# ---- design 1 ----
$ cat src/rtl/data_memory_arbiter.sv
// Round-robin arbiter and access sequencer sharing one data memory
// between the MEM stage (port 0) and a debug/loader port (port 1).
module data_memory_arbiter #(
  parameter int unsigned WAIT_CYCLES = 1
) (
  input  logic        clk,
  input  logic        rst,
  input  logic        req0,
  input  logic        req1,
  input  logic        we0,
  input  logic        we1,
  input  logic [31:0] addr0,
  input  logic [31:0] addr1,
  input  logic [31:0] wdata0,
  input  logic [31:0] wdata1,
  output logic        ack0,
  output logic        ack1,
  output logic        err0,
  output logic        err1,
  output logic [31:0] rdata0,
  output logic [31:0] rdata1,
  output logic [31:0] mem_addr,
  output logic [31:0] mem_wdata,
  output logic        mem_read,
  output logic        mem_write,
  input  logic [31:0] mem_rdata,
  output logic        busy,
  output logic        grant_id
);

  typedef enum logic [1:0] {
    IDLE,
    ACCESS,
    RESP
  } state_e;

  localparam logic [3:0] WaitInit = 4'(WAIT_CYCLES - 1);

  state_e      state_q, state_d;
  logic [3:0]  wait_q, wait_d;
  logic        last_q, last_d;
  logic        gid_q, gid_d;
  logic        we_q, we_d;
  logic [31:0] addr_q, addr_d;
  logic [31:0] wdata_q, wdata_d;
  logic        err_q, err_d;
  logic [31:0] rdata0_q, rdata0_d;
  logic [31:0] rdata1_q, rdata1_d;

  logic        sel;
  logic        sel_we;
  logic [31:0] sel_addr;
  logic [31:0] sel_wdata;
  logic        sel_bad;

  // On a tie the port that was not served last wins
  always_comb begin
    sel = 1'b0;
    if (req0 && req1) sel = ~last_q;
    else              sel = req1;
    sel_we    = sel ? we1    : we0;
    sel_addr  = sel ? addr1  : addr0;
    sel_wdata = sel ? wdata1 : wdata0;
    sel_bad   = (sel_addr[1:0] != 2'b00);
  end

  always_comb begin
    state_d  = state_q;
    wait_d   = wait_q;
    last_d   = last_q;
    gid_d    = gid_q;
    we_d     = we_q;
    addr_d   = addr_q;
    wdata_d  = wdata_q;
    err_d    = err_q;
    rdata0_d = rdata0_q;
    rdata1_d = rdata1_q;
    unique case (state_q)
      IDLE: begin
        if (req0 || req1) begin
          last_d  = sel;
          gid_d   = sel;
          we_d    = sel_we;
          addr_d  = sel_addr;
          wdata_d = sel_wdata;
          err_d   = sel_bad;
          wait_d  = sel_bad ? 4'd0 : WaitInit;
          state_d = sel_bad ? RESP : ACCESS;
        end
      end
      ACCESS: begin
        if (wait_q != 4'd0) begin
          wait_d = wait_q - 4'd1;
        end else begin
          state_d = RESP;
          // Load data lands in the port register so it is valid with ack
          if (!we_q) begin
            if (gid_q) rdata1_d = mem_rdata;
            else       rdata0_d = mem_rdata;
          end
        end
      end
      RESP: begin
        state_d = IDLE;
      end
      default: begin
        state_d = IDLE;
      end
    endcase
  end

  always_ff @(posedge clk or posedge rst) begin
    if (rst) begin
      state_q  <= IDLE;
      wait_q   <= 4'd0;
      last_q   <= 1'b1;
      gid_q    <= 1'b0;
      we_q     <= 1'b0;
      addr_q   <= '0;
      wdata_q  <= '0;
      err_q    <= 1'b0;
      rdata0_q <= '0;
      rdata1_q <= '0;
    end else begin
      state_q  <= state_d;
      wait_q   <= wait_d;
      last_q   <= last_d;
      gid_q    <= gid_d;
      we_q     <= we_d;
      addr_q   <= addr_d;
      wdata_q  <= wdata_d;
      err_q    <= err_d;
      rdata0_q <= rdata0_d;
      rdata1_q <= rdata1_d;
    end
  end

  logic in_acc;
  logic in_resp;

  assign in_acc    = (state_q == ACCESS);
  assign in_resp   = (state_q == RESP);
  assign ack0      = in_resp && !gid_q;
  assign ack1      = in_resp && gid_q;
  assign err0      = ack0 && err_q;
  assign err1      = ack1 && err_q;
  assign rdata0    = rdata0_q;
  assign rdata1    = rdata1_q;
  assign mem_addr  = in_acc ? addr_q : '0;
  assign mem_wdata = in_acc ? wdata_q : '0;
  assign mem_read  = in_acc && !we_q;
  assign mem_write = in_acc && we_q;
  assign busy      = (state_q != IDLE);
  assign grant_id  = gid_q;

endmodule

$ cat config.mk
export PLATFORM = sky130hd
export DESIGN_NAME = data_memory_arbiter
export DESIGN_NICKNAME = d
export VERILOG_FILES = /design/src/rtl/data_memory_arbiter.sv
export SDC_FILE = /design/constraint.sdc
export NUM_CORES = 1
export LEC_CHECK = 0
export ABC_AREA = 1
export CORE_ASPECT_RATIO = 0.8
export CORE_MARGIN = 3
export CORE_UTILIZATION = 42
export CTS_CLUSTER_DIAMETER = 200
export DETAILED_ROUTE_END_ITERATION = 10
export HOLD_SLACK_MARGIN = 0.05
export PLACE_DENSITY = 0.81
export SETUP_SLACK_MARGIN = 0.4
export SLEW_MARGIN = 30
export SYNTH_ARGS = -nofsm -noshare
export SYNTH_HDL_FRONTEND = slang
export SYNTH_SLANG_ARGS = --single-unit
$ cat constraint.sdc
create_clock -name clk -period 6.1 [get_ports clk]
set_input_delay 1.525 -clock clk [delete_from_list [all_inputs] [get_ports clk]]
set_output_delay 1.525 -clock clk [all_outputs]
set_load 0.05 [all_outputs]
# ---- design 2 ----
### config.mk
export PLATFORM = sky130hd
export DESIGN_NAME = img_gray_decimate
export DESIGN_NICKNAME = d
export VERILOG_FILES = /design/src/rtl/img_gray_decimate.sv
export SDC_FILE = /design/constraint.sdc
export NUM_CORES = 1
export LEC_CHECK = 0
export ABC_AREA = 1
export CAP_MARGIN = 20
export CORE_UTILIZATION = 65
export CTS_BUF_LIST = sky130_fd_sc_hd__clkbuf_16
export CTS_CLUSTER_DIAMETER = 50
export DETAILED_ROUTE_END_ITERATION = 6
export GPL_TIMING_DRIVEN = 1
export PLACE_DENSITY = 0.86
export SETUP_SLACK_MARGIN = 0.05
export SYNTH_ARGS = -nofsm -noshare
export SYNTH_HDL_FRONTEND = slang
export SYNTH_SLANG_ARGS = --single-unit
### constraint.sdc
create_clock -name clk -period 2.2 [get_ports clk]
set_input_delay 0.44 -clock clk [delete_from_list [all_inputs] [get_ports clk]]
set_output_delay 0.44 -clock clk [all_outputs]
set_load 0.05 [all_outputs]
### src/rtl/img_gray_decimate.sv
// RGB565 -> 8-bit luma stream with frame position tracking and optional 2x2 decimation.
// Define IMG_GRAY_DECIMATE_EN to forward only even-column/even-row pixels.
module img_gray_decimate #(
  parameter int unsigned IMG_W = 640,
  parameter int unsigned IMG_H = 480
) (
  input  logic        clk,
  input  logic        reset,
  output logic        in_ready,
  input  logic        in_valid,
  input  logic        in_sync,
  input  logic [15:0] in_data,
  input  logic        out_ready,
  output logic        out_valid,
  output logic        out_sync,
  output logic [7:0]  out_data,
  output logic        frame_done,
  output logic        sync_err
);

  localparam int unsigned CW = (IMG_W > 1) ? $clog2(IMG_W) : 1;
  localparam int unsigned RW = (IMG_H > 1) ? $clog2(IMG_H) : 1;

`ifdef IMG_GRAY_DECIMATE_EN
  localparam bit DECIM = 1'b1;
`else
  localparam bit DECIM = 1'b0;
`endif

  typedef enum logic {
    WAIT_SYNC,
    ACTIVE
  } state_t;

  state_t          state_q, state_d;
  logic [CW-1:0]   col_q, col_d;
  logic [RW-1:0]   row_q, row_d;
  logic            frame_done_q, frame_done_d;
  logic            sync_err_q, sync_err_d;

  logic            s1_valid_q;
  logic            s1_sync_q;
  logic [15:0]     s1_sum_q;
  logic            out_valid_q;
  logic            out_sync_q;
  logic [7:0]      out_data_q;

  logic            advance;
  logic            accept;
  logic            in_frame;
  logic            col_even;
  logic            row_even;
  logic            keep;
  logic [7:0]      r8, g8, b8;
  logic [15:0]     sum;

  assign advance  = out_ready || !out_valid_q;
  assign accept   = in_valid && advance;
  assign in_ready = advance;

  // Channel expansion by MSB replication, then fixed-point BT.601-style weights (sum of weights = 256).
  always_comb begin
    r8  = {in_data[15:11], in_data[15:13]};
    g8  = {in_data[10:5],  in_data[10:9]};
    b8  = {in_data[4:0],   in_data[4:2]};
    sum = 16'd77 * {8'd0, r8} + 16'd150 * {8'd0, g8} + 16'd29 * {8'd0, b8};
  end

  // A sync pixel always counts as (0,0), so its parity comes from the restart, not the counters.
  always_comb begin
    state_d      = state_q;
    col_d        = col_q;
    row_d        = row_q;
    frame_done_d = 1'b0;
    sync_err_d   = 1'b0;
    in_frame     = 1'b0;
    col_even     = !col_q[0];
    row_even     = !row_q[0];

    if (accept) begin
      if (in_sync) begin
        in_frame   = 1'b1;
        col_even   = 1'b1;
        row_even   = 1'b1;
        sync_err_d = (state_q == ACTIVE) && ((col_q != '0) || (row_q != '0));
        col_d      = CW'(1);
        row_d      = '0;
        state_d    = ACTIVE;
      end else if (state_q == ACTIVE) begin
        in_frame = 1'b1;
        if (col_q == CW'(IMG_W - 1)) begin
          col_d = '0;
          if (row_q == RW'(IMG_H - 1)) begin
            row_d        = '0;
            frame_done_d = 1'b1;
            state_d      = WAIT_SYNC;
          end else begin
            row_d = row_q + RW'(1);
          end
        end else begin
          col_d = col_q + CW'(1);
        end
      end
    end

    keep = in_frame && (!DECIM || (col_even && row_even));
  end

  always_ff @(posedge clk or negedge reset) begin
    if (!reset) begin
      state_q      <= WAIT_SYNC;
      col_q        <= '0;
      row_q        <= '0;
      frame_done_q <= 1'b0;
      sync_err_q   <= 1'b0;
      s1_valid_q   <= 1'b0;
      s1_sync_q    <= 1'b0;
      s1_sum_q     <= '0;
      out_valid_q  <= 1'b0;
      out_sync_q   <= 1'b0;
      out_data_q   <= '0;
    end else begin
      state_q      <= state_d;
      col_q        <= col_d;
      row_q        <= row_d;
      frame_done_q <= frame_done_d;
      sync_err_q   <= sync_err_d;
      if (advance) begin
        s1_valid_q  <= keep;
        s1_sync_q   <= keep && in_sync;
        s1_sum_q    <= sum;
        out_valid_q <= s1_valid_q;
        out_sync_q  <= s1_valid_q && s1_sync_q;
        if (s1_valid_q) begin
          out_data_q <= 8'(s1_sum_q >> 8);
        end
      end
    end
  end

  assign out_valid  = out_valid_q;
  assign out_sync   = out_sync_q;
  assign out_data   = out_data_q;
  assign frame_done = frame_done_q;
  assign sync_err   = sync_err_q;

endmodule
Fig. 1: design 1, nets reached from selected ports
Drawn at 3 px/um.
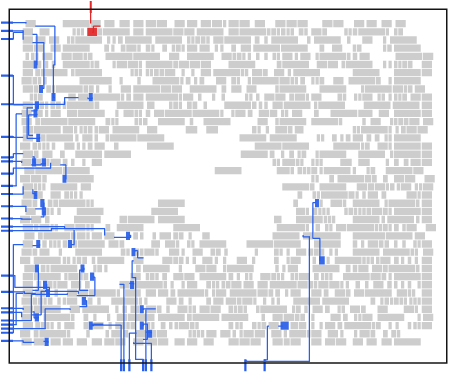
- red: rst (direction input; edge top; end cells 1; buffers 1; wire 8.90 um)
- blue: addr1 (direction input; edge 24 left, 8 bottom; end cells 33; buffers 32; wire 798 um)

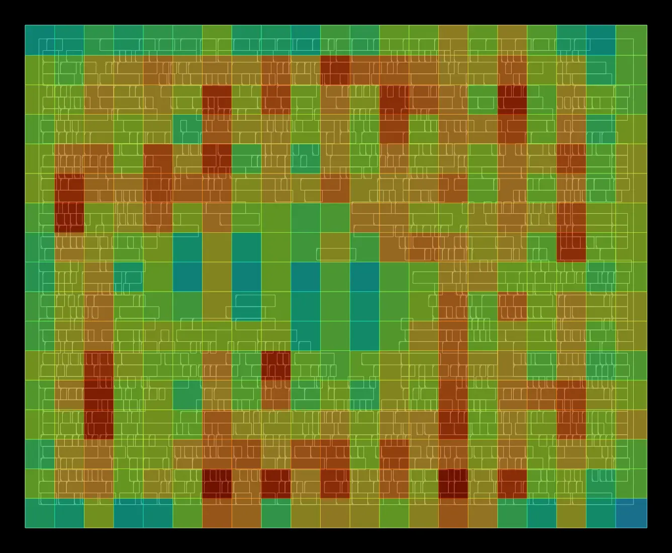
Fig. 2. Routing congestion map (design 1).
Total GRT Usage: 24.4%
final core occ: 67.3%

==> impl_metrics.yaml, design 1 <==
# generated from flow reports
status:
  status: "finished clean"
cells_and_area:
  nClkBuffers: 19
  logic_gates: 572
  nonClkBufAreaFrac_pct: 29.9
  final_cells: 1337
yosys:
  edf_count: 0
  async_flop_share_pct: 100
  yosys-stat-area_um2: 6520
route:
  wl_met2_mm: 10.0
  first_pass_iters: 7
place:
  dpl-instance-area_um2: 9560
floorplanning:
  placeableCoreArea_um2: 15100
  dieArea_um2: 17100
worst_setup_path:
  path_class: "flop to output pin"
  worstReg2RegStart: "last_q"
  startpoint: "state_q[0]"
  rr_worst_depth: 6
timing:
  rsz0062_at_grt: "false"
  worst_slack_ns: 1.65
  finalCritPeriodShare_pct: 72.9
  tightest_slew_ns: 0.885
cts:
  path_clk_slew_ns: 0.06
  postCtsSetupBuffers: 0
global_routing:
  overflow: 0
design 1: worst min path at each step:
stage	start	endpoint	slack, ns	cells after the start
3_5_place_dp	err_q	err_q	0.47	2
4_1_cts	err_q	err_q	0.48	2
2_1_floorplan	last_q	last_q	0.44	2
6_report	err_q	err_q	0.48	2
5_1_grt	addr_q[22]	addr_q[22]	0.50	2
3_3_place_gp	addr_q[29]	addr_q[29]	0.47	2
design 1: logic make-up after synthesis:
kind of cell | count (synthesis) | synth area share [%]
XOR/XNOR | 1 | 0.134
AND-OR/OR-AND | 199 | 15.3
AND/OR/NAND/NOR | 370 | 22.2
flip-flops | 138 | 53.0
adder cells (fa/ha/maj) | 2 | 0.384
buffers and inverters | 134 | 8.92
design 1: flip-flops by register name, summed over array words and instances, names as in the netlist:
signal and count:
addr_q 32, rdata0 32, rdata1 32, wdata_q 32, wait_q 4, state_q 2
err_q 1, grant_id 1, last_q 1, we_q 1
design 1: worst max-delay path, stage by stage, from the launching register on:
cell             delay (ns)
dfrtp_1                0.45
inv_2                  0.08
nor2_4                 0.23
inv_2                  0.37
buf_4                  0.37
nor2_1                 0.17
clkdlybuf4s50_1        0.83
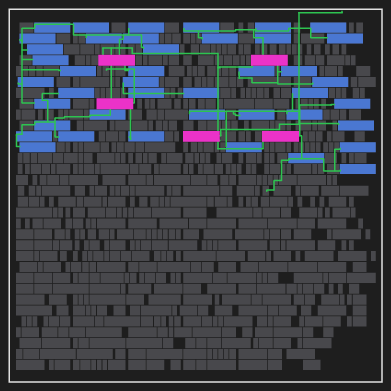
Fig. 3. Clock distribution (design 2).
Drawn at 4 px/um.
- magenta: clock-net drivers (count 5)
- blue: flip-flops (count 42)
- green: clock wires (length 572 um)
- routed clock nets: 6

==> impl_metrics.yaml, design 2 <==
# generated from flow reports
status:
  status: "complete, but fails checks"
  failed_checks: "design-rule violations, negative setup slack"
run:
  cap_violations: 0
timing:
  setup_viol: 8
  tns_ns: -29.22
  worst_slack_ns: -3.87
  skew_ns: 0.00501
  max_freq_mhz: 165
route:
  drc: 1
  wl_met3_mm: 2.14
  highest_layer: "met4"
  drt_iter0_markers: 733
yosys:
  synth_top_area_share_pct: 20.3
  xor_share_pct: 2.12
  ys_seq_elements: 42
  compound_area_share_pct: 7.24
  adder_share_pct: 40.5
cts:
  clk_latency_ns: 0.29
  cts_resized: 58
  ctsRootBufferMaster: "clkbuf_16"
  cts_made_buffers: 5
  hold_buffers: 0
  path_clk_slew_ns: 0.06
worst_setup_path:
  critPathCapture: "s1_sum_q[13]"
  rrSetupSlack_ns: 0.30
  worstPathRequired_ns: 2.37
  crit_top_cell: "nand2_1"
floorplanning:
  placeableCoreArea_um2: 7850
  dieArea_um2: 8610
cells_and_area:
  num_antenna_cells: 0
  design_area_um2: 6990
  syn_to_final_growth_pct: 30.5
  layout_top_cell: "inv_1"
worst_hold_path:
  min_path_type: "input port to async pin"
global_routing:
  grt_max_degree: 29
design 2: synthesized netlist by cell type:
cell type,instances
inv_1,143
nand2_1,114
ha_1,87
fa_1,54
dfrtp_1,42
nand3_1,34
nor2_1,30
a21oi_1,25
o21ai_0,22
nand4_1,9
nor3_1,8
xnor2_1,8
o21ai_1,6
nand3b_1,5
xor2_1,5
inv_2,4
nor2_4,4
o211ai_1,4
mux2_2,3
nor4_1,3
o21ai_2,3
a21o_1,2
a31oi_1,2
nand2_2,2
nor2_2,2
o21bai_1,2
or2_2,2
and3_1,1
buf_1,1
buf_2,1
buf_6,1
clkbuf_1,1
clkinv_8,1
inv_4,1
nand2_4,1
nand2_8,1
nand4_4,1
o2111ai_1,1
o22ai_1,1
o41ai_1,1
design 2: layout make-up:
class,count,area [um2]
flip-flops and latches,42,1050
well taps,102,128
repair buffers,101,856
clock inverters,3,40.0
clock buffers,5,125
inverters,149,579
multi-input cells,443,4210
fillers,333,855
design 2: flip-flops by register name (all words and copies together) (netlist names):
name,flops
s1_sum_q,8
out_data,8
col_q,10
out_sync,1
s1_sync_q,1
out_valid,1
row_q,9
frame_done,1
state_q,1
s1_valid_q,1
sync_err,1

# ---- design 3 ----
Fig. 4: design 3, clock distribution
Drawn at 2 px/um.
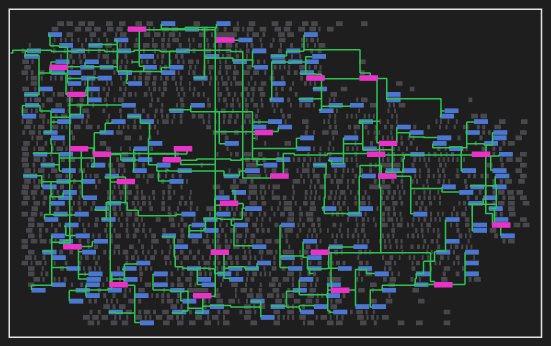

===== src/rtl/mem_access_unit_if.sv =====
// mem_access_unit_if
// Groups the pipeline request/response signals and the data-memory bus
// of the load/store sequencer.
//   slave  : the sequencer (takes requests, drives the memory bus)
//   master : pipeline + memory side (issues requests, returns mem_dout)
// Request:  req, req_write, req_size, req_signed, req_addr, req_wdata, req_pc
// Response: busy, done, rdata
// Memory:   mem_pc, mem_we, mem_addr, mem_din, mem_be (out), mem_dout (in)
interface mem_access_unit_if;
  logic        req;
  logic        req_write;
  logic [1:0]  req_size;
  logic        req_signed;
  logic [31:0] req_addr;
  logic [31:0] req_wdata;
  logic [31:0] req_pc;
  logic        busy;
  logic        done;
  logic [31:0] rdata;
  logic [31:0] mem_pc;
  logic        mem_we;
  logic [31:0] mem_addr;
  logic [31:0] mem_din;
  logic [3:0]  mem_be;
  logic [31:0] mem_dout;

  modport slave (
    input  req, req_write, req_size, req_signed, req_addr, req_wdata, req_pc,
    input  mem_dout,
    output busy, done, rdata, mem_pc, mem_we, mem_addr, mem_din, mem_be
  );

  modport master (
    output req, req_write, req_size, req_signed, req_addr, req_wdata, req_pc,
    output mem_dout,
    input  busy, done, rdata, mem_pc, mem_we, mem_addr, mem_din, mem_be
  );
endinterface


===== src/rtl/mem_access_unit.sv =====
// mem_access_unit
// Load/store sequencer between the MEM stage and a word-organised,
// byte-enabled data memory. Aligned accesses take one memory cycle;
// misaligned halfword/word accesses are split into one-hot byte accesses.
// Ports:
//   clk    in  system clock, rising edge
//   reset  in  synchronous active-high reset
//   mau    slave modport of mem_access_unit_if (request, response, memory bus)
//
// state | meaning
// IDLE  | no request in flight
// ACC   | memory access cycle(s); busy=1
// DONE  | completion pulse; a new request may be accepted here
module mem_access_unit (
  input  logic              clk,
  input  logic              reset,
  mem_access_unit_if.slave  mau
);
  typedef enum logic [1:0] {IDLE, ACC, DONE} state_t;

  state_t      state_q, state_d;
  logic [1:0]  i_q, i_d;
  logic [31:0] asm_q, asm_d;
  logic [31:0] rdata_q, rdata_d;
  logic        write_q, signed_q;
  logic [1:0]  size_q;
  logic [31:0] addr_q, wdata_q, pc_q;
  logic [31:0] addr_hold_q, din_hold_q;

  logic        accept, aligned, last, in_acc, acc_live;
  logic [1:0]  last_idx, lane;
  logic [31:0] cur_addr, cur_din, raw, ext;
  logic [3:0]  cur_be;
  logic [7:0]  lane_byte;

  assign in_acc = (state_q == ACC);
  assign accept = mau.req && !in_acc;

  // size_q is normalised at accept, so 3 never appears here
  assign aligned  = (size_q == 2'd0) ||
                    (size_q == 2'd1 && !addr_q[0]) ||
                    (size_q == 2'd2 && addr_q[1:0] == 2'b00);
  assign last_idx = (size_q == 2'd0) ? 2'd0 : (size_q == 2'd1) ? 2'd1 : 2'd3;
  assign last     = aligned || (i_q == last_idx);
  assign cur_addr = aligned ? addr_q : addr_q + {30'b0, i_q};
  assign lane     = cur_addr[1:0];
  assign lane_byte = mau.mem_dout[{lane, 3'b000} +: 8];

  always_comb begin
    cur_be  = 4'b0001 << lane;
    cur_din = {4{wdata_q[{i_q, 3'b000} +: 8]}};
    if (aligned) begin
      cur_din = wdata_q << {lane, 3'b000};
      case (size_q)
        2'd0:    cur_be = 4'b0001 << lane;
        2'd1:    cur_be = addr_q[1] ? 4'b1100 : 4'b0011;
        default: cur_be = 4'b1111;
      endcase
    end
  end

  always_comb begin
    state_d = state_q;
    i_d     = i_q;
    asm_d   = asm_q;
    rdata_d = rdata_q;
    if (in_acc && !aligned) asm_d[{i_q, 3'b000} +: 8] = lane_byte;
    // asm_d already holds the byte captured this cycle
    raw = aligned ? (mau.mem_dout >> {lane, 3'b000}) : asm_d;
    case (size_q)
      2'd0:    ext = {{24{signed_q & raw[7]}}, raw[7:0]};
      2'd1:    ext = {{16{signed_q & raw[15]}}, raw[15:0]};
      default: ext = raw;
    endcase
    case (state_q)
      IDLE, DONE: begin
        if (mau.req) begin
          state_d = ACC;
          i_d     = 2'd0;
        end else begin
          state_d = IDLE;
        end
      end
      ACC: begin
        if (last) begin
          state_d = DONE;
          if (!write_q) rdata_d = ext;
        end else begin
          i_d = i_q + 2'd1;
        end
      end
      default: state_d = IDLE;
    endcase
  end

  always_ff @(posedge clk) begin
    if (reset) begin
      state_q     <= IDLE;
      i_q         <= '0;
      asm_q       <= '0;
      rdata_q     <= '0;
      write_q     <= 1'b0;
      signed_q    <= 1'b0;
      size_q      <= '0;
      addr_q      <= '0;
      wdata_q     <= '0;
      pc_q        <= '0;
      addr_hold_q <= '0;
      din_hold_q  <= '0;
    end else begin
      state_q <= state_d;
      i_q     <= i_d;
      asm_q   <= asm_d;
      rdata_q <= rdata_d;
      if (accept) begin
        write_q  <= mau.req_write;
        signed_q <= mau.req_signed;
        size_q   <= (mau.req_size == 2'd3) ? 2'd2 : mau.req_size;
        addr_q   <= mau.req_addr;
        wdata_q  <= mau.req_wdata;
        pc_q     <= mau.req_pc;
      end
      if (in_acc) begin
        addr_hold_q <= cur_addr;
        din_hold_q  <= cur_din;
      end
    end
  end

  // Strobes are cut during reset so an access interrupted by reset writes nothing more
  assign acc_live     = in_acc && !reset;
  assign mau.busy     = in_acc;
  assign mau.done     = (state_q == DONE);
  assign mau.rdata    = rdata_q;
  assign mau.mem_pc   = pc_q;
  assign mau.mem_we   = acc_live && write_q;
  assign mau.mem_be   = acc_live ? cur_be : 4'b0000;
  assign mau.mem_addr = in_acc ? cur_addr : addr_hold_q;
  assign mau.mem_din  = in_acc ? cur_din : din_hold_q;
endmodule

===== src/flat_wrapper.sv =====
// flat-port wrapper written by rule: the top's interface ports become plain ports
module mem_access_unit_flat 
  (clk, reset, mau_req, mau_req_write, mau_req_size, mau_req_signed, mau_req_addr, mau_req_wdata, mau_req_pc, mau_mem_dout, mau_busy, mau_done, mau_rdata, mau_mem_pc, mau_mem_we, mau_mem_addr, mau_mem_din, mau_mem_be);
  mem_access_unit_if mau_i ();
  input  logic clk;
  input  logic reset;
  input wire logic [$bits(mau_i.req)-1:0] mau_req;
  input wire logic [$bits(mau_i.req_write)-1:0] mau_req_write;
  input wire logic [$bits(mau_i.req_size)-1:0] mau_req_size;
  input wire logic [$bits(mau_i.req_signed)-1:0] mau_req_signed;
  input wire logic [$bits(mau_i.req_addr)-1:0] mau_req_addr;
  input wire logic [$bits(mau_i.req_wdata)-1:0] mau_req_wdata;
  input wire logic [$bits(mau_i.req_pc)-1:0] mau_req_pc;
  input wire logic [$bits(mau_i.mem_dout)-1:0] mau_mem_dout;
  output wire logic [$bits(mau_i.busy)-1:0] mau_busy;
  output wire logic [$bits(mau_i.done)-1:0] mau_done;
  output wire logic [$bits(mau_i.rdata)-1:0] mau_rdata;
  output wire logic [$bits(mau_i.mem_pc)-1:0] mau_mem_pc;
  output wire logic [$bits(mau_i.mem_we)-1:0] mau_mem_we;
  output wire logic [$bits(mau_i.mem_addr)-1:0] mau_mem_addr;
  output wire logic [$bits(mau_i.mem_din)-1:0] mau_mem_din;
  output wire logic [$bits(mau_i.mem_be)-1:0] mau_mem_be;
  assign mau_i.req = mau_req;
  assign mau_i.req_write = mau_req_write;
  assign mau_i.req_size = mau_req_size;
  assign mau_i.req_signed = mau_req_signed;
  assign mau_i.req_addr = mau_req_addr;
  assign mau_i.req_wdata = mau_req_wdata;
  assign mau_i.req_pc = mau_req_pc;
  assign mau_i.mem_dout = mau_mem_dout;
  assign mau_busy = mau_i.busy;
  assign mau_done = mau_i.done;
  assign mau_rdata = mau_i.rdata;
  assign mau_mem_pc = mau_i.mem_pc;
  assign mau_mem_we = mau_i.mem_we;
  assign mau_mem_addr = mau_i.mem_addr;
  assign mau_mem_din = mau_i.mem_din;
  assign mau_mem_be = mau_i.mem_be;
  mem_access_unit u_core (.clk(clk), .reset(reset), .mau(mau_i));
endmodule

===== config.mk =====
export PLATFORM = sky130hd
export DESIGN_NAME = mem_access_unit_flat
export DESIGN_NICKNAME = d
export VERILOG_FILES = /design/src/rtl/mem_access_unit_if.sv /design/src/rtl/mem_access_unit.sv /design/src/flat_wrapper.sv
export SDC_FILE = /design/constraint.sdc
export NUM_CORES = 1
export LEC_CHECK = 0
export ABC_AREA = 1
export CAP_MARGIN = 20
export CELL_PAD_IN_SITES_DETAIL_PLACEMENT = 1
export CELL_PAD_IN_SITES_GLOBAL_PLACEMENT = 2
export CORE_ASPECT_RATIO = 0.6
export CORE_MARGIN = 5
export CORE_UTILIZATION = 29
export CTS_BUF_LIST = sky130_fd_sc_hd__clkbuf_16
export DETAILED_ROUTE_END_ITERATION = 16
export PLACE_DENSITY = 0.93
export SYNTH_ARGS = -nofsm -noshare
export SYNTH_HDL_FRONTEND = slang
export SYNTH_SLANG_ARGS = --single-unit

===== constraint.sdc =====
create_clock -name clk -period 4.8 [get_ports clk]
set_clock_uncertainty 0.1 [all_clocks]
set_input_delay 0.96 -clock clk [delete_from_list [all_inputs] [get_ports clk]]
set_output_delay 0.96 -clock clk [all_outputs]
set_load 0.01 [all_outputs]

# ---- design 4 ----
## src/rtl/vector_alu_status_control.sv

```systemverilog
`default_nettype none
// ============================================================================
// vector_alu_status_control
// Sequences an element-wise signed vector ALU one element per clock and
// exposes busy/done/counter status alongside a registered result vector.
// Revision: 1.0 - initial release
// ============================================================================
module vector_alu_status_control #(
    parameter int DATA_WIDTH   = 16,
    parameter int VECTOR_DEPTH = 16,
    parameter int CNT_WIDTH    = 5
) (
    input  logic                               clk,
    input  logic                               rst_n,
    input  logic                               start,
    input  logic [CNT_WIDTH-1:0]               max_count,
    input  logic [1:0]                         op_type,
    input  logic [VECTOR_DEPTH*DATA_WIDTH-1:0] vec_a,
    input  logic [VECTOR_DEPTH*DATA_WIDTH-1:0] vec_b,
    output logic                               busy,
    output logic                               done,
    output logic [CNT_WIDTH-1:0]               counter,
    output logic [VECTOR_DEPTH*DATA_WIDTH-1:0] result
);

    localparam int IDX_W = (VECTOR_DEPTH > 1) ? $clog2(VECTOR_DEPTH) : 1;
    localparam logic [CNT_WIDTH-1:0] DEPTH_C = CNT_WIDTH'(VECTOR_DEPTH);
    localparam logic [CNT_WIDTH-1:0] ONE_C   = CNT_WIDTH'(1);

    localparam logic [1:0] OP_ADD  = 2'd0;
    localparam logic [1:0] OP_SUB  = 2'd1;
    localparam logic [1:0] OP_MUL  = 2'd2;
    localparam logic [1:0] OP_PASS = 2'd3;

    typedef enum logic [0:0] {
        ST_IDLE = 1'b0,
        ST_RUN  = 1'b1
    } state_t;

    state_t                 state_q, state_d;
    logic [CNT_WIDTH-1:0]   cnt_q, cnt_d;
    logic [CNT_WIDTH-1:0]   len_q, len_d;
    logic [1:0]             op_q, op_d;
    logic                   done_q, done_d;
    logic                   wr_en;

    logic [IDX_W-1:0]       idx;
    logic [DATA_WIDTH-1:0]  a_arr   [VECTOR_DEPTH];
    logic [DATA_WIDTH-1:0]  b_arr   [VECTOR_DEPTH];
    logic [DATA_WIDTH-1:0]  res_q   [VECTOR_DEPTH];
    logic [DATA_WIDTH-1:0]  a_sel;
    logic [DATA_WIDTH-1:0]  b_sel;
    logic [DATA_WIDTH-1:0]  alu_out;

    always_ff @(posedge clk or negedge rst_n) begin
        if (!rst_n) begin
            state_q <= ST_IDLE;
            cnt_q   <= '0;
            len_q   <= '0;
            op_q    <= '0;
            done_q  <= 1'b0;
        end else begin
            state_q <= state_d;
            cnt_q   <= cnt_d;
            len_q   <= len_d;
            op_q    <= op_d;
            done_q  <= done_d;
        end
    end

    always_comb begin
        state_d = state_q;
        cnt_d   = cnt_q;
        len_d   = len_q;
        op_d    = op_q;
        done_d  = 1'b0;
        wr_en   = 1'b0;
        case (state_q)
            ST_IDLE: begin
                if (start) begin
                    state_d = ST_RUN;
                    cnt_d   = '0;
                    len_d   = (max_count > DEPTH_C) ? DEPTH_C : max_count;
                    op_d    = op_type;
                end
            end
            ST_RUN: begin
                // An empty run still spends one RUN cycle before reporting done.
                if (len_q == '0) begin
                    state_d = ST_IDLE;
                    done_d  = 1'b1;
                    cnt_d   = '0;
                end else begin
                    wr_en = 1'b1;
                    if (cnt_q == len_q - ONE_C) begin
                        state_d = ST_IDLE;
                        done_d  = 1'b1;
                        cnt_d   = '0;
                    end else begin
                        cnt_d = cnt_q + ONE_C;
                    end
                end
            end
            default: begin
                state_d = ST_IDLE;
            end
        endcase
    end

    assign idx = cnt_q[IDX_W-1:0];

    generate
        for (genvar i = 0; i < VECTOR_DEPTH; i++) begin : g_unpack
            assign a_arr[i] = vec_a[i*DATA_WIDTH +: DATA_WIDTH];
            assign b_arr[i] = vec_b[i*DATA_WIDTH +: DATA_WIDTH];
        end
    endgenerate

    assign a_sel = a_arr[idx];
    assign b_sel = b_arr[idx];

    // The low half of a two's complement product does not depend on operand
    // signedness, so a same-width multiply yields the wrapped signed result.
    always_comb begin
        alu_out = a_sel;
        case (op_q)
            OP_ADD:  alu_out = a_sel + b_sel;
            OP_SUB:  alu_out = a_sel - b_sel;
            OP_MUL:  alu_out = a_sel * b_sel;
            OP_PASS: alu_out = a_sel;
            default: alu_out = a_sel;
        endcase
    end

    generate
        for (genvar i = 0; i < VECTOR_DEPTH; i++) begin : g_res
            localparam logic [IDX_W-1:0] IDX_C = IDX_W'(i);
            always_ff @(posedge clk or negedge rst_n) begin
                if (!rst_n) begin
                    res_q[i] <= '0;
                end else if (wr_en && (idx == IDX_C)) begin
                    res_q[i] <= alu_out;
                end
            end
            assign result[i*DATA_WIDTH +: DATA_WIDTH] = res_q[i];
        end
    endgenerate

    assign busy    = (state_q == ST_RUN);
    assign done    = done_q;
    assign counter = cnt_q;

endmodule
`default_nettype wire

```

## config.mk

```make
export PLATFORM = sky130hd
export DESIGN_NAME = vector_alu_status_control
export DESIGN_NICKNAME = d
export VERILOG_FILES = /design/src/rtl/vector_alu_status_control.sv
export SDC_FILE = /design/constraint.sdc
export NUM_CORES = 1
export LEC_CHECK = 0
export CAP_MARGIN = 10
export CORE_AREA = 2 2 310 312
export CTS_CLUSTER_DIAMETER = 30
export DETAILED_ROUTE_END_ITERATION = 8
export DIE_AREA = 0 0 312 314
export MAX_ROUTING_LAYER = met4
export PLACE_DENSITY = 0.44
export SYNTH_ARGS = -nofsm -noshare
export SYNTH_HDL_FRONTEND = slang
export SYNTH_SLANG_ARGS = --single-unit
```

## constraint.sdc

```tcl
create_clock -name clk -period 11.3 [get_ports clk]
set_clock_uncertainty 0.1 [all_clocks]
set_input_delay 1.695 -clock clk [delete_from_list [all_inputs] [get_ports clk]]
set_output_delay 1.695 -clock clk [all_outputs]
set_load 0.01 [all_outputs]
```

# ---- design 5 ----
<file path="src/rtl/cq_pkg.sv">
// cq_pkg: shared constants, IDLE/HOLD encoding and pointer arithmetic for the circular queue.
package cq_pkg;

    localparam int DEPTH_DEF = 8;
    localparam int WIDTH_DEF = 16;

    localparam logic [0:0] ST_IDLE = 1'b0;
    localparam logic [0:0] ST_HOLD = 1'b1;

    // Distance from b to a for pointers pw bits wide (wrap bit included).
    function automatic logic [31:0] ptr_diff(input logic [31:0] a, input logic [31:0] b, input int pw);
        return (a - b) & ((32'd1 << pw) - 32'd1);
    endfunction

endpackage

</file>
<file path="src/rtl/cq_rd_stage.sv">
// cq_rd_stage: registered output entry of the queue read port (IDLE/HOLD).
module cq_rd_stage
    import cq_pkg::*;
#(
    parameter int WIDTH = WIDTH_DEF
) (
    input  logic             clk,
    input  logic             reset_,
    input  logic             load,
    input  logic             clear,
    input  logic [WIDTH-1:0] din,
    output logic             valid,
    output logic [WIDTH-1:0] data
);

    logic [0:0] st;

    always_ff @(posedge clk or negedge reset_) begin
        if (!reset_) begin
            st   <= ST_IDLE;
            data <= '0;
        end else if (load) begin
            st   <= ST_HOLD;
            data <= din;
        end else if (clear) begin
            st <= ST_IDLE;
        end
    end

    assign valid = (st == ST_HOLD);

endmodule

</file>
<file path="src/rtl/cq_read_port.sv">
// cq_read_port: read side of a circular queue with a registered output entry.
// Define CQ_READ_PORT_COUNT_EN to add the registered occupancy output count.
module cq_read_port
    import cq_pkg::*;
#(
    parameter int DEPTH = DEPTH_DEF,
    parameter int WIDTH = WIDTH_DEF,
    localparam int AW = $clog2(DEPTH)
) (
    input  logic             clk,
    input  logic             reset_,
    input  logic [AW:0]      wr_ptr,
    input  logic             flush,
    output logic [AW-1:0]    mem_raddr,
    input  logic [WIDTH-1:0] mem_rdata,
    output logic             rd_valid,
    input  logic             rd_ready,
    output logic [WIDTH-1:0] rd_data,
`ifdef CQ_READ_PORT_COUNT_EN
    output logic [AW+1:0]    count,
`endif
    output logic [AW:0]      rd_ptr,
    output logic             empty
);

    localparam logic [AW:0] ONE = 1;

    logic        fetch;
    logic        xfer;
    logic [AW:0] rd_ptr_nxt;

    assign empty      = (rd_ptr == wr_ptr);
    assign fetch      = (!rd_valid || rd_ready) && !empty && !flush;
    assign xfer       = rd_valid && rd_ready;
    assign rd_ptr_nxt = flush ? wr_ptr : fetch ? rd_ptr + ONE : rd_ptr;
    assign mem_raddr  = rd_ptr[AW-1:0];

    always_ff @(posedge clk or negedge reset_) begin
        if (!reset_)
            rd_ptr <= '0;
        else
            rd_ptr <= rd_ptr_nxt;
    end

    cq_rd_stage #(.WIDTH(WIDTH)) u_stage (
        .clk    (clk),
        .reset_ (reset_),
        .load   (fetch),
        .clear  (flush || (xfer && !fetch)),
        .din    (mem_rdata),
        .valid  (rd_valid),
        .data   (rd_data)
    );

`ifdef CQ_READ_PORT_COUNT_EN
    logic valid_nxt;

    // Built from next-state values so count tracks rd_ptr/rd_valid in the same cycle.
    assign valid_nxt = flush ? 1'b0 : fetch ? 1'b1 : xfer ? 1'b0 : rd_valid;

    always_ff @(posedge clk or negedge reset_) begin
        if (!reset_)
            count <= '0;
        else
            count <= (AW+2)'(ptr_diff(32'(wr_ptr), 32'(rd_ptr_nxt), AW + 1)) + (AW+2)'(valid_nxt);
    end
`endif

endmodule
</file>
<file path="config.mk">
export PLATFORM = sky130hd
export DESIGN_NAME = cq_read_port
export DESIGN_NICKNAME = d
export VERILOG_FILES = /design/src/rtl/cq_pkg.sv /design/src/rtl/cq_rd_stage.sv /design/src/rtl/cq_read_port.sv
export SDC_FILE = /design/constraint.sdc
export NUM_CORES = 1
export LEC_CHECK = 0
export ABC_CLOCK_PERIOD_IN_PS = 2000
export CORE_MARGIN = 5
export CORE_UTILIZATION = 38
export DETAILED_ROUTE_END_ITERATION = 8
export PLACE_DENSITY = 0.75
export SLEW_MARGIN = 0
export SYNTH_ARGS = -nofsm -noshare
export SYNTH_HDL_FRONTEND = slang
export SYNTH_SLANG_ARGS = --single-unit
</file>
<file path="constraint.sdc">
create_clock -name clk -period 2 [get_ports clk]
set_clock_uncertainty 0.05 [all_clocks]
set_input_delay 0.4 -clock clk [delete_from_list [all_inputs] [get_ports clk]]
set_output_delay 0.4 -clock clk [all_outputs]
set_load 0.01 [all_outputs]
</file>
Fig. 5: design 3, nets reached from selected ports
Drawn at 2 px/um.
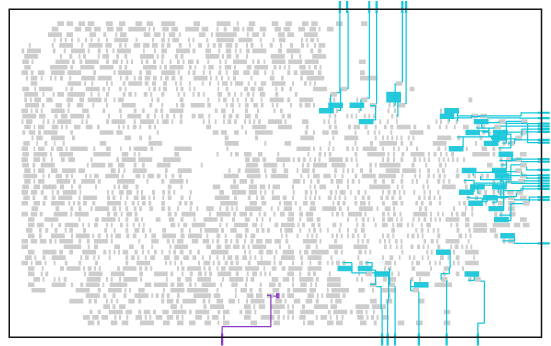
- cyan: mau_rdata (direction output; edge 20 right, 6 bottom, 6 top; end cells 32; buffers 32; wire 1250 um)
- purple: mau_req_write (direction input; edge bottom; end cells 1; buffers 1; wire 47.8 um)

## Picture notes: Fig. 4
- blue: flip-flops (count 232)
- green: clock wires (length 3740 um)
- magenta: clock-net drivers (count 26)
- routed clock nets: 27
- flops lie: all over the die

==> impl_metrics.yaml, design 3 <==
# generated from flow reports
route:
  wl_met1_mm: 22.0
  drc: 0
  highest_layer: "met5"
  wl_per_cell_um: 19.3
  drt_iter0_markers: 822
timing:
  tns_ns: 0
global_routing:
  grt_antenna_before_repair: 3
  met3_usage_pct: 4.83
  grtUsageTotal_pct: 21.0
  grt_pass1_vias: 12500
  overflow: 0
cts:
  clock_sinks: 232
  clk_latency_ns: 0.57
  hold_buffers: 0
status:
  status: "finished clean"
yosys:
  syn_area_um2: 11300
  ys_seq_elements: 232
  synth_nets: 1806
  xor_share_pct: 1.77
  logic_family: "simple AND/OR/NAND/NOR gates"
  most_common_cell: "nand2_1"
cells_and_area:
  num_antenna_cells: 1
  drive_above_1_share_pct: 6.81
worst_hold_path:
  worstHoldEndpoint: "u_core.addr_hold_q[9]"
[design 3: repair_timing]
item	4_1_cts	5_1_grt
pin swaps	0	1
endpoints found under the setup margin	13	27
buffers inserted	0	3
gates cloned	0	0
hold endpoints to repair	0	0
resized	2	10
[design 3: sequential cells by signal, summed over array words and instances, names as in the netlist]
signal,flops
u_core.addr_hold_q,32
u_core.addr_q,32
u_core.asm_q,32
u_core.din_hold_q,32
u_core.i_q,2
u_core.mau.mem_pc,32
u_core.mau.rdata,32
u_core.signed_q,1
u_core.size_q,2
u_core.state_q,2
u_core.wdata_q,32
u_core.write_q,1
[design 3: cells in the final DEF (no fill, tap or decap), drive strengths merged, types with 10 or more instances in the layout]
cell           instances
clkinv                11
a31oi                 15
nand2                354
dfxtp                232
nor3                  19
or2                   21
and2                  26
nor2                 261
o22ai                 10
o21ai                171
clkdlybuf4s50        268
buf                   23
inv                  149
a21oi                136
nand3                 87
xor2                  18
o211ai                14
clkbuf                26
nand4                 11
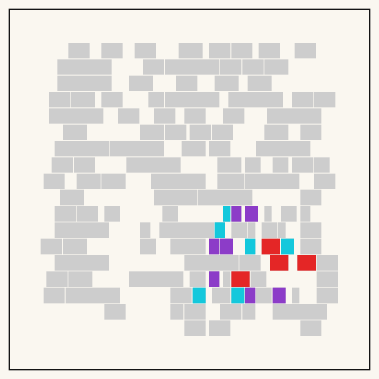
Fig. 6. Logic cells by family (design 5).
Drawn at 6 px/um.
- purple: aoi and oai cells (cells 7)
- red: xor and xnor cells (cells 4)
- cyan: nand cells (cells 6)

==> impl_metrics.yaml, design 5 <==
# generated from flow reports
cts:
  cts_tree: "done"
  cts_resized: 1
  clock_sinks: 21
cells_and_area:
  final_cells: 158
  final_util_pct: 62.8
  sh_seq_area_pct: 34.4
  syn_to_final_growth_pct: 61.8
  largest_reg_flops: 16
status:
  status: "finished clean"
global_routing:
  use_met2_pct: 25.3
worst_setup_path:
  path_class: "input port to flop"
floorplanning:
  fp.dieH_um: 59.8
  dieArea_um2: 3580
yosys:
  synthTopCellsByArea: "dfrtp_1, mux2_2, xnor2_1"
  avgSynthCellArea_um2: 13.3
-- design 5: worst paths after layout --
| path | from | end | cells after the start |
|---|---|---|---|
| setup / recovery | wr_ptr[2] | u_stage.data[2] | 8 |
| min in group clk | u_stage.data[8] | u_stage.data[8] | 1 |
| hold / removal | reset_ | u_stage.data[8] | 2 |
| hold reg to reg | u_stage.data[8] | u_stage.data[8] | 1 |
| setup reg to reg | rd_ptr[2] | u_stage.data[2] | 7 |
| max in group asynchronous | reset_ | rd_ptr[0] | 2 |
-- design 5: Yosys cell counts, types with 2 or more instances --
master / instances
dfrtp_1: 21
mux2_2: 16
xnor2_1: 4
a31oi_1: 3
buf_4: 3
nor2_1: 3
o21ai_0: 3
nand2b_1: 2
nand3_1: 2
or3_2: 2
-- design 5: cells by family after synthesis --
| group | Yosys count | share of synthesized area [%] |
|---|---|---|
| AOI/OAI and AO/OA | 9 | 6.10 |
| xor gates and xnor gates | 4 | 3.71 |
| muxes | 16 | 19.1 |
| DFF | 21 | 55.7 |
| adders and majority gates | 1 | 1.33 |
| and+or+nand+nor | 14 | 9.28 |
| buffers and inverters | 6 | 4.77 |
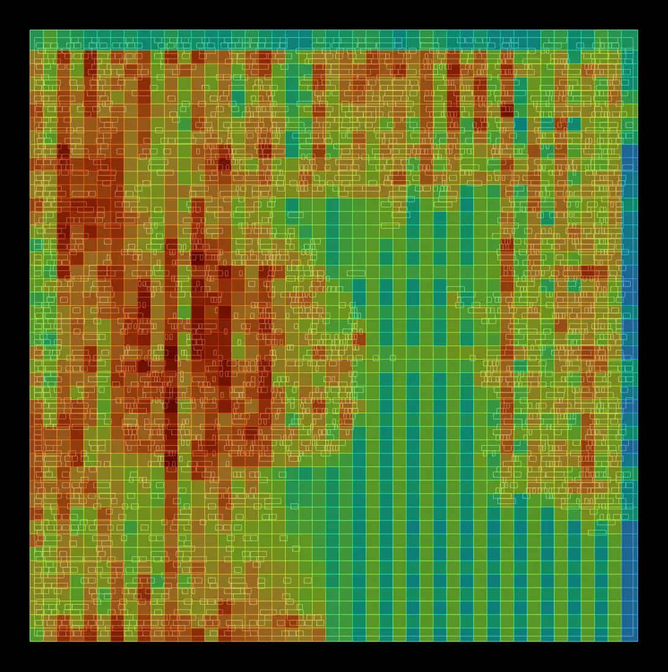
Fig. 7. Routing congestion map (design 4).
drt wl/cell: 27.0 um
GRT met1 Usage: 22.2%
met3 Usage GRT: 3.35%

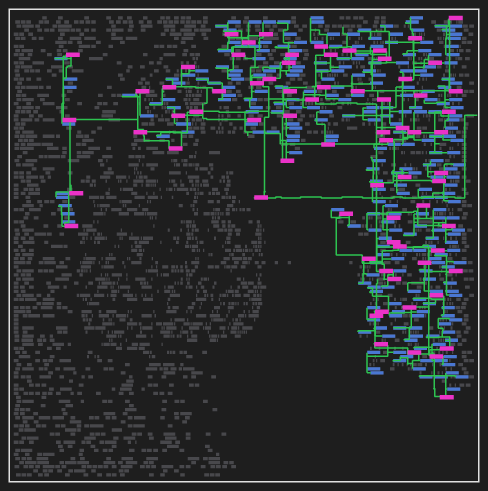
Fig. 8. Clock distribution (design 4).
Drawn at 1.5 px/um.
- magenta: clock-net drivers (count 72)
- blue: flip-flops (count 270)
- green: clock wires (length 4770 um)
- routed clock nets: 73

==> impl_metrics.yaml, design 4 <==
# generated from flow reports
cells_and_area:
  nClkBuffers: 101
  n_all_buffers: 822
  nonClkBufAreaFrac_pct: 26.5
  area_dominant_class: "combinational gates"
  design_area_um2: 30900
  num_antenna_cells: 16
  sh_seq_area_pct: 21.9
  ff_count: 270
  logic_area_um2: 11300
  num-fill-cells: 9765
  regArea_um2: 6770
  final_cell_mix: "clkdlybuf4s50_1, nand2_1, dfrtp_1"
  final_util_pct: 32.7
  final_cells: 3886
yosys:
  most_common_cell: "nand2_1"
  post_synth_num_cell_types: 65
  synth_top_cell_by_area: "dfrtp_1"
  logic_family: "multiplexers"
  simple_gate_share_pct: 10.4
  yosysWarnings: 0
  muxShareOfSynthArea_pct: 21.5
  postSynthCellCount: 1768
  yosys-stat-area_um2: 19100
  synthTopCellsByCount: "nand2_1, dfrtp_1, o21ai_0"
  avgSynthCellArea_um2: 10.8
cts:
  cts_tree: "done"
  cts_made_buffers: 72
  clock_sinks: 270
  hold_buffers: 0
  h-tree-depth: 3
global_routing:
  grt_antenna_before_repair: 26
  use_met2_pct: 39.6
worst_setup_path:
  arrival_ns: 9.51
  rrSetupSlack_ns: 2.29
  reg2reg_to: "result[239]"
worst_hold_path:
  min_path_type: "flop to flop"
  worstHoldEndpoint: "result[100]"
  min_from: "result[100]"
floorplanning:
  initCoreUtil_pct: 20.3
  die_x_um: 312
timing:
  max_freq_mhz: 110
  hold-worst-slack_ns: 0.375
  rsz0062_at_grt: "false"
  finalCritPeriodShare_pct: 80.7
  tns_ns: 0
  tightest_slew_ns: 1.11
place:
  hpwlAfterDp_mm: 86.4
route:
  first_pass_iters: 5
  highest_layer: "met4"
  avgViaCountPerCell: 4.48
  drc: 0
status:
  status: "finished clean"
design 4: sequential cells by signal, summed over array words and instances, names as in the netlist:
| register | count |
|---|---|
| op_q | 2 |
| len_q | 5 |
| done | 1 |
| busy | 1 |
| counter | 5 |
| result | 256 |
design 4: how the worst max path moves through the flow:
stage | from | endpoint | slack [ns] | cells after the start
after global routing | counter[0] | result[207] | 1.77 | 24
after CTS | counter[0] | result[239] | 2.20 | 24
final | vec_b[243] | result[239] | 2.18 | 25
after global placement | vec_b[243] | result[111] | 1.68 | 25
after floorplan | vec_b[180] | result[14] | 2.81 | 23
after detailed placement | vec_b[243] | result[239] | 1.67 | 25
design 4: worst min-delay path, delay by kind of cell, from the launching register on:
kind	cells	cell delay [ns]
flops	1	0.33
simple gates	1	0.05
compound gates	1	0.06

==> gallery <==
Routed metal per tile.
panel A
Drawn at 2 px/um. 27 x 16 tiles, from white (low) to dark blue (high), scaled to the fullest tile. Values are wire area over tile area, all layers added.
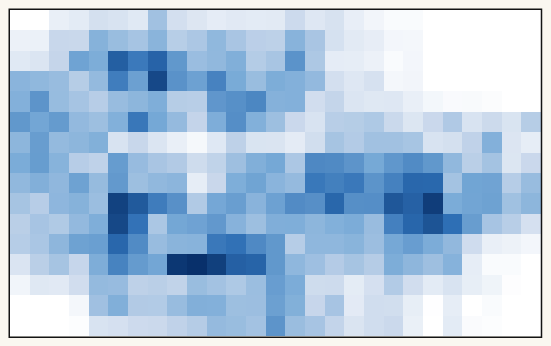
panel B
Drawn at 6 px/um. 12 x 12 tiles, from white (low) to dark blue (high), scaled to the fullest tile. Values are wire area over tile area, all layers added.
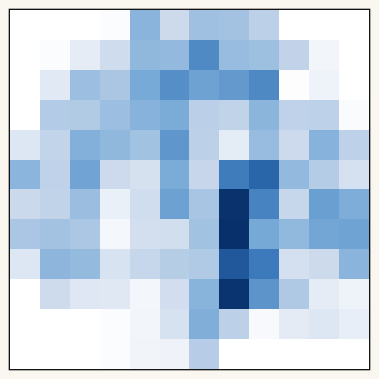
panel C
Drawn at 1 px/um. 31 x 31 tiles, from white (low) to dark blue (high), scaled to the fullest tile. Values are wire area over tile area, all layers added.
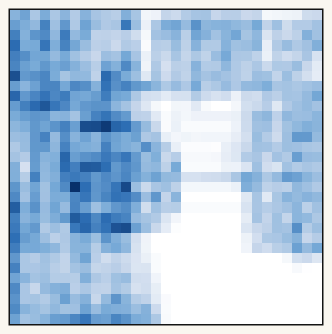
Panel B is design 5.
Panel C is design 4.
Panel A is design 3.
The one with the smallest die is panel B.
The one with the largest die is panel C.

Key to panel A:
- nearly empty tiles: 11%
- mean over tiles: 0.17
- emptiest ninth of the die: upper right
- fullest tile: 0.51
- tiles over half the peak: 22%


# ---- design 6 ----
Fig. 9: design 6, routing congestion map
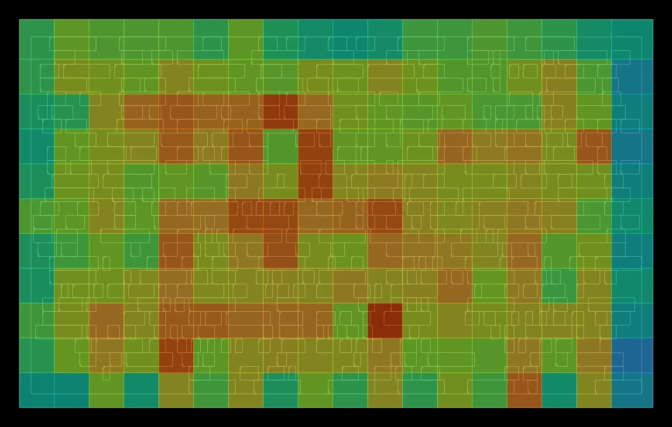

$ cat src/rtl/seven_seg_pkg.sv
// Shared constants and the hex-to-segment table for the display scanner.
// Segment order is {a,b,c,d,e,f,g}; every line is active low.
package seven_seg_pkg;

  localparam int MAX_DIGITS = 32;

  localparam logic [6:0] SEG_OFF = 7'h7F;

  typedef logic [MAX_DIGITS-1:0] anode_vec_t;

  localparam anode_vec_t ANODE_OFF = '1;

  function automatic logic [6:0] hex2seg(input logic [3:0] h);
    logic [6:0] s;
    case (h)
      4'h0: s = 7'b0000001;
      4'h1: s = 7'b1001111;
      4'h2: s = 7'b0010010;
      4'h3: s = 7'b0000110;
      4'h4: s = 7'b1001100;
      4'h5: s = 7'b0100100;
      4'h6: s = 7'b0100000;
      4'h7: s = 7'b0001111;
      4'h8: s = 7'b0000000;
      4'h9: s = 7'b0000100;
      4'hA: s = 7'b0001000;
      4'hB: s = 7'b1100000;
      4'hC: s = 7'b0110001;
      4'hD: s = 7'b1000010;
      4'hE: s = 7'b0110000;
      4'hF: s = 7'b0111000;
      default: s = SEG_OFF;
    endcase
    return s;
  endfunction

endpackage

$ cat src/rtl/hex_to_seg.sv
// Combinational hex digit to active-low seven-segment pattern.
module hex_to_seg
  import seven_seg_pkg::*;
(
  input  logic [3:0] i_digit,
  output logic [6:0] o_seg
);

  assign o_seg = hex2seg(i_digit);

endmodule

$ cat src/rtl/seven_segment_scanner.sv
// Multiplexed common-anode seven-segment driver with double-buffered
// digits, leading-zero suppression, per-digit blanking and blink.
module seven_segment_scanner
  import seven_seg_pkg::*;
#(
  parameter int NUM_DIGITS   = 4,
  parameter int REFRESH_DIV  = 100000,
  parameter int GUARD        = 4,
  parameter int BLINK_FRAMES = 128
) (
  input  logic                    clk,
  input  logic                    reset,
  input  logic                    load,
  input  logic [4*NUM_DIGITS-1:0] digits_in,
  input  logic [NUM_DIGITS-1:0]   blank_mask,
  input  logic                    lz_suppress,
  input  logic                    blink_en,
  output logic [6:0]              seg_out,
  output logic [NUM_DIGITS-1:0]   anode_out,
  output logic                    frame_done
);

  localparam int RW = (REFRESH_DIV > 2) ? $clog2(REFRESH_DIV) : 1;
  localparam int IW = (NUM_DIGITS > 2) ? $clog2(NUM_DIGITS) : 1;
  localparam int BW = $clog2(BLINK_FRAMES + 1);
  localparam int DW = 4 * NUM_DIGITS;
  localparam logic [NUM_DIGITS-1:0] AN_OFF = ANODE_OFF[NUM_DIGITS-1:0];

  logic [RW-1:0]         r_rcnt;
  logic [IW-1:0]         r_idx;
  logic [BW-1:0]         r_bcnt;
  logic                  r_phase;
  logic [DW-1:0]         r_pend_dig;
  logic [NUM_DIGITS-1:0] r_pend_blank;
  logic                  r_pend_valid;
  logic [DW-1:0]         r_act_dig;
  logic [NUM_DIGITS-1:0] r_act_blank;
  logic [6:0]            r_seg;
  logic [NUM_DIGITS-1:0] r_anode;
  logic                  r_frame_done;

  logic                  w_tick;
  logic                  w_wrap;
  logic                  w_commit;
  logic [RW-1:0]         w_rcnt_nxt;
  logic [IW-1:0]         w_idx_nxt;
  logic [BW-1:0]         w_bcnt_nxt;
  logic                  w_phase_nxt;
  logic [DW-1:0]         w_act_dig_nxt;
  logic [NUM_DIGITS-1:0] w_act_blank_nxt;
  logic [NUM_DIGITS-1:0] w_lz;
  logic                  w_run;
  logic [3:0]            w_dig;
  logic [6:0]            w_seg;
  logic                  w_lit;
  logic [NUM_DIGITS-1:0] w_an_on;

  assign w_tick   = (r_rcnt == RW'(REFRESH_DIV - 1));
  assign w_wrap   = w_tick && (r_idx == IW'(NUM_DIGITS - 1));
  assign w_commit = w_wrap && r_pend_valid;

  // Outputs are built from next-state values so they move with idx.
  assign w_rcnt_nxt      = w_tick ? '0 : r_rcnt + 1'b1;
  assign w_idx_nxt       = w_wrap ? '0 : (w_tick ? r_idx + 1'b1 : r_idx);
  assign w_act_dig_nxt   = w_commit ? r_pend_dig : r_act_dig;
  assign w_act_blank_nxt = w_commit ? r_pend_blank : r_act_blank;

  always_comb begin
    w_bcnt_nxt  = r_bcnt;
    w_phase_nxt = r_phase;
    if (!blink_en) begin
      w_bcnt_nxt  = '0;
      w_phase_nxt = 1'b0;
    end else if (w_wrap) begin
      if (r_bcnt == BW'(BLINK_FRAMES - 1)) begin
        w_bcnt_nxt  = '0;
        w_phase_nxt = ~r_phase;
      end else begin
        w_bcnt_nxt  = r_bcnt + 1'b1;
      end
    end
  end

  // Zero run from the MSB down; digit 0 always stays eligible.
  always_comb begin
    w_lz  = '0;
    w_run = 1'b1;
    for (int i = NUM_DIGITS - 1; i > 0; i--) begin
      w_run   = w_run & (w_act_dig_nxt[4*i +: 4] == 4'h0);
      w_lz[i] = lz_suppress & w_run;
    end
  end

  assign w_dig   = w_act_dig_nxt[{w_idx_nxt, 2'b00} +: 4];
  assign w_lit   = !(w_act_blank_nxt[w_idx_nxt] | w_lz[w_idx_nxt])
                   && !w_phase_nxt;
  assign w_an_on = AN_OFF ^ (NUM_DIGITS'(1) << w_idx_nxt);

  hex_to_seg u_hex (
    .i_digit (w_dig),
    .o_seg   (w_seg)
  );

  always_ff @(posedge clk or posedge reset) begin
    if (reset) begin
      r_rcnt       <= '0;
      r_idx        <= '0;
      r_bcnt       <= '0;
      r_phase      <= 1'b0;
      r_pend_dig   <= '0;
      r_pend_blank <= '1;
      r_pend_valid <= 1'b0;
      r_act_dig    <= '0;
      r_act_blank  <= '1;
      r_seg        <= SEG_OFF;
      r_anode      <= AN_OFF;
      r_frame_done <= 1'b0;
    end else begin
      r_rcnt      <= w_rcnt_nxt;
      r_idx       <= w_idx_nxt;
      r_bcnt      <= w_bcnt_nxt;
      r_phase     <= w_phase_nxt;
      r_act_dig   <= w_act_dig_nxt;
      r_act_blank <= w_act_blank_nxt;
      if (w_commit)
        r_pend_valid <= 1'b0;
      if (load) begin
        r_pend_dig   <= digits_in;
        r_pend_blank <= blank_mask;
        r_pend_valid <= 1'b1;
      end
      r_seg        <= w_lit ? w_seg : SEG_OFF;
      r_anode      <= (w_lit && (w_rcnt_nxt >= RW'(GUARD))) ? w_an_on : AN_OFF;
      r_frame_done <= w_wrap;
    end
  end

  assign seg_out    = r_seg;
  assign anode_out  = r_anode;
  assign frame_done = r_frame_done;

endmodule

$ cat config.mk
export PLATFORM = sky130hd
export DESIGN_NAME = seven_segment_scanner
export DESIGN_NICKNAME = d
export VERILOG_FILES = /design/src/rtl/seven_seg_pkg.sv /design/src/rtl/hex_to_seg.sv /design/src/rtl/seven_segment_scanner.sv
export SDC_FILE = /design/constraint.sdc
export NUM_CORES = 1
export LEC_CHECK = 0
export ABC_AREA = 0
export CAP_MARGIN = 5
export CELL_PAD_IN_SITES_DETAIL_PLACEMENT = 1
export CELL_PAD_IN_SITES_GLOBAL_PLACEMENT = 1
export CORE_ASPECT_RATIO = 0.6
export CORE_MARGIN = 2
export CORE_UTILIZATION = 48
export CTS_BUF_LIST = sky130_fd_sc_hd__clkbuf_2 sky130_fd_sc_hd__clkbuf_4 sky130_fd_sc_hd__clkbuf_8
export CTS_CLUSTER_SIZE = 40
export DETAILED_ROUTE_END_ITERATION = 12
export PLACE_DENSITY_LB_ADDON = 0.08
export SLEW_MARGIN = 30
export SYNTH_ARGS = -nofsm -noshare
export SYNTH_HDL_FRONTEND = slang
export SYNTH_HIERARCHICAL = 1
export SYNTH_SLANG_ARGS = --single-unit
$ cat constraint.sdc
create_clock -name clk -period 4.6 [get_ports clk]
set_input_delay 0.92 -clock clk [delete_from_list [all_inputs] [get_ports clk]]
set_output_delay 0.92 -clock clk [all_outputs]
set_load 0.1 [all_outputs]
# ---- design 7 ----
==> src/rtl/minmax_pkg.sv <==
// Shared types for the min/max window controller.
// Holds the FSM state encoding, the default counter width and the
// datapath strobe bundle driven by the controller.
package minmax_pkg;

  localparam int unsigned CNT_W_DEF = 8;

  typedef enum logic [2:0] {
    IDLE,
    CLR,
    RUN,
    DRAIN,
    DONE
  } state_e;

  // Strobes towards the sample/min/max register datapath
  typedef struct packed {
    logic reg_clr;
    logic min_clr;
    logic max_clr;
    logic reg_ld;
    logic min_ld;
    logic max_ld;
  } strobe_t;

endpackage

==> src/rtl/minmax_window_ctrl_win_counter.sv <==
// Window counter for the min/max controller.
// Tracks samples accepted in the current window, latches the window length
// and flags when the next accepted sample is the last one.
// Optional MINMAX_STALL_CNT_EN: adds a saturating count of stalled RUN cycles.
// Ports:
//   clk, rst       clock, async active-low reset
//   clr_i          clear count (and stall count)
//   inc_i          one sample accepted
//   len_ld_i       latch win_len_i as the window length
//   win_len_i      requested window length
//   stall_i        RUN cycle without a sample (feature build only)
//   stall_cnt_o    saturating stall count (feature build only)
//   count_o        samples accepted so far
//   last_o         count_o == length-1
module minmax_window_ctrl_win_counter
  import minmax_pkg::*;
#(
  parameter int unsigned CNT_W = CNT_W_DEF
) (
  input  logic             clk,
  input  logic             rst,
  input  logic             clr_i,
  input  logic             inc_i,
  input  logic             len_ld_i,
  input  logic [CNT_W-1:0] win_len_i,
`ifdef MINMAX_STALL_CNT_EN
  input  logic             stall_i,
  output logic [CNT_W-1:0] stall_cnt_o,
`endif
  output logic [CNT_W-1:0] count_o,
  output logic             last_o
);

  logic [CNT_W-1:0] count_q, count_d;
  logic [CNT_W-1:0] len_q, len_d;

  // Next count / length
  always_comb begin
    count_d = count_q;
    len_d   = len_q;
    if (clr_i) begin
      count_d = '0;
    end else if (inc_i) begin
      count_d = count_q + CNT_W'(1);
    end
    if (len_ld_i) begin
      len_d = win_len_i;
    end
  end

  always_ff @(posedge clk or negedge rst) begin
    if (!rst) begin
      count_q <= '0;
      len_q   <= '0;
    end else begin
      count_q <= count_d;
      len_q   <= len_d;
    end
  end

  // Length is never zero while counting, so len-1 cannot underflow in use
  assign last_o  = (count_q == (len_q - CNT_W'(1)));
  assign count_o = count_q;

`ifdef MINMAX_STALL_CNT_EN
  logic [CNT_W-1:0] stall_q, stall_d;

  // Saturating stall counter
  always_comb begin
    stall_d = stall_q;
    if (clr_i) begin
      stall_d = '0;
    end else if (stall_i && (stall_q != {CNT_W{1'b1}})) begin
      stall_d = stall_q + CNT_W'(1);
    end
  end

  always_ff @(posedge clk or negedge rst) begin
    if (!rst) begin
      stall_q <= '0;
    end else begin
      stall_q <= stall_d;
    end
  end

  assign stall_cnt_o = stall_q;
`endif

endmodule

==> src/rtl/minmax_window_ctrl.sv <==
// Sequencer for the sample/min/max tracking datapath.
// Clears the datapath, accepts win_len samples over valid/ready, drives the
// min/max load strobes from the datapath comparators one cycle after each
// sample load, and holds done once the window is final.
// Optional MINMAX_STALL_CNT_EN: adds stall_cnt output.
// Ports:
//   clk, rst                   clock, async active-low reset
//   start, abort               begin window / return to IDLE
//   win_len                    samples per window, latched on accepted start
//   in_valid, in_ready         sample handshake
//   lt_min, gt_max             datapath comparator results
//   reg_clr, min_clr, max_clr  datapath clears
//   reg_ld, min_ld, max_ld     datapath loads (combinational from inputs)
//   done, err                  window complete / zero-length start pulse
//   count                      samples accepted in the current window
//   stall_cnt                  stalled RUN cycles (feature build only)
module minmax_window_ctrl
  import minmax_pkg::*;
#(
  parameter int unsigned CNT_W = CNT_W_DEF
) (
  input  logic             clk,
  input  logic             rst,
  input  logic             start,
  input  logic             abort,
  input  logic [CNT_W-1:0] win_len,
  input  logic             in_valid,
  output logic             in_ready,
  input  logic             lt_min,
  input  logic             gt_max,
  output logic             reg_clr,
  output logic             min_clr,
  output logic             max_clr,
  output logic             reg_ld,
  output logic             min_ld,
  output logic             max_ld,
  output logic             done,
  output logic             err,
`ifdef MINMAX_STALL_CNT_EN
  output logic [CNT_W-1:0] stall_cnt,
`endif
  output logic [CNT_W-1:0] count
);

  state_e  state_q, state_d;
  logic    pend_q, pend_d;
  logic    first_q, first_d;
  logic    err_q, err_d;
  logic    len_ld;
  logic    hs;
  logic    last;
  strobe_t stb;

  assign in_ready = (state_q == RUN);
  assign hs       = in_valid & in_ready;

  // Next state, compare-pending and first-sample tracking
  always_comb begin
    state_d = state_q;
    pend_d  = 1'b0;
    first_d = first_q & ~pend_q;   // first sample's compare retires the flag
    err_d   = 1'b0;
    len_ld  = 1'b0;
    case (state_q)
      IDLE, DONE: begin
        if (start) begin
          if (win_len != '0) begin
            state_d = CLR;
            len_ld  = 1'b1;
          end else begin
            err_d = 1'b1;
          end
        end
      end
      CLR: begin
        first_d = 1'b1;
        state_d = RUN;
      end
      RUN: begin
        pend_d = hs;
        if (hs && last) begin
          state_d = DRAIN;
        end
      end
      DRAIN: begin
        state_d = DONE;
      end
      default: begin
        state_d = IDLE;
      end
    endcase
    if (abort) begin
      state_d = IDLE;
      pend_d  = 1'b0;
      first_d = 1'b0;
      err_d   = 1'b0;
      len_ld  = 1'b0;
    end
  end

  always_ff @(posedge clk or negedge rst) begin
    if (!rst) begin
      state_q <= IDLE;
      pend_q  <= 1'b0;
      first_q <= 1'b0;
      err_q   <= 1'b0;
    end else begin
      state_q <= state_d;
      pend_q  <= pend_d;
      first_q <= first_d;
      err_q   <= err_d;
    end
  end

  // Datapath strobes: clears from state, loads from handshake / comparators
  always_comb begin
    stb         = '0;
    stb.reg_clr = (state_q == CLR);
    stb.min_clr = (state_q == CLR);
    stb.max_clr = (state_q == CLR);
    stb.reg_ld  = hs;
    stb.min_ld  = pend_q & (first_q | lt_min);
    stb.max_ld  = pend_q & (first_q | gt_max);
  end

  assign reg_clr = stb.reg_clr;
  assign min_clr = stb.min_clr;
  assign max_clr = stb.max_clr;
  assign reg_ld  = stb.reg_ld;
  assign min_ld  = stb.min_ld;
  assign max_ld  = stb.max_ld;
  assign done    = (state_q == DONE);
  assign err     = err_q;

  // Count is cleared on the accepting start so CLR already shows zero
  minmax_window_ctrl_win_counter #(
    .CNT_W (CNT_W)
  ) u_win_counter (
    .clk         (clk),
    .rst         (rst),
    .clr_i       (len_ld | (state_q == CLR)),
    .inc_i       (hs & ~abort),
    .len_ld_i    (len_ld),
    .win_len_i   (win_len),
`ifdef MINMAX_STALL_CNT_EN
    .stall_i     ((state_q == RUN) & ~in_valid),
    .stall_cnt_o (stall_cnt),
`endif
    .count_o     (count),
    .last_o      (last)
  );

endmodule

==> config.mk <==
export PLATFORM = sky130hd
export DESIGN_NAME = minmax_window_ctrl
export DESIGN_NICKNAME = d
export VERILOG_FILES = /design/src/rtl/minmax_pkg.sv /design/src/rtl/minmax_window_ctrl_win_counter.sv /design/src/rtl/minmax_window_ctrl.sv
export SDC_FILE = /design/constraint.sdc
export NUM_CORES = 1
export LEC_CHECK = 0
export ABC_AREA = 1
export CAP_MARGIN = 40
export CORE_UTILIZATION = 50
export CTS_CLUSTER_SIZE = 8
export DETAILED_ROUTE_END_ITERATION = 6
export GPL_ROUTABILITY_DRIVEN = 1
export HOLD_SLACK_MARGIN = 0.15
export PLACE_DENSITY_LB_ADDON = 0.3
export SYNTH_ARGS = -nofsm -noshare
export SYNTH_HDL_FRONTEND = slang
export SYNTH_SLANG_ARGS = --single-unit
==> constraint.sdc <==
create_clock -name clk -period 1.8 [get_ports clk]
set_input_delay 0.36 -clock clk [delete_from_list [all_inputs] [get_ports clk]]
set_output_delay 0.36 -clock clk [all_outputs]
set_load 0.05 [all_outputs]
# ---- design 8 ----
File: config.mk
export PLATFORM = sky130hd
export DESIGN_NAME = serial_addsub_ctrl
export DESIGN_NICKNAME = d
export VERILOG_FILES = /design/src/rtl/addsub_pkg.sv /design/src/rtl/addsub_cell.sv /design/src/rtl/serial_addsub_ctrl.sv
export SDC_FILE = /design/constraint.sdc
export NUM_CORES = 1
export LEC_CHECK = 0
export ABC_AREA = 0
export CAP_MARGIN = 15
export CORE_MARGIN = 2
export CORE_UTILIZATION = 45
export CTS_BUF_LIST = sky130_fd_sc_hd__clkbuf_16
export DETAILED_ROUTE_END_ITERATION = 7
export HOLD_SLACK_MARGIN = 0.1
export PLACE_DENSITY = 0.75
export SLEW_MARGIN = 20
export SYNTH_ARGS = -nofsm -noshare
export SYNTH_HDL_FRONTEND = slang
export SYNTH_SLANG_ARGS = --single-unit
File: constraint.sdc
create_clock -name clk -period 1.1 [get_ports clk]
set_input_delay 0.165 -clock clk [delete_from_list [all_inputs] [get_ports clk]]
set_output_delay 0.165 -clock clk [all_outputs]
set_load 0.1 [all_outputs]
File: src/rtl/addsub_pkg.sv
`default_nettype none
// ============================================================================
// Module      : addsub_pkg
// Description : Shared types and constants for the bit-serial add/subtract
//               sequencer: sequencer state encoding, op encodings and a
//               helper that sizes the bit counter.
// Revision    : 1.0 - initial release
// ============================================================================
package addsub_pkg;

    typedef enum logic [1:0] {
        IDLE = 2'd0,
        RUN  = 2'd1,
        DONE = 2'd2
    } state_t;

    localparam logic OP_ADD = 1'b0;
    localparam logic OP_SUB = 1'b1;

    // Bit counter width: max(1, clog2(WIDTH)) so WIDTH=1 still gets a flop.
    function automatic int cnt_width(input int width);
        return (width > 1) ? $clog2(width) : 1;
    endfunction

endpackage
`default_nettype wire

File: src/rtl/addsub_cell.sv
`default_nettype none
// ============================================================================
// Module      : addsub_cell
// Description : Combinational 1-bit full adder / full subtractor.
//               op=OP_ADD : s = a^b^cin, cout = carry out
//               op=OP_SUB : s = a^b^cin, cout = borrow out (cin is borrow in)
// Ports       : a, b  - operand bits
//               cin   - carry in (add) or borrow in (sub)
//               op    - operation select
//               s     - sum / difference bit
//               cout  - carry out (add) or borrow out (sub)
// Revision    : 1.0 - initial release
// ============================================================================
module addsub_cell
    import addsub_pkg::*;
(
    input  logic a,
    input  logic b,
    input  logic cin,
    input  logic op,
    output logic s,
    output logic cout
);

    logic w_prop;

    assign w_prop = a ^ b;
    assign s      = w_prop ^ cin;

    // Sum and difference share the same XOR; only the carry/borrow differs.
    assign cout = (op == OP_SUB) ? ((~a & b) | (cin & ~w_prop))
                                 : ((a & b)  | (cin &  w_prop));

endmodule
`default_nettype wire

File: src/rtl/serial_addsub_ctrl.sv
`default_nettype none
// ============================================================================
// Module      : serial_addsub_ctrl
// Description : Bit-serial add/subtract sequencer. One shared 1-bit
//               add/sub cell processes the operands LSB first, one bit per
//               clock, with the carry/borrow held in a flop between bits.
//               One operation takes WIDTH+2 cycles start-to-start.
// Ports       : clk    - rising-edge clock
//               rst_n  - asynchronous active-low reset
//               start  - request, accepted only while ready=1
//               ready  - high in IDLE (combinational from state)
//               op     - 0 add, 1 subtract; sampled with start
//               a, b   - operands; sampled with start
//               result - sum/difference mod 2^WIDTH (registered)
//               cout   - final carry (add) or borrow (sub) (registered)
//               done   - one-cycle completion pulse (registered)
//               busy   - high in RUN (and DONE), equals ~ready
// Revision    : 1.0 - initial release
// ============================================================================
module serial_addsub_ctrl
    import addsub_pkg::*;
#(
    parameter int WIDTH = 8
) (
    input  logic             clk,
    input  logic             rst_n,
    input  logic             start,
    output logic             ready,
    input  logic             op,
    input  logic [WIDTH-1:0] a,
    input  logic [WIDTH-1:0] b,
    output logic [WIDTH-1:0] result,
    output logic             cout,
    output logic             done,
    output logic             busy
);

    localparam int             c_cnt_w = cnt_width(WIDTH);
    localparam logic [c_cnt_w-1:0] c_last = c_cnt_w'(WIDTH - 1);

    state_t             r_state;
    logic [WIDTH-1:0]   r_a_sh;
    logic [WIDTH-1:0]   r_b_sh;
    logic               r_op;
    logic               r_carry;
    logic [c_cnt_w-1:0] r_cnt;
    logic [WIDTH-1:0]   r_result;
    logic               r_cout;
    logic               r_done;

    logic               w_s;
    logic               w_cout;
    logic [WIDTH-1:0]   w_result_next;

    addsub_cell u_cell (
        .a    (r_a_sh[0]),
        .b    (r_b_sh[0]),
        .cin  (r_carry),
        .op   (r_op),
        .s    (w_s),
        .cout (w_cout)
    );

    // New bit enters at the MSB; after WIDTH shifts the LSB-first stream
    // lands in natural bit order. Written this way so WIDTH=1 needs no slice.
    always_comb begin
        w_result_next             = r_result >> 1;
        w_result_next[WIDTH-1]    = w_s;
    end

    always_ff @(posedge clk or negedge rst_n) begin
        if (!rst_n) begin
            r_state  <= IDLE;
            r_a_sh   <= '0;
            r_b_sh   <= '0;
            r_op     <= OP_ADD;
            r_carry  <= 1'b0;
            r_cnt    <= '0;
            r_result <= '0;
            r_cout   <= 1'b0;
            r_done   <= 1'b0;
        end else begin
            case (r_state)
                IDLE: begin
                    r_done <= 1'b0;
                    if (start) begin
                        r_a_sh  <= a;
                        r_b_sh  <= b;
                        r_op    <= op;
                        r_carry <= 1'b0;
                        r_cnt   <= '0;
                        r_state <= RUN;
                    end
                end
                RUN: begin
                    r_result <= w_result_next;
                    r_a_sh   <= r_a_sh >> 1;
                    r_b_sh   <= r_b_sh >> 1;
                    r_carry  <= w_cout;
                    r_cnt    <= r_cnt + c_cnt_w'(1);
                    if (r_cnt == c_last) begin
                        r_cout  <= w_cout;
                        r_done  <= 1'b1;
                        r_state <= DONE;
                    end
                end
                DONE: begin
                    r_done  <= 1'b0;
                    r_state <= IDLE;
                end
                default: begin
                    r_done  <= 1'b0;
                    r_state <= IDLE;
                end
            endcase
        end
    end

    assign ready  = (r_state == IDLE);
    assign busy   = ~ready;
    assign result = r_result;
    assign cout   = r_cout;
    assign done   = r_done;

endmodule
`default_nettype wire

# ---- design 9 ----
`src/rtl/tpi_multiport.sv`:
```
// Multi-port parallel I/O block with per-port data and direction registers, strobe capture
// with interrupt, and an acknowledge generator for the peer handshake.
module tpi_multiport #(
  parameter int NPORTS  = 3,
  parameter int WIDTH   = 8,
  parameter int ACK_LEN = 4
) (
  input  logic                    clock,
  input  logic                    _reset,
  input  logic                    _cs,
  input  logic                    _write,
  input  logic [3:0]              rs,
  input  logic [WIDTH-1:0]        data_in,
  output logic [WIDTH-1:0]        data_out,
  output logic                    data_oe,
  input  logic [NPORTS*WIDTH-1:0] port_in,
  output logic [NPORTS*WIDTH-1:0] port_out,
  output logic [NPORTS*WIDTH-1:0] port_dir,
  input  logic                    strobe_in,
  output logic                    ack_out,
  output logic                    irq_n,
  output logic [1:0]              dbg_ack_state
);

  // CTRL is held at least 8 bits wide so the fixed field positions always exist.
  localparam int CW      = (WIDTH >= 8) ? WIDTH : 8;
  localparam int IRQ_BIT = (WIDTH >= 8) ? 7 : WIDTH - 1;
  localparam int CTRL_RS = 2 * NPORTS;
  localparam int STAT_RS = 2 * NPORTS + 1;
  localparam logic [CW-1:0] CTRL_MASK = CW'(8'h0F) | (CW'(1) << IRQ_BIT);
  localparam logic [7:0]    CNT_LOAD  = 8'(ACK_LEN - 1);

  localparam logic [1:0] MODE_MANUAL = 2'b00;
  localparam logic [1:0] MODE_PULSE  = 2'b01;
  localparam logic [1:0] MODE_HSHAKE = 2'b10;

  typedef enum logic [1:0] {
    ST_IDLE  = 2'd0,
    ST_PULSE = 2'd1,
    ST_WAIT  = 2'd2
  } ack_state_t;

  logic [WIDTH-1:0]        pr_q  [NPORTS];
  logic [WIDTH-1:0]        ddr_q [NPORTS];
  logic [CW-1:0]           ctrl_q, ctrl_d;
  logic [CW-1:0]           data_cw;
  logic                    stb_q, ovr_q;
  logic [NPORTS*WIDTH-1:0] pin_s1, pin_s2;
  logic                    strb_s1, strb_s2, strb_s3;
  ack_state_t              state_q, state_d;
  logic [7:0]              cnt_q, cnt_d;
  logic                    ack_d;

  int                      rs_n;
  logic                    acc, wr, rd, pr0_acc;
  logic                    ctrl_sel, stat_sel;
  logic                    strb_rise, strb_fall, edge_hit;
  logic                    stb_clr, ovr_clr;
  logic [1:0]              mode_q, mode_d;
  logic                    mode_chg;
  logic [WIDTH-1:0]        rd_val;

  function automatic logic [1:0] eff_mode(input logic [1:0] m);
    return (m == 2'b11) ? MODE_MANUAL : m;
  endfunction

  // Host bus: every clock with _cs low is exactly one access (no stall). A read returns
  // its data on the following cycle, and data_oe qualifies that cycle alone.
  assign acc      = ~_cs;
  assign wr       = acc & ~_write;
  assign rd       = acc & _write;
  assign rs_n     = int'(rs);
  assign pr0_acc  = acc && (rs_n == 0);
  assign ctrl_sel = (rs_n == CTRL_RS);
  assign stat_sel = (rs_n == STAT_RS);
  assign data_cw  = CW'(data_in);

  assign strb_rise = strb_s2 & ~strb_s3;
  assign strb_fall = ~strb_s2 & strb_s3;
  assign edge_hit  = ctrl_q[3] ? strb_rise : strb_fall;
  assign stb_clr   = (wr && stat_sel && data_cw[0]) || (rd && (rs_n == 0));
  assign ovr_clr   = wr && stat_sel && data_cw[1];

  assign ctrl_d   = (wr && ctrl_sel) ? (data_cw & CTRL_MASK) : ctrl_q;
  assign mode_q   = eff_mode(ctrl_q[1:0]);
  assign mode_d   = eff_mode(ctrl_d[1:0]);
  assign mode_chg = wr && ctrl_sel && (mode_d != mode_q);

  for (genvar g = 0; g < NPORTS; g++) begin : g_port
    assign port_out[g*WIDTH +: WIDTH] = pr_q[g];
    assign port_dir[g*WIDTH +: WIDTH] = ddr_q[g];
  end

  assign dbg_ack_state = state_q;

  // PR reads merge driven bits with synchronised pin levels on the input bits.
  always_comb begin
    rd_val = '0;
    for (int n = 0; n < NPORTS; n++) begin
      if (rs_n == n)
        rd_val = (pr_q[n] & ddr_q[n]) | (pin_s2[n*WIDTH +: WIDTH] & ~ddr_q[n]);
      if (rs_n == NPORTS + n)
        rd_val = ddr_q[n];
    end
    if (ctrl_sel) rd_val = WIDTH'(ctrl_q);
    if (stat_sel) rd_val = WIDTH'({ovr_q, stb_q});
  end

  always_comb begin
    state_d = state_q;
    cnt_d   = cnt_q;
    if (mode_chg) begin
      state_d = ST_IDLE;
      cnt_d   = '0;
    end else begin
      case (state_q)
        ST_IDLE: begin
          if (pr0_acc && mode_q == MODE_PULSE) begin
            state_d = ST_PULSE;
            cnt_d   = CNT_LOAD;
          end else if (pr0_acc && mode_q == MODE_HSHAKE) begin
            state_d = ST_WAIT;
          end
        end
        ST_PULSE: begin
          if (pr0_acc)          cnt_d   = CNT_LOAD;
          else if (cnt_q == '0) state_d = ST_IDLE;
          else                  cnt_d   = cnt_q - 8'd1;
        end
        ST_WAIT: begin
          if (strb_rise) state_d = ST_IDLE;
        end
        default: state_d = ST_IDLE;
      endcase
    end
    // ack is registered from the next state so it changes together with the state.
    ack_d = 1'b1;
    if (state_d != ST_IDLE)          ack_d = 1'b0;
    else if (mode_d == MODE_MANUAL)  ack_d = ctrl_d[2];
  end

  always_ff @(posedge clock) begin
    if (!_reset) begin
      for (int n = 0; n < NPORTS; n++) begin
        pr_q[n]  <= '0;
        ddr_q[n] <= '0;
      end
      ctrl_q   <= '0;
      stb_q    <= 1'b0;
      ovr_q    <= 1'b0;
      pin_s1   <= '0;
      pin_s2   <= '0;
      strb_s1  <= 1'b0;
      strb_s2  <= 1'b0;
      strb_s3  <= 1'b0;
      state_q  <= ST_IDLE;
      cnt_q    <= '0;
      data_out <= '0;
      data_oe  <= 1'b0;
      ack_out  <= 1'b1;
      irq_n    <= 1'b1;
    end else begin
      for (int n = 0; n < NPORTS; n++) begin
        if (wr && rs_n == n)          pr_q[n]  <= data_in;
        if (wr && rs_n == NPORTS + n) ddr_q[n] <= data_in;
      end
      ctrl_q   <= ctrl_d;
      stb_q    <= edge_hit | (stb_q & ~stb_clr);
      ovr_q    <= (edge_hit & stb_q) | (ovr_q & ~ovr_clr);
      pin_s1   <= port_in;
      pin_s2   <= pin_s1;
      strb_s1  <= strobe_in;
      strb_s2  <= strb_s1;
      strb_s3  <= strb_s2;
      state_q  <= state_d;
      cnt_q    <= cnt_d;
      data_out <= rd ? rd_val : '0;
      data_oe  <= rd;
      ack_out  <= ack_d;
      irq_n    <= ~(stb_q & ctrl_q[IRQ_BIT]);
    end
  end

endmodule

```
`config.mk`:
```
export PLATFORM = sky130hd
export DESIGN_NAME = tpi_multiport
export DESIGN_NICKNAME = d
export VERILOG_FILES = /design/src/rtl/tpi_multiport.sv
export SDC_FILE = /design/constraint.sdc
export NUM_CORES = 1
export LEC_CHECK = 0
export ABC_AREA = 1
export ABC_CLOCK_PERIOD_IN_PS = 2420
export CAP_MARGIN = 20
export CORE_MARGIN = 5
export CORE_UTILIZATION = 46
export DETAILED_ROUTE_END_ITERATION = 16
export PLACE_DENSITY = 0.73
export SETUP_SLACK_MARGIN = 0.3
export SLEW_MARGIN = 20
export SYNTH_ARGS = -nofsm -noshare
export SYNTH_HDL_FRONTEND = slang
export SYNTH_SLANG_ARGS = --single-unit
```
`constraint.sdc`:
```
create_clock -name clock -period 2.42 [get_ports clock]
set_input_delay 0.726 -clock clock [delete_from_list [all_inputs] [get_ports clock]]
set_output_delay 0.726 -clock clock [all_outputs]
set_load 0.02 [all_outputs]
```
Fig. 10: design 9, nets reached from selected ports
Drawn at 4 px/um.
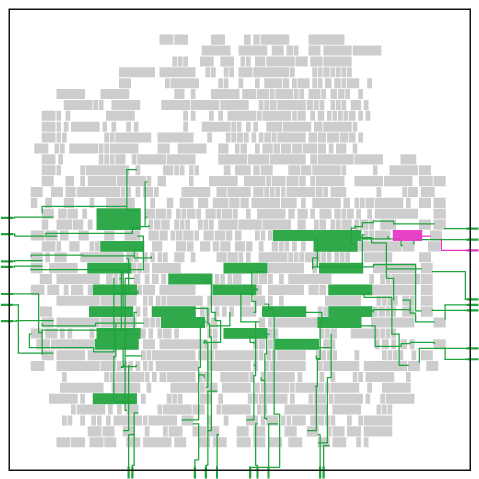
- magenta: irq_n (direction output; edge right; end cells 1; buffers 1; wire 12.2 um)
- green: port_dir (direction output; edge 10 bottom, 7 right, 7 left; end cells 24; buffers 24; wire 1220 um)

==> impl_metrics.yaml, design 9 <==
# generated from flow reports
cells_and_area:
  area_dominant_class: "registers"
  regArea_um2: 3020
  sh_seq_area_pct: 42.9
  ff_count: 127
  final_util_pct: 65.3
  logic_area_um2: 1640
yosys:
  edf_count: 48
  most_common_cell: "nand2_1"
  async_flop_share_pct: 0
  simple_gate_share_pct: 22.1
  syn_area_um2: 5060
  adder_share_pct: 0.990
  synth_top_cell_by_area: "dfxtp_1"
  ys_cells: 585
  synthTopCellsByArea: "dfxtp_1, edfxtp_1, nand2_1"
  avgSynthCellArea_um2: 8.65
  compound_area_share_pct: 5.37
route:
  highest_layer: "met4"
  vias: 4301
  first_pass_iters: 5
  wl_met3_mm: 1.02
  wl_met1_mm: 5.30
  drt_iter0_markers: 246
power:
  finalPower_mw: 5.05
floorplanning:
  dieArea_um2: 13200
worst_setup_path:
  startpoint: "rs[1]"
  rr_worst_depth: 8
global_routing:
  grtUsageTotal_pct: 20.6
  grt-busiest-layer: "met2"
  grt_max_degree: 64
status:
  status: "finished clean"
timing:
  period_needed_ns: 2.09
  hold_viol_final: 0
  rsz0062_at_grt: "false"
-- design 9: power breakdown --
group          total, mW  switching [mW]  leakage, nW  internal [mW]
clock network       2.23           0.916        0.259           1.31
registers           2.37          0.0539         1.11           2.31
logic              0.450           0.258         2.16          0.192
total               5.05            1.23         3.52           3.82
-- design 9: repair_timing --
| action | 4_1_cts | 5_1_grt |
|---|---|---|
| resized | 69 | 14 |
| gates cloned | 0 | 0 |
| endpoints found under the setup margin | 72 | 11 |
| setup buffers | 2 | 3 |
| pin swaps | 6 | 5 |
-- design 9: layout by cell type (no fill, tap or decap), types with 3 or more instances in the layout --
cell	count
xor2_1	5
dfxtp_1	79
nand3_1	12
o21ai_0	23
clkbuf_2	3
buf_12	3
inv_1	111
inv_4	3
nor2_4	4
dlygate4sd2_1	63
nand2_2	4
buf_4	35
nor2_2	4
edfxtp_1	48
clkdlybuf4s50_1	33
a21oi_1	13
nor2_1	62
clkbuf_16	17
nand3_2	3
mux2_2	7
nand2_1	166
clkinv_4	3
clkinv_2	3
nand4_1	9
-- design 9: tightest hold or removal path, cell delays in order (launching register included) --
cell     delay [ns]
dfxtp_1        0.30
nand2_1        0.04
inv_1          0.04
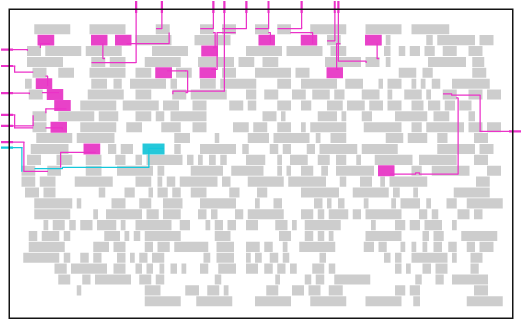
Fig. 11. Nets reached from selected ports (design 6).
Drawn at 4 px/um.
- magenta: digits_in (direction input; edge 9 top, 6 left, 1 right; end cells 16; buffers 16; wire 344 um)
- cyan: lz_suppress (direction input; edge left; end cells 1; buffers 1; wire 45.8 um)

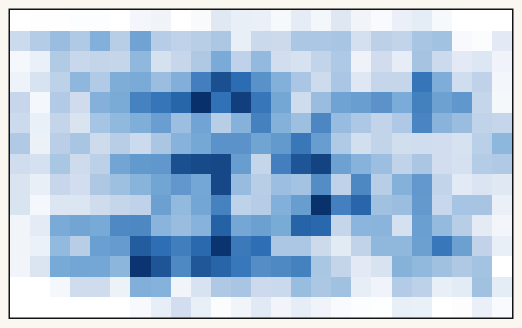
Fig. 12. Routed metal per tile (design 6).
Drawn at 4 px/um. 25 x 15 tiles, from white (low) to dark blue (high), scaled to the fullest tile. Values are wire area over tile area, all layers added.
- densest ninth of the die: centre
- nearly empty tiles: 6.7%
- mean over tiles: 0.16

About Fig. 9:
final core occ: 56.2%
GRT busiest layer: met1

==> impl_metrics.yaml, design 6 <==
# generated from flow reports
global_routing:
  grt_pass1_vias: 3053
  met3_usage_pct: 5.65
  use_met2_pct: 30.9
timing:
  hold-worst-slack_ns: 0.506
  tightest_slew_ns: 0.993
  rsz0062_at_grt: "false"
  slew_headroom_pct: 31.9
cts:
  path_clk_slew_ns: 0.08
  postCtsSetupBuffers: 0
  clockBufferDepth: 2
  cts_tree: "done"
yosys:
  synthTopCellsByArea: "dfrtp_1, dfstp_2, mux2_2"
  edf_count: 0
  post_synth_num_cell_types: 58
  ys_seq_share_pct: 48.2
  postSynthCellCount: 366
  yosysWarnings: 6
cells_and_area:
  num-fill-cells: 923
  comb_area_share_pct: 42.2
  clock_area_share_pct: 3.46
  logic_gates: 254
  num_antenna_cells: 0
  inverters: 11
  nNetsFinal: 431
  ff_count: 81
  largest_reg_flops: 17
  layout_top_cell: "dfrtp_1"
worst_setup_path:
  path_cells: "ha_1 > and4_4 > and4_4 > mux2i_4 > inv_2 > mux2i_1 > mux2i_1 > inv_1 > ha_1 > inv_1 > mux4_2 > nand3b_1"
  cpMaxStageDelayCell: "mux2i_4"
  crit_family: "multiplexers"
route:
  wl_per_cell_um: 19.0
  wl_met3_um: 547
  drt_iter0_markers: 164
run:
  cap_violations: 0
  tool_warnings: 32
floorplanning:
  placeableCoreArea_um2: 8560
  fp.dieH_um: 76.9
  initCoreUtil_pct: 49.7
place:
  place_congestion: 0.844
  hpwlAfterDp_mm: 7.07
power:
  seq-power_mw: 0.744
  p_seq_share_pct: 59.0
  pwr-share-comb_pct: 4.9
  total_leakage_power_nw: 2.04
  p_clk_mw: 0.454
  p_sw_share_pct: 23.4
status:
  status: "finished clean"
==> design 6: final timing paths <==
path | to | from | slack (ns) | depth (start not counted)
setup / recovery | seg_out[3] | r_rcnt[0] | 0.63 | 12
hold / removal | r_act_dig[1] | r_act_dig[1] | 0.51 | 1
setup reg to reg | seg_out[3] | r_rcnt[0] | 0.63 | 12
hold reg to reg | r_act_dig[1] | r_act_dig[1] | 0.51 | 1
max in group asynchronous | seg_out[5] | reset | 2.88 | 3
min in group asynchronous | r_rcnt[0] | reset | 0.99 | 2
==> design 6: cell families (layout without fill, tap and decap cells) <==
logic type,count (synthesis),after routing,share of synthesized area [%]
DFF,81,81,48.2
muxes,62,62,16.7
xor gates and xnor gates,22,22,4.53
and+or+nand+nor,116,116,16.2
AOI/OAI and AO/OA,44,44,7.45
buffers and inverters,31,66,4.00
adders and majority gates,10,10,2.94
==> design 6: per-stage QoR <==
stage	power, mW	utilization [%]	cells
finish	1.26	56.2	513
global route	1.32	56.2	513
CTS	1.28	56.2	513
detailed placement	0.821	54.3	497
global placement	0.818	54.3	497
floorplan	0.786	-	366
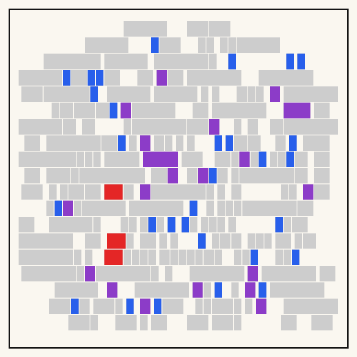
Fig. 13. Logic cells by family (design 7).
Drawn at 6 px/um.
- purple: aoi and oai cells (cells 20)
- blue: inv cells (cells 30)
- red: xor and xnor cells (cells 3)

==> impl_metrics.yaml, design 7 <==
# generated from flow reports
cells_and_area:
  final_util_pct: 72.8
  num-fill-cells: 221
  logic_area_um2: 807
  regArea_um2: 553
  final_cells: 273
place:
  placedCellCount: 268
  place_congestion: 0.878
  io_buffers: 31
yosys:
  simple_gate_share_pct: 41.2
  synth_top_area_share_pct: 37.5
  ys_cells: 200
  post_synth_num_cell_types: 28
  muxShareOfSynthArea_pct: 0
  xor_share_pct: 1.79
  yosys-stat-area_um2: 1470
  async_flop_share_pct: 100
  adder_share_pct: 1.71
  ys_seq_elements: 22
global_routing:
  grt_max_degree: 23
  grtUsageTotal_pct: 23.1
  grt_pass1_vias: 1349
route:
  avgViaCountPerCell: 5.21
  vias: 1422
  drt_iter0_markers: 87
status:
  status: "finished clean"
worst_setup_path:
  path_class: "flop to flop"
  cp_slowest_stage_delay_ns: 0.44
  reg2reg_to: "state_q[2]"
  path_buffers: 2
  rrSetupSlack_ns: 0.08
  cp.depth: 14
  path_max_fanout: 3
  startpoint: "u_win_counter.len_q[0]"
floorplanning:
  dieArea_um2: 3160
  placeableCoreArea_um2: 2760
  initCoreUtil_pct: 53.2
  fp.dieH_um: 56.2
  die_x_um: 56.2
  io_pins: 32
  rows: 19
timing:
  max_freq_mhz: 582
  slew_headroom_pct: 74.5
  maxSlewViolCount: 0
  period_needed_ns: 1.72
power:
  ir_drop_mv: 1.03
  p_seq_share_pct: 27.4
  power_switching_mw: 1.28
  pwr-share-comb_pct: 59.0
  maxPowerGroup: "combinational logic"
  p_sw_share_pct: 45.1
run:
  cap_violations: 0
cts:
  postCtsSetupBuffers: 0
  cts_tree: "done"
  cts_made_buffers: 3
  h-tree-depth: 1
  path_clk_slew_ns: 0.14
  cts_resized: 0
[design 7: per-layer routing]
layer  vias up  share of wire [%]  GRT usage (%)
met4         0               0.66           4.88
met5         -                  0              0
met2        42                 49           37.8
li1        717                  -              -
met3         4                4.6           5.35
met1       659                 46           31.4
[design 7: sequential cells by signal, indices dropped and copies added (netlist names)]
name                   flops
err                        1
first_q                    1
pend_q                     1
state_q                    3
u_win_counter.count_o      8
u_win_counter.len_q        8
[design 7: cell type report]
| type | instances | area share, % |
|---|---|---|
| Clock inverter | 1 | 1.50 |
| Timing Repair Buffer | 41 | 22.1 |
| Clock buffer | 3 | 1.12 |
| Sequential cell | 22 | 27.6 |
| Multi-Input combinational cell | 145 | 40.2 |
| Tap cell | 31 | 1.93 |
| Inverter | 30 | 5.61 |
[design 7: per-stage QoR]
| stage | power [mW] | setup TNS, ns | cell area, um2 |
|---|---|---|---|
| after detailed placement | 2.34 | -0.0112 | 1920 |
| after global routing | 3.04 | -0.152 | 2010 |
| after CTS | 2.74 | 0 | 1980 |
| after global placement | 2.31 | 0 | 1920 |
| after floorplan | 1.80 | -0.00928 | 1470 |
| final | 2.83 | 0 | 2010 |
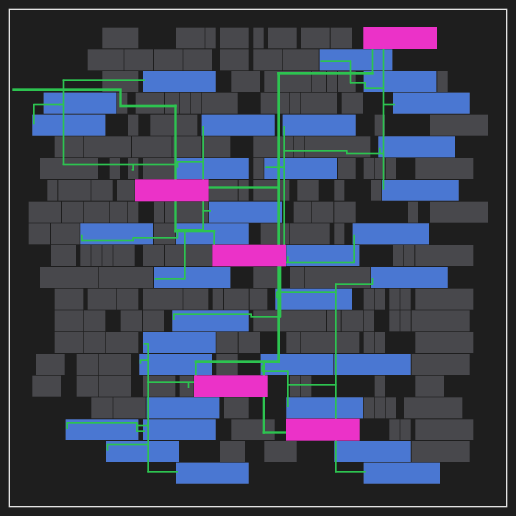
Fig. 14. Clock distribution (design 8).
Drawn at 8 px/um.
- green: clock wires (length 440 um)
- magenta: clock-net drivers (count 5)
- blue: flip-flops (count 33)
- routed clock nets: 6

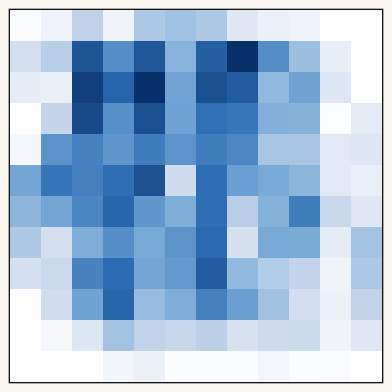
Fig. 15. Routed metal per tile (design 8).
Drawn at 6 px/um. 12 x 12 tiles, from white (low) to dark blue (high), scaled to the fullest tile. Values are wire area over tile area, all layers added.
- mean over tiles: 0.16
- fullest tile: 0.41
- nearly empty tiles: 9.7%
- densest ninth of the die: top centre

==> impl_metrics.yaml, design 8 <==
# generated from flow reports
route:
  drt_iter0_markers: 40
power:
  ir_drop_mv: 1.74
  p_seq_share_pct: 27.5
worst_setup_path:
  crit_family: "AND-OR/OR-AND gates"
  path_max_fanout: 8
  path_buffers: 1
  worstReg2RegStart: "r_state[1]"
global_routing:
  grt_max_degree: 34
  grt_pass1_vias: 1309
yosys:
  synth_top_area_share_pct: 54.6
  post_synth_num_cell_types: 28
  most_common_cell: "dfrtp_1"
  ys_seq_elements: 33
timing:
  setup_viol: 33
  slew_headroom_pct: 71.6
  maxSlewViolCount: 0
  worst_slack_ns: -0.251
  tns_ns: -3.42
floorplanning:
  io_pins: 32
  fp.dieH_um: 62.0
place:
  dp_slack_ns: -0.293
cts:
  h-tree-depth: 2
  clk_latency_ns: 0.28
status:
  status: "complete, but fails checks"
  failed_checks: "negative setup slack"
cells_and_area:
  final_cells: 244
[design 8: routing by layer]
| layer | vias to the layer above | share of wire, % | track usage (%) |
|---|---|---|---|
| li1 | 604 | - | - |
| met1 | 638 | 41 | 25.6 |
| met2 | 31 | 53 | 37.5 |
| met3 | 8 | 3.8 | 6.21 |
| met4 | 0 | 1.6 | 9.12 |
| met5 | - | 0 | 0 |
[design 8: state kept, by name (all words and copies together), names as in the netlist, 2 cells and up]
register / cells
r_a_sh: 8
r_b_sh: 8
result: 8
r_cnt: 3
r_state: 2
[design 8: area by class of cell]
cell class / count / area [um2] / share of cell area, %
clock buffers: 5 / 125 / 5.08
clock inverters: 3 / 13.8 / 0.559
inverters: 4 / 15.0 / 0.609
multi-input cells: 101 / 788 / 32.0
flip-flops and latches: 33 / 841 / 34.1
well taps: 46 / 57.6 / 2.34
repair buffers: 52 / 623 / 25.3
[design 8: power groups by stage]
stage	sequential, mW	combinational (mW)	clock, mW
after global routing	2.43	5.26	1.39
after CTS	2.35	4.68	1.33
after global placement	2.33	4.21	0
final	2.37	4.94	1.31
after floorplan	3.41	1.70	0
after detailed placement	2.36	4.36	0

# ---- design 10 ----
Fig. 16: design 10, logic cells by family
Drawn at 4 px/um.
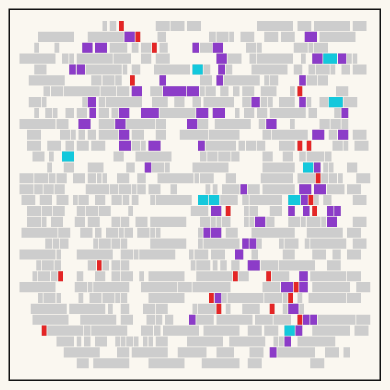

<file path="src/rtl/seven_seg_pkg.sv">
// Shared constants and types for the multiplexed BCD seven-segment counter.
package seven_seg_pkg;

    typedef logic [3:0] bcd_t;

    // Segment codes, bit order {g,f,e,d,c,b,a}, active high
    localparam logic [6:0] SEG_0     = 7'h3F;
    localparam logic [6:0] SEG_1     = 7'h06;
    localparam logic [6:0] SEG_2     = 7'h5B;
    localparam logic [6:0] SEG_3     = 7'h4F;
    localparam logic [6:0] SEG_4     = 7'h66;
    localparam logic [6:0] SEG_5     = 7'h6D;
    localparam logic [6:0] SEG_6     = 7'h7D;
    localparam logic [6:0] SEG_7     = 7'h07;
    localparam logic [6:0] SEG_8     = 7'h7F;
    localparam logic [6:0] SEG_9     = 7'h6F;
    localparam logic [6:0] SEG_BLANK = 7'h00;

    localparam int DEF_MAX_COUNT = 10_000_000;
    localparam int DEF_SCAN_DIV  = 1024;

endpackage

</file>
<file path="src/rtl/bcd_seg7_decode.sv">
// Combinational BCD digit to seven-segment lookup; non-decimal codes blank.
module bcd_seg7_decode
    import seven_seg_pkg::*;
(
    input  bcd_t       i_digit,
    output logic [6:0] o_seg
);

    always_comb begin
        o_seg = SEG_BLANK;
        case (i_digit)
            4'd0:    o_seg = SEG_0;
            4'd1:    o_seg = SEG_1;
            4'd2:    o_seg = SEG_2;
            4'd3:    o_seg = SEG_3;
            4'd4:    o_seg = SEG_4;
            4'd5:    o_seg = SEG_5;
            4'd6:    o_seg = SEG_6;
            4'd7:    o_seg = SEG_7;
            4'd8:    o_seg = SEG_8;
            4'd9:    o_seg = SEG_9;
            default: o_seg = SEG_BLANK;
        endcase
    end

endmodule

</file>
<file path="src/rtl/seven_segment_counter_mux.sv">
// N-digit BCD up/down counter on a programmable prescaler tick, driving one
// scanned seven-segment display. Define SEVEN_SEG_LZB_EN for leading-zero blanking.
module seven_segment_counter_mux
    import seven_seg_pkg::*;
#(
    parameter int NUM_DIGITS = 4,
    parameter int PRESCALE_W = 24,
    parameter int MAX_COUNT  = DEF_MAX_COUNT,
    parameter int SCAN_DIV   = DEF_SCAN_DIV
) (
    input  logic                    clk,
    input  logic                    rst_n,
    input  logic                    ena,
    input  logic [7:0]              cmp_sel,
    input  logic                    up_dn,
    input  logic                    pause,
    input  logic                    clear,
    output logic [6:0]              segments,
    output logic [NUM_DIGITS-1:0]   digit_sel,
    output logic                    tick,
    output logic                    wrap,
    output logic [4*NUM_DIGITS-1:0] bcd_value
);

    localparam int SCAN_W = $clog2(SCAN_DIV);
    localparam int IDX_W  = (NUM_DIGITS > 1) ? $clog2(NUM_DIGITS) : 1;
    localparam logic [PRESCALE_W-1:0] MAX_T    = PRESCALE_W'(MAX_COUNT);
    localparam logic [IDX_W-1:0]      LAST_IDX = IDX_W'(NUM_DIGITS - 1);

    logic [PRESCALE_W-1:0]   r_pre;
    logic [PRESCALE_W-1:0]   w_term;
    bcd_t [NUM_DIGITS-1:0]   r_digits;
    bcd_t [NUM_DIGITS-1:0]   w_digits_nxt;
    logic                    w_roll;
    logic                    r_tick;
    logic                    r_wrap;
    logic [SCAN_W-1:0]       r_scan_cnt;
    logic [IDX_W-1:0]        r_scan_idx;
    logic [NUM_DIGITS-1:0]   r_digit_sel;
    logic [NUM_DIGITS-1:0]   w_sel_onehot;
    logic [6:0]              r_segments;
    logic [6:0]              w_dec_seg;
    bcd_t                    w_cur_digit;
    logic                    w_blank;

    assign w_term = (cmp_sel == 8'd0) ? MAX_T : PRESCALE_W'({cmp_sel, 10'b0});

    // Ripple carry/borrow through all digits in one cycle; w_roll survives to
    // the end only when every digit rolled over.
    always_comb begin
        w_digits_nxt = r_digits;
        w_roll       = 1'b1;
        for (int k = 0; k < NUM_DIGITS; k++) begin
            if (w_roll) begin
                if (up_dn) begin
                    if (r_digits[k] == 4'd9) begin
                        w_digits_nxt[k] = 4'd0;
                    end else begin
                        w_digits_nxt[k] = r_digits[k] + 4'd1;
                        w_roll          = 1'b0;
                    end
                end else begin
                    if (r_digits[k] == 4'd0) begin
                        w_digits_nxt[k] = 4'd9;
                    end else begin
                        w_digits_nxt[k] = r_digits[k] - 4'd1;
                        w_roll          = 1'b0;
                    end
                end
            end
        end
    end

    always_ff @(posedge clk or negedge rst_n) begin
        if (!rst_n) begin
            r_pre    <= '0;
            r_digits <= '0;
            r_tick   <= 1'b0;
            r_wrap   <= 1'b0;
        end else if (clear) begin
            r_pre    <= '0;
            r_digits <= '0;
            r_tick   <= 1'b0;
            r_wrap   <= 1'b0;
        end else if (pause || !ena) begin
            r_tick <= 1'b0;
            r_wrap <= 1'b0;
        end else if (r_pre == w_term) begin
            r_pre    <= '0;
            r_digits <= w_digits_nxt;
            r_tick   <= 1'b1;
            r_wrap   <= w_roll;
        end else begin
            r_pre  <= r_pre + 1'b1;
            r_tick <= 1'b0;
            r_wrap <= 1'b0;
        end
    end

    assign w_cur_digit = r_digits[r_scan_idx];

    bcd_seg7_decode u_decode (
        .i_digit (w_cur_digit),
        .o_seg   (w_dec_seg)
    );

`ifdef SEVEN_SEG_LZB_EN
    logic [NUM_DIGITS-1:0] w_upper_zero;

    // w_upper_zero[k]: digit k and every digit above it are zero
    always_comb begin
        w_upper_zero = '0;
        w_upper_zero[NUM_DIGITS-1] = (r_digits[NUM_DIGITS-1] == 4'd0);
        for (int k = NUM_DIGITS - 2; k >= 0; k--) begin
            w_upper_zero[k] = w_upper_zero[k+1] && (r_digits[k] == 4'd0);
        end
    end

    assign w_blank = (r_scan_idx != '0) && w_upper_zero[r_scan_idx];
`else
    assign w_blank = 1'b0;
`endif

    always_comb begin
        w_sel_onehot             = '0;
        w_sel_onehot[r_scan_idx] = 1'b1;
    end

    // Select and segment registers load from the same index so they never disagree.
    always_ff @(posedge clk or negedge rst_n) begin
        if (!rst_n) begin
            r_scan_cnt  <= '0;
            r_scan_idx  <= '0;
            r_digit_sel <= NUM_DIGITS'(1);
            r_segments  <= SEG_0;
        end else begin
            r_scan_cnt <= r_scan_cnt + 1'b1;
            if (&r_scan_cnt) begin
                r_scan_idx <= (r_scan_idx == LAST_IDX) ? '0 : r_scan_idx + 1'b1;
            end
            r_digit_sel <= w_sel_onehot;
            r_segments  <= w_blank ? SEG_BLANK : w_dec_seg;
        end
    end

    assign segments  = r_segments;
    assign digit_sel = r_digit_sel;
    assign tick      = r_tick;
    assign wrap      = r_wrap;
    assign bcd_value = r_digits;

endmodule
</file>
<file path="config.mk">
export PLATFORM = sky130hd
export DESIGN_NAME = seven_segment_counter_mux
export DESIGN_NICKNAME = d
export VERILOG_FILES = /design/src/rtl/seven_seg_pkg.sv /design/src/rtl/bcd_seg7_decode.sv /design/src/rtl/seven_segment_counter_mux.sv
export SDC_FILE = /design/constraint.sdc
export NUM_CORES = 1
export LEC_CHECK = 0
export CAP_MARGIN = 20
export CORE_MARGIN = 2
export CORE_UTILIZATION = 55
export CTS_BUF_LIST = sky130_fd_sc_hd__clkbuf_2
export DETAILED_ROUTE_END_ITERATION = 8
export MAX_ROUTING_LAYER = met4
export PLACE_DENSITY_LB_ADDON = 0.05
export SLEW_MARGIN = 10
export SYNTH_ARGS = -nofsm -noshare
export SYNTH_HDL_FRONTEND = slang
export SYNTH_SLANG_ARGS = --single-unit
</file>
<file path="constraint.sdc">
create_clock -name clk -period 2.87 [get_ports clk]
set_input_delay 0.861 -clock clk [delete_from_list [all_inputs] [get_ports clk]]
set_output_delay 0.861 -clock clk [all_outputs]
set_load 0.02 [all_outputs]
</file>
# ---- design 11 ----
--- src/rtl/systolic_ctrl.sv ---
// systolic_ctrl: sequences accumulator clear, lockstep weight/activation SRAM reads and array drain; ports: start/abort/k_len/bases in, SRAM enable+addresses, array clear/valid, busy, cycles_count, compute_done out
module systolic_ctrl #(
  parameter int ROWS     = 8,
  parameter int COLS     = 4,
  parameter int ADDR_W   = 6,
  parameter int K_W      = 7,
  parameter int SRAM_LAT = 1
) (
  input  logic              clk,
  input  logic              reset,
  input  logic              start,
  input  logic              abort,
  input  logic [K_W-1:0]    k_len,
  input  logic [ADDR_W-1:0] act_base,
  input  logic [ADDR_W-1:0] wt_base,
  output logic              sram_en,
  output logic [ADDR_W-1:0] act_addr,
  output logic [ADDR_W-1:0] wt_addr,
  output logic              array_clear,
  output logic              array_valid,
  output logic              busy,
  output logic [5:0]        cycles_count,
  output logic              compute_done
);
  typedef enum logic [2:0] {IDLE, CLEAR, LOAD, DRAIN, DONE} state_e;
  localparam int DRAIN_LEN = SRAM_LAT + ROWS + COLS - 2;
  localparam int K_MAX     = 1 << ADDR_W;
  localparam int IW        = $clog2(K_MAX > DRAIN_LEN ? K_MAX : DRAIN_LEN) + 1;
  state_e              state_q, state_d;
  logic [IW-1:0]       k_q, k_d, idx_q, idx_d, k_eff;
  logic [ADDR_W-1:0]   act_q, act_d, wt_q, wt_d;
  logic [5:0]          cnt_q, cnt_d;
  logic [SRAM_LAT-1:0] vld_q, vld_d;
  logic                go;
  assign go    = start && (state_q == IDLE || state_q == DONE);
  assign k_eff = int'(k_len) > K_MAX ? IW'(K_MAX) : IW'(k_len);
  always_ff @(posedge clk)
    if (reset) state_q <= IDLE;
    else state_q <= state_d;
  always_comb begin
    state_d = state_q;
    case (state_q)
      IDLE, DONE: state_d = start ? CLEAR : state_q;
      CLEAR:      state_d = abort ? IDLE : (k_q == '0 ? DONE : LOAD);
      LOAD:       state_d = abort ? IDLE : (idx_q == k_q - IW'(1) ? DRAIN : LOAD);
      DRAIN:      state_d = abort ? IDLE : (idx_q == IW'(DRAIN_LEN - 1) ? DONE : DRAIN);
      default:    state_d = IDLE;
    endcase
  end
  always_comb begin
    sram_en      = state_q == LOAD;
    array_clear  = state_q == CLEAR;
    busy         = sram_en || array_clear || state_q == DRAIN;
    compute_done = state_q == DONE;
  end
  // idx counts cycles within LOAD or DRAIN and restarts whenever the state changes
  always_comb begin
    k_d   = go ? k_eff : k_q;
    idx_d = (state_d == state_q && (state_q == LOAD || state_q == DRAIN)) ? idx_q + IW'(1) : '0;
    act_d = go ? act_base : (state_q == LOAD && state_d == LOAD) ? act_q + ADDR_W'(1) : act_q;
    wt_d  = go ? wt_base : (state_q == LOAD && state_d == LOAD) ? wt_q + ADDR_W'(1) : wt_q;
    cnt_d = state_d == CLEAR ? 6'd1 :
            ((state_d == LOAD || state_d == DRAIN) && cnt_q != 6'd63) ? cnt_q + 6'd1 : cnt_q;
    vld_d = (abort && busy) ? '0 : SRAM_LAT'({vld_q, sram_en});
  end
  always_ff @(posedge clk)
    if (reset) begin
      k_q   <= '0;
      idx_q <= '0;
      act_q <= '0;
      wt_q  <= '0;
      cnt_q <= '0;
      vld_q <= '0;
    end else begin
      k_q   <= k_d;
      idx_q <= idx_d;
      act_q <= act_d;
      wt_q  <= wt_d;
      cnt_q <= cnt_d;
      vld_q <= vld_d;
    end
  assign act_addr     = act_q;
  assign wt_addr      = wt_q;
  assign cycles_count = cnt_q;
  assign array_valid  = vld_q[SRAM_LAT-1];
endmodule

--- config.mk ---
export PLATFORM = sky130hd
export DESIGN_NAME = systolic_ctrl
export DESIGN_NICKNAME = d
export VERILOG_FILES = /design/src/rtl/systolic_ctrl.sv
export SDC_FILE = /design/constraint.sdc
export NUM_CORES = 1
export LEC_CHECK = 0
export CELL_PAD_IN_SITES_DETAIL_PLACEMENT = 1
export CELL_PAD_IN_SITES_GLOBAL_PLACEMENT = 2
export CORE_MARGIN = 2
export CORE_UTILIZATION = 25
export CTS_CLUSTER_SIZE = 10
export DETAILED_ROUTE_END_ITERATION = 12
export PLACE_DENSITY = 0.81
export SLEW_MARGIN = 20
export SYNTH_ARGS = -nofsm -noshare
export SYNTH_HDL_FRONTEND = slang
export SYNTH_SLANG_ARGS = --single-unit
--- constraint.sdc ---
create_clock -name clk -period 2.4 [get_ports clk]
set_input_delay 0.48 -clock clk [delete_from_list [all_inputs] [get_ports clk]]
set_output_delay 0.48 -clock clk [all_outputs]
set_load 0.05 [all_outputs]

==> notes/layouts.md <==
Pictures saved along the way, in no particular order.

Routing congestion map.
shot_01.png
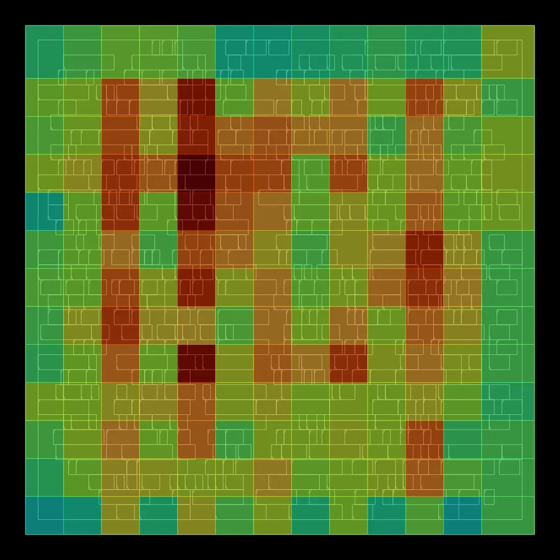
shot_02.png
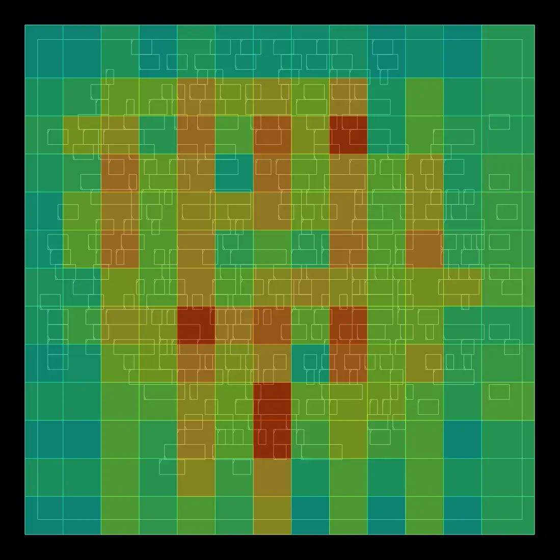
Of these, highest utilization: shot_01.png
Of these, highest track usage: shot_01.png
shot_01.png: design 10
shot_02.png: design 11

Fig. 17: design 11, routed metal per tile
Drawn at 4 px/um. 18 x 18 tiles, from white (low) to dark blue (high), scaled to the fullest tile. Values are wire area over tile area, all layers added.
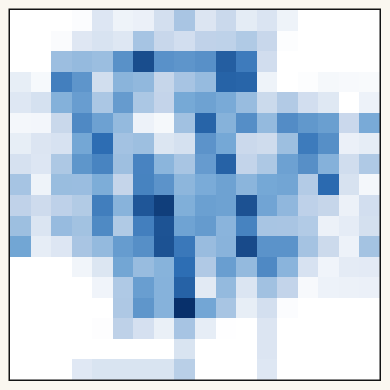
- tiles over half the peak: 22%
- densest ninth of the die: centre
- nearly empty tiles: 25%

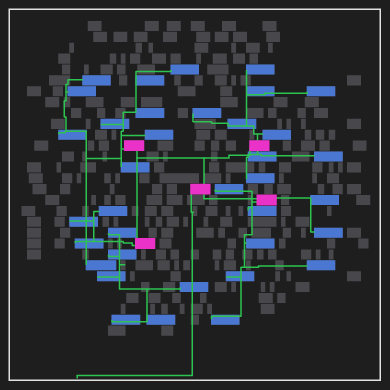
Fig. 18. Clock distribution (design 11).
Drawn at 4 px/um.
- magenta: clock-net drivers (count 5)
- green: clock wires (length 555 um)
- blue: flip-flops (count 36)
- routed clock nets: 6

==> impl_metrics.yaml, design 11 <==
# generated from flow reports
status:
  status: "complete, but fails checks"
  failed_checks: "negative setup slack"
yosys:
  yosysWarnings: 0
  syn_area_um2: 1950
  simple_gate_share_pct: 28.6
  synth_top_area_share_pct: 36.9
power:
  power_switching_mw: 0.433
  internal_power_mw: 0.996
  seq-power_mw: 0.651
timing:
  tns_ns: -0.0509
  setup_viol: 4
  rsz0062_at_grt: "true"
  worst_slack_ns: -0.0231
  hold-worst-slack_ns: 0.493
  skew_ns: 0.00674
place:
  placedCellCount: 374
cells_and_area:
  num-fill-cells: 897
route:
  wl_met1_mm: 2.48
  vias: 1855
floorplanning:
  rows: 32
cts:
  h-tree-depth: 2
worst_setup_path:
  path_class: "flop to flop"
-- design 11: worst reg2reg max path: stages, from the launching register on --
cell       delay, ns
dfxtp_2         0.33
or3_4           0.38
or4_4           0.50
a2111oi_4       0.34
a31oi_2         0.16
buf_12          0.18
a21bo_1         0.20
a311oi_2        0.25
-- design 11: worst paths after layout --
check	startpoint	to	depth (start not counted)
hold / removal	cycles_count[5]	cycles_count[5]	2
setup / recovery	k_q[2]	wt_addr[2]	7
hold reg to reg	cycles_count[5]	cycles_count[5]	2
setup reg to reg	k_q[2]	wt_addr[2]	7
-- design 11: repair_timing --
item / CTS / global route
resized: 0 / 11
gates cloned: 0 / 0
setup endpoints to repair: 6 / 16
pin swaps: 1 / 6
setup buffers: 1 / 0
-- design 11: area by class of cell --
class | instances | area share, %
Multi-Input combinational cell | 176 | 44.5
Sequential cell | 36 | 26.5
Clock buffer | 8 | 3.31
Tap cell | 102 | 4.69
Timing Repair Buffer | 55 | 20.1
Inverter | 6 | 0.828
-- design 11: cells by family after synthesis --
logic type	after synthesis
flops	36
xor+xnor	15
buf+inv	17
simple gates	105
compound gates	44
fa+ha+maj	7
mux	5
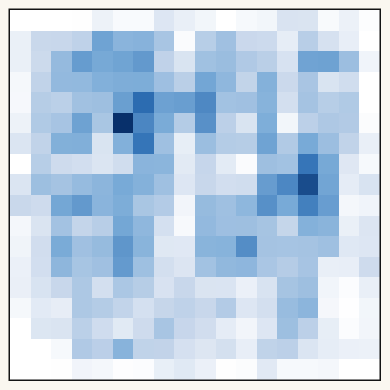
Fig. 19. Routed metal per tile (design 10).
Drawn at 4 px/um. 18 x 18 tiles, from white (low) to dark blue (high), scaled to the fullest tile. Values are wire area over tile area, all layers added.
- mean over tiles: 0.18
- nearly empty tiles: 7.7%
- fullest tile: 0.65

Notes on Fig. 16 above:
- purple: aoi and oai cells (cells 67)
- red: inv cells (cells 22)
- cyan: non-inverting ao/oa cells (cells 9)

==> impl_metrics.yaml, design 10 <==
# generated from flow reports
yosys:
  yosys-stat-area_um2: 4300
  ys_seq_share_pct: 38.0
  yosysWarnings: 0
  logic_family: "simple AND/OR/NAND/NOR gates"
cts:
  clk_latency_ns: 0.54
  ctsRootBufferMaster: "clkbuf_2"
  cts_tree: "done"
  postCtsSetupBuffers: 0
  h-tree-depth: 3
  clockBufferDepth: 2
cells_and_area:
  final_util_pct: 66.9
  final_cells: 630
  final_cell_mix: "dfrtp_1, nor2_1, clkdlybuf4s50_1"
route:
  antenna_left: 0
  wl_met1_mm: 4.26
  vias: 3633
  first_pass_iters: 4
worst_setup_path:
  endpoint_kind: "output pin"
  crit_path_start_kind: "flop"
timing:
  maxSlewViolCount: 0
  hold-worst-slack_ns: 0.286
  finalCritPeriodShare_pct: 94.4
  max_freq_mhz: 369
status:
  status: "finished clean"
place:
  dp_slack_ns: -0.295
  io_buffers: 42
power:
  p_sw_share_pct: 28.7
  clock_power_share_pct: 36.2
global_routing:
  grtUsageTotal_pct: 24.3
  grt_pass1_vias: 3354
-- design 10: cell type report --
class	count	area [um2]
tap	102	128
clock buffer	9	45.0
sequential	65	1640
timing repair buffer	76	708
clock inverter	7	83.8
multi-input combinational	349	2430
inverter	22	82.6
fill	645	2530
-- design 10: sequential cells by signal (all words and copies together) (netlist names) --
name and flops:
r_pre 24, digit_sel 4, r_scan_idx 2, segments 7
tick 1, bcd_value 16, r_scan_cnt 10, wrap 1
-- design 10: path summary, 6_finish.rpt --
path                                     from             to  slack, ns  depth (start not counted)
min in group clk                r_scan_cnt[0]  r_scan_cnt[0]       0.48                          1
worst max register to register      r_pre[21]       r_pre[1]       0.51                          6
worst min-delay path                    rst_n   digit_sel[2]       0.29                          1
max in group asynchronous               rst_n   digit_sel[0]       1.90                          2
worst max-delay path             bcd_value[1]   bcd_value[1]       0.16                          1
worst min register to register  r_scan_cnt[0]  r_scan_cnt[0]       0.48                          1
-- design 10: power groups by stage --
stage,clock (mW),combinational [mW],sequential (mW)
2_1_floorplan,0,0.0741,0.937
3_3_place_gp,0,0.157,0.937
3_5_place_dp,0,0.161,0.937
4_1_cts,0.639,0.161,0.922
5_1_grt,0.682,0.178,0.923
6_report,0.615,0.160,0.922


==> gallery <==
Routed metal per tile.
Plate I
Drawn at 6 px/um. 11 x 11 tiles, from white (low) to dark blue (high), scaled to the fullest tile. Values are wire area over tile area, all layers added.
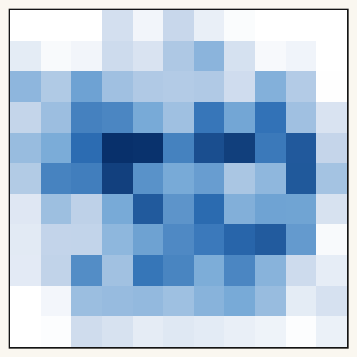
Plate II
Drawn at 2 px/um. 29 x 23 tiles, from white (low) to dark blue (high), scaled to the fullest tile. Values are wire area over tile area, all layers added.
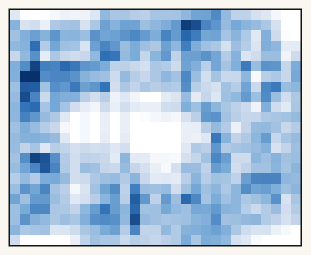
Plate III
Drawn at 4 px/um. 19 x 19 tiles, from white (low) to dark blue (high), scaled to the fullest tile. Values are wire area over tile area, all layers added.
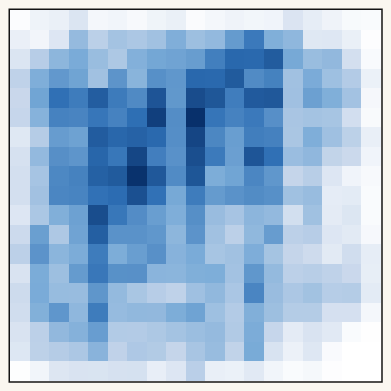
Plate IV
Drawn at 3 px/um. 23 x 23 tiles, from white (low) to dark blue (high), scaled to the fullest tile. Values are wire area over tile area, all layers added.
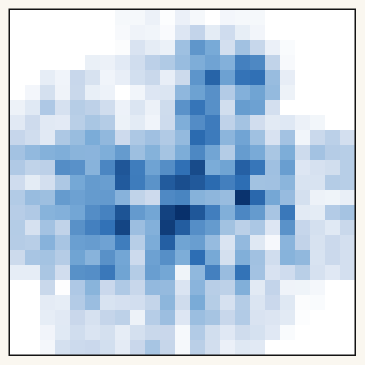
| from | picture |
|---|---|
| design 2 | Plate III |
| design 7 | Plate I |
| design 9 | Plate IV |
| design 1 | Plate II |
The one with the largest die is Plate II.
The one with the smallest die is Plate I.


## Gallery

Routing congestion map.
picture 1
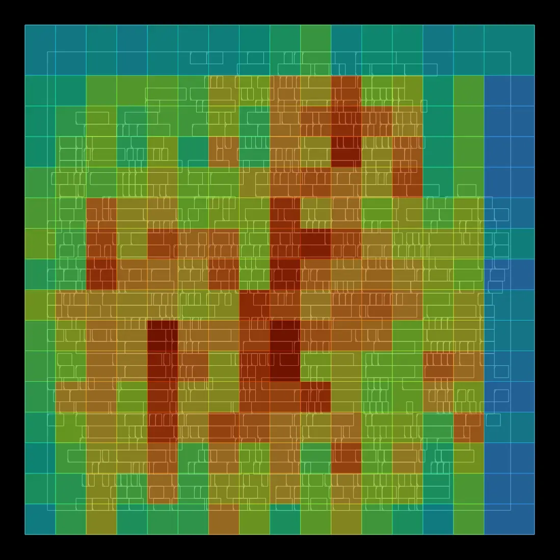
picture 2
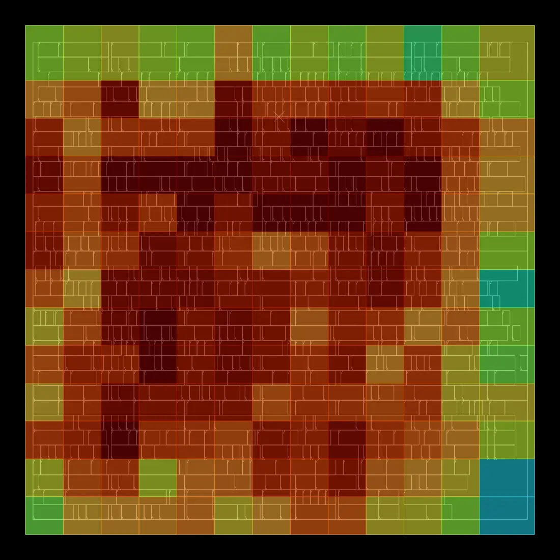
picture 3
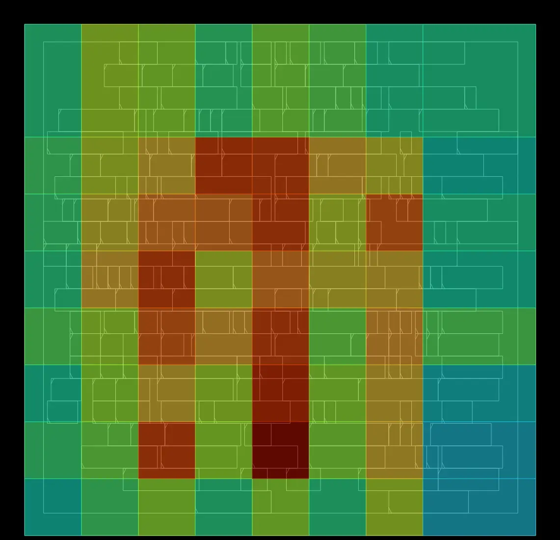
picture 4
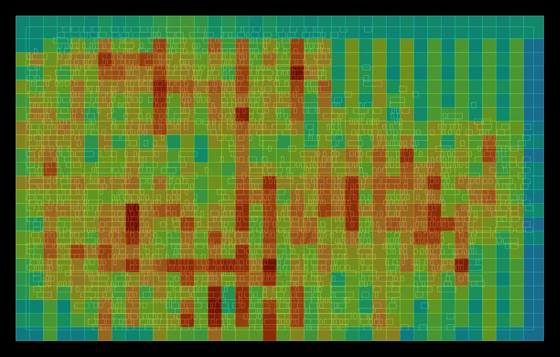
picture 5
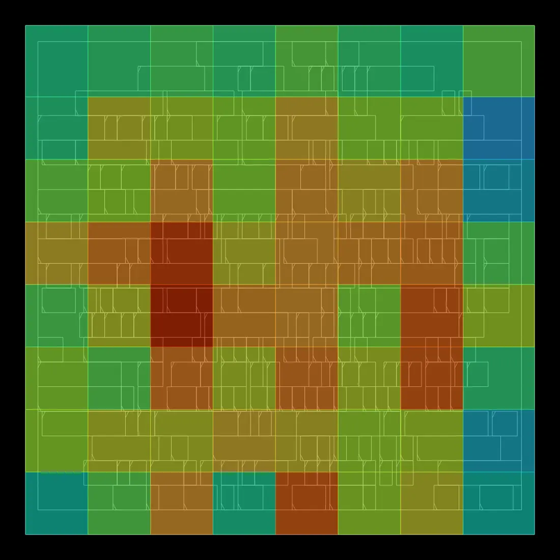
picture 6
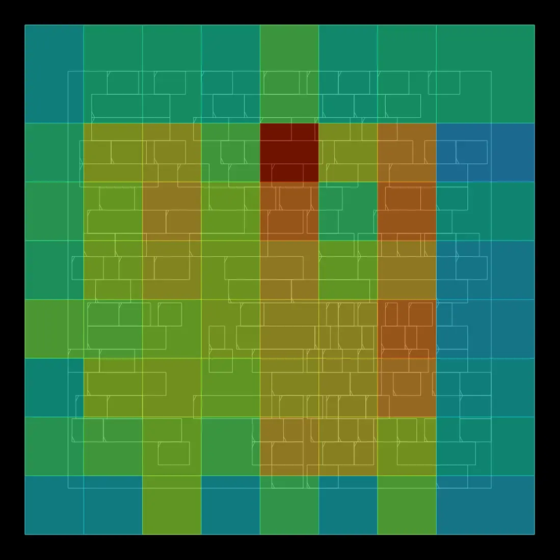
- most wire per cell: picture 2
- least wire per cell: picture 5
For design 8, see picture 3.
For design 5, see picture 6.
For design 3, see picture 4.
For design 7, see picture 5.
For design 2, see picture 2.
For design 9, see picture 1.

Power figures rest on the tool's default switching activity, not on a simulated workload.
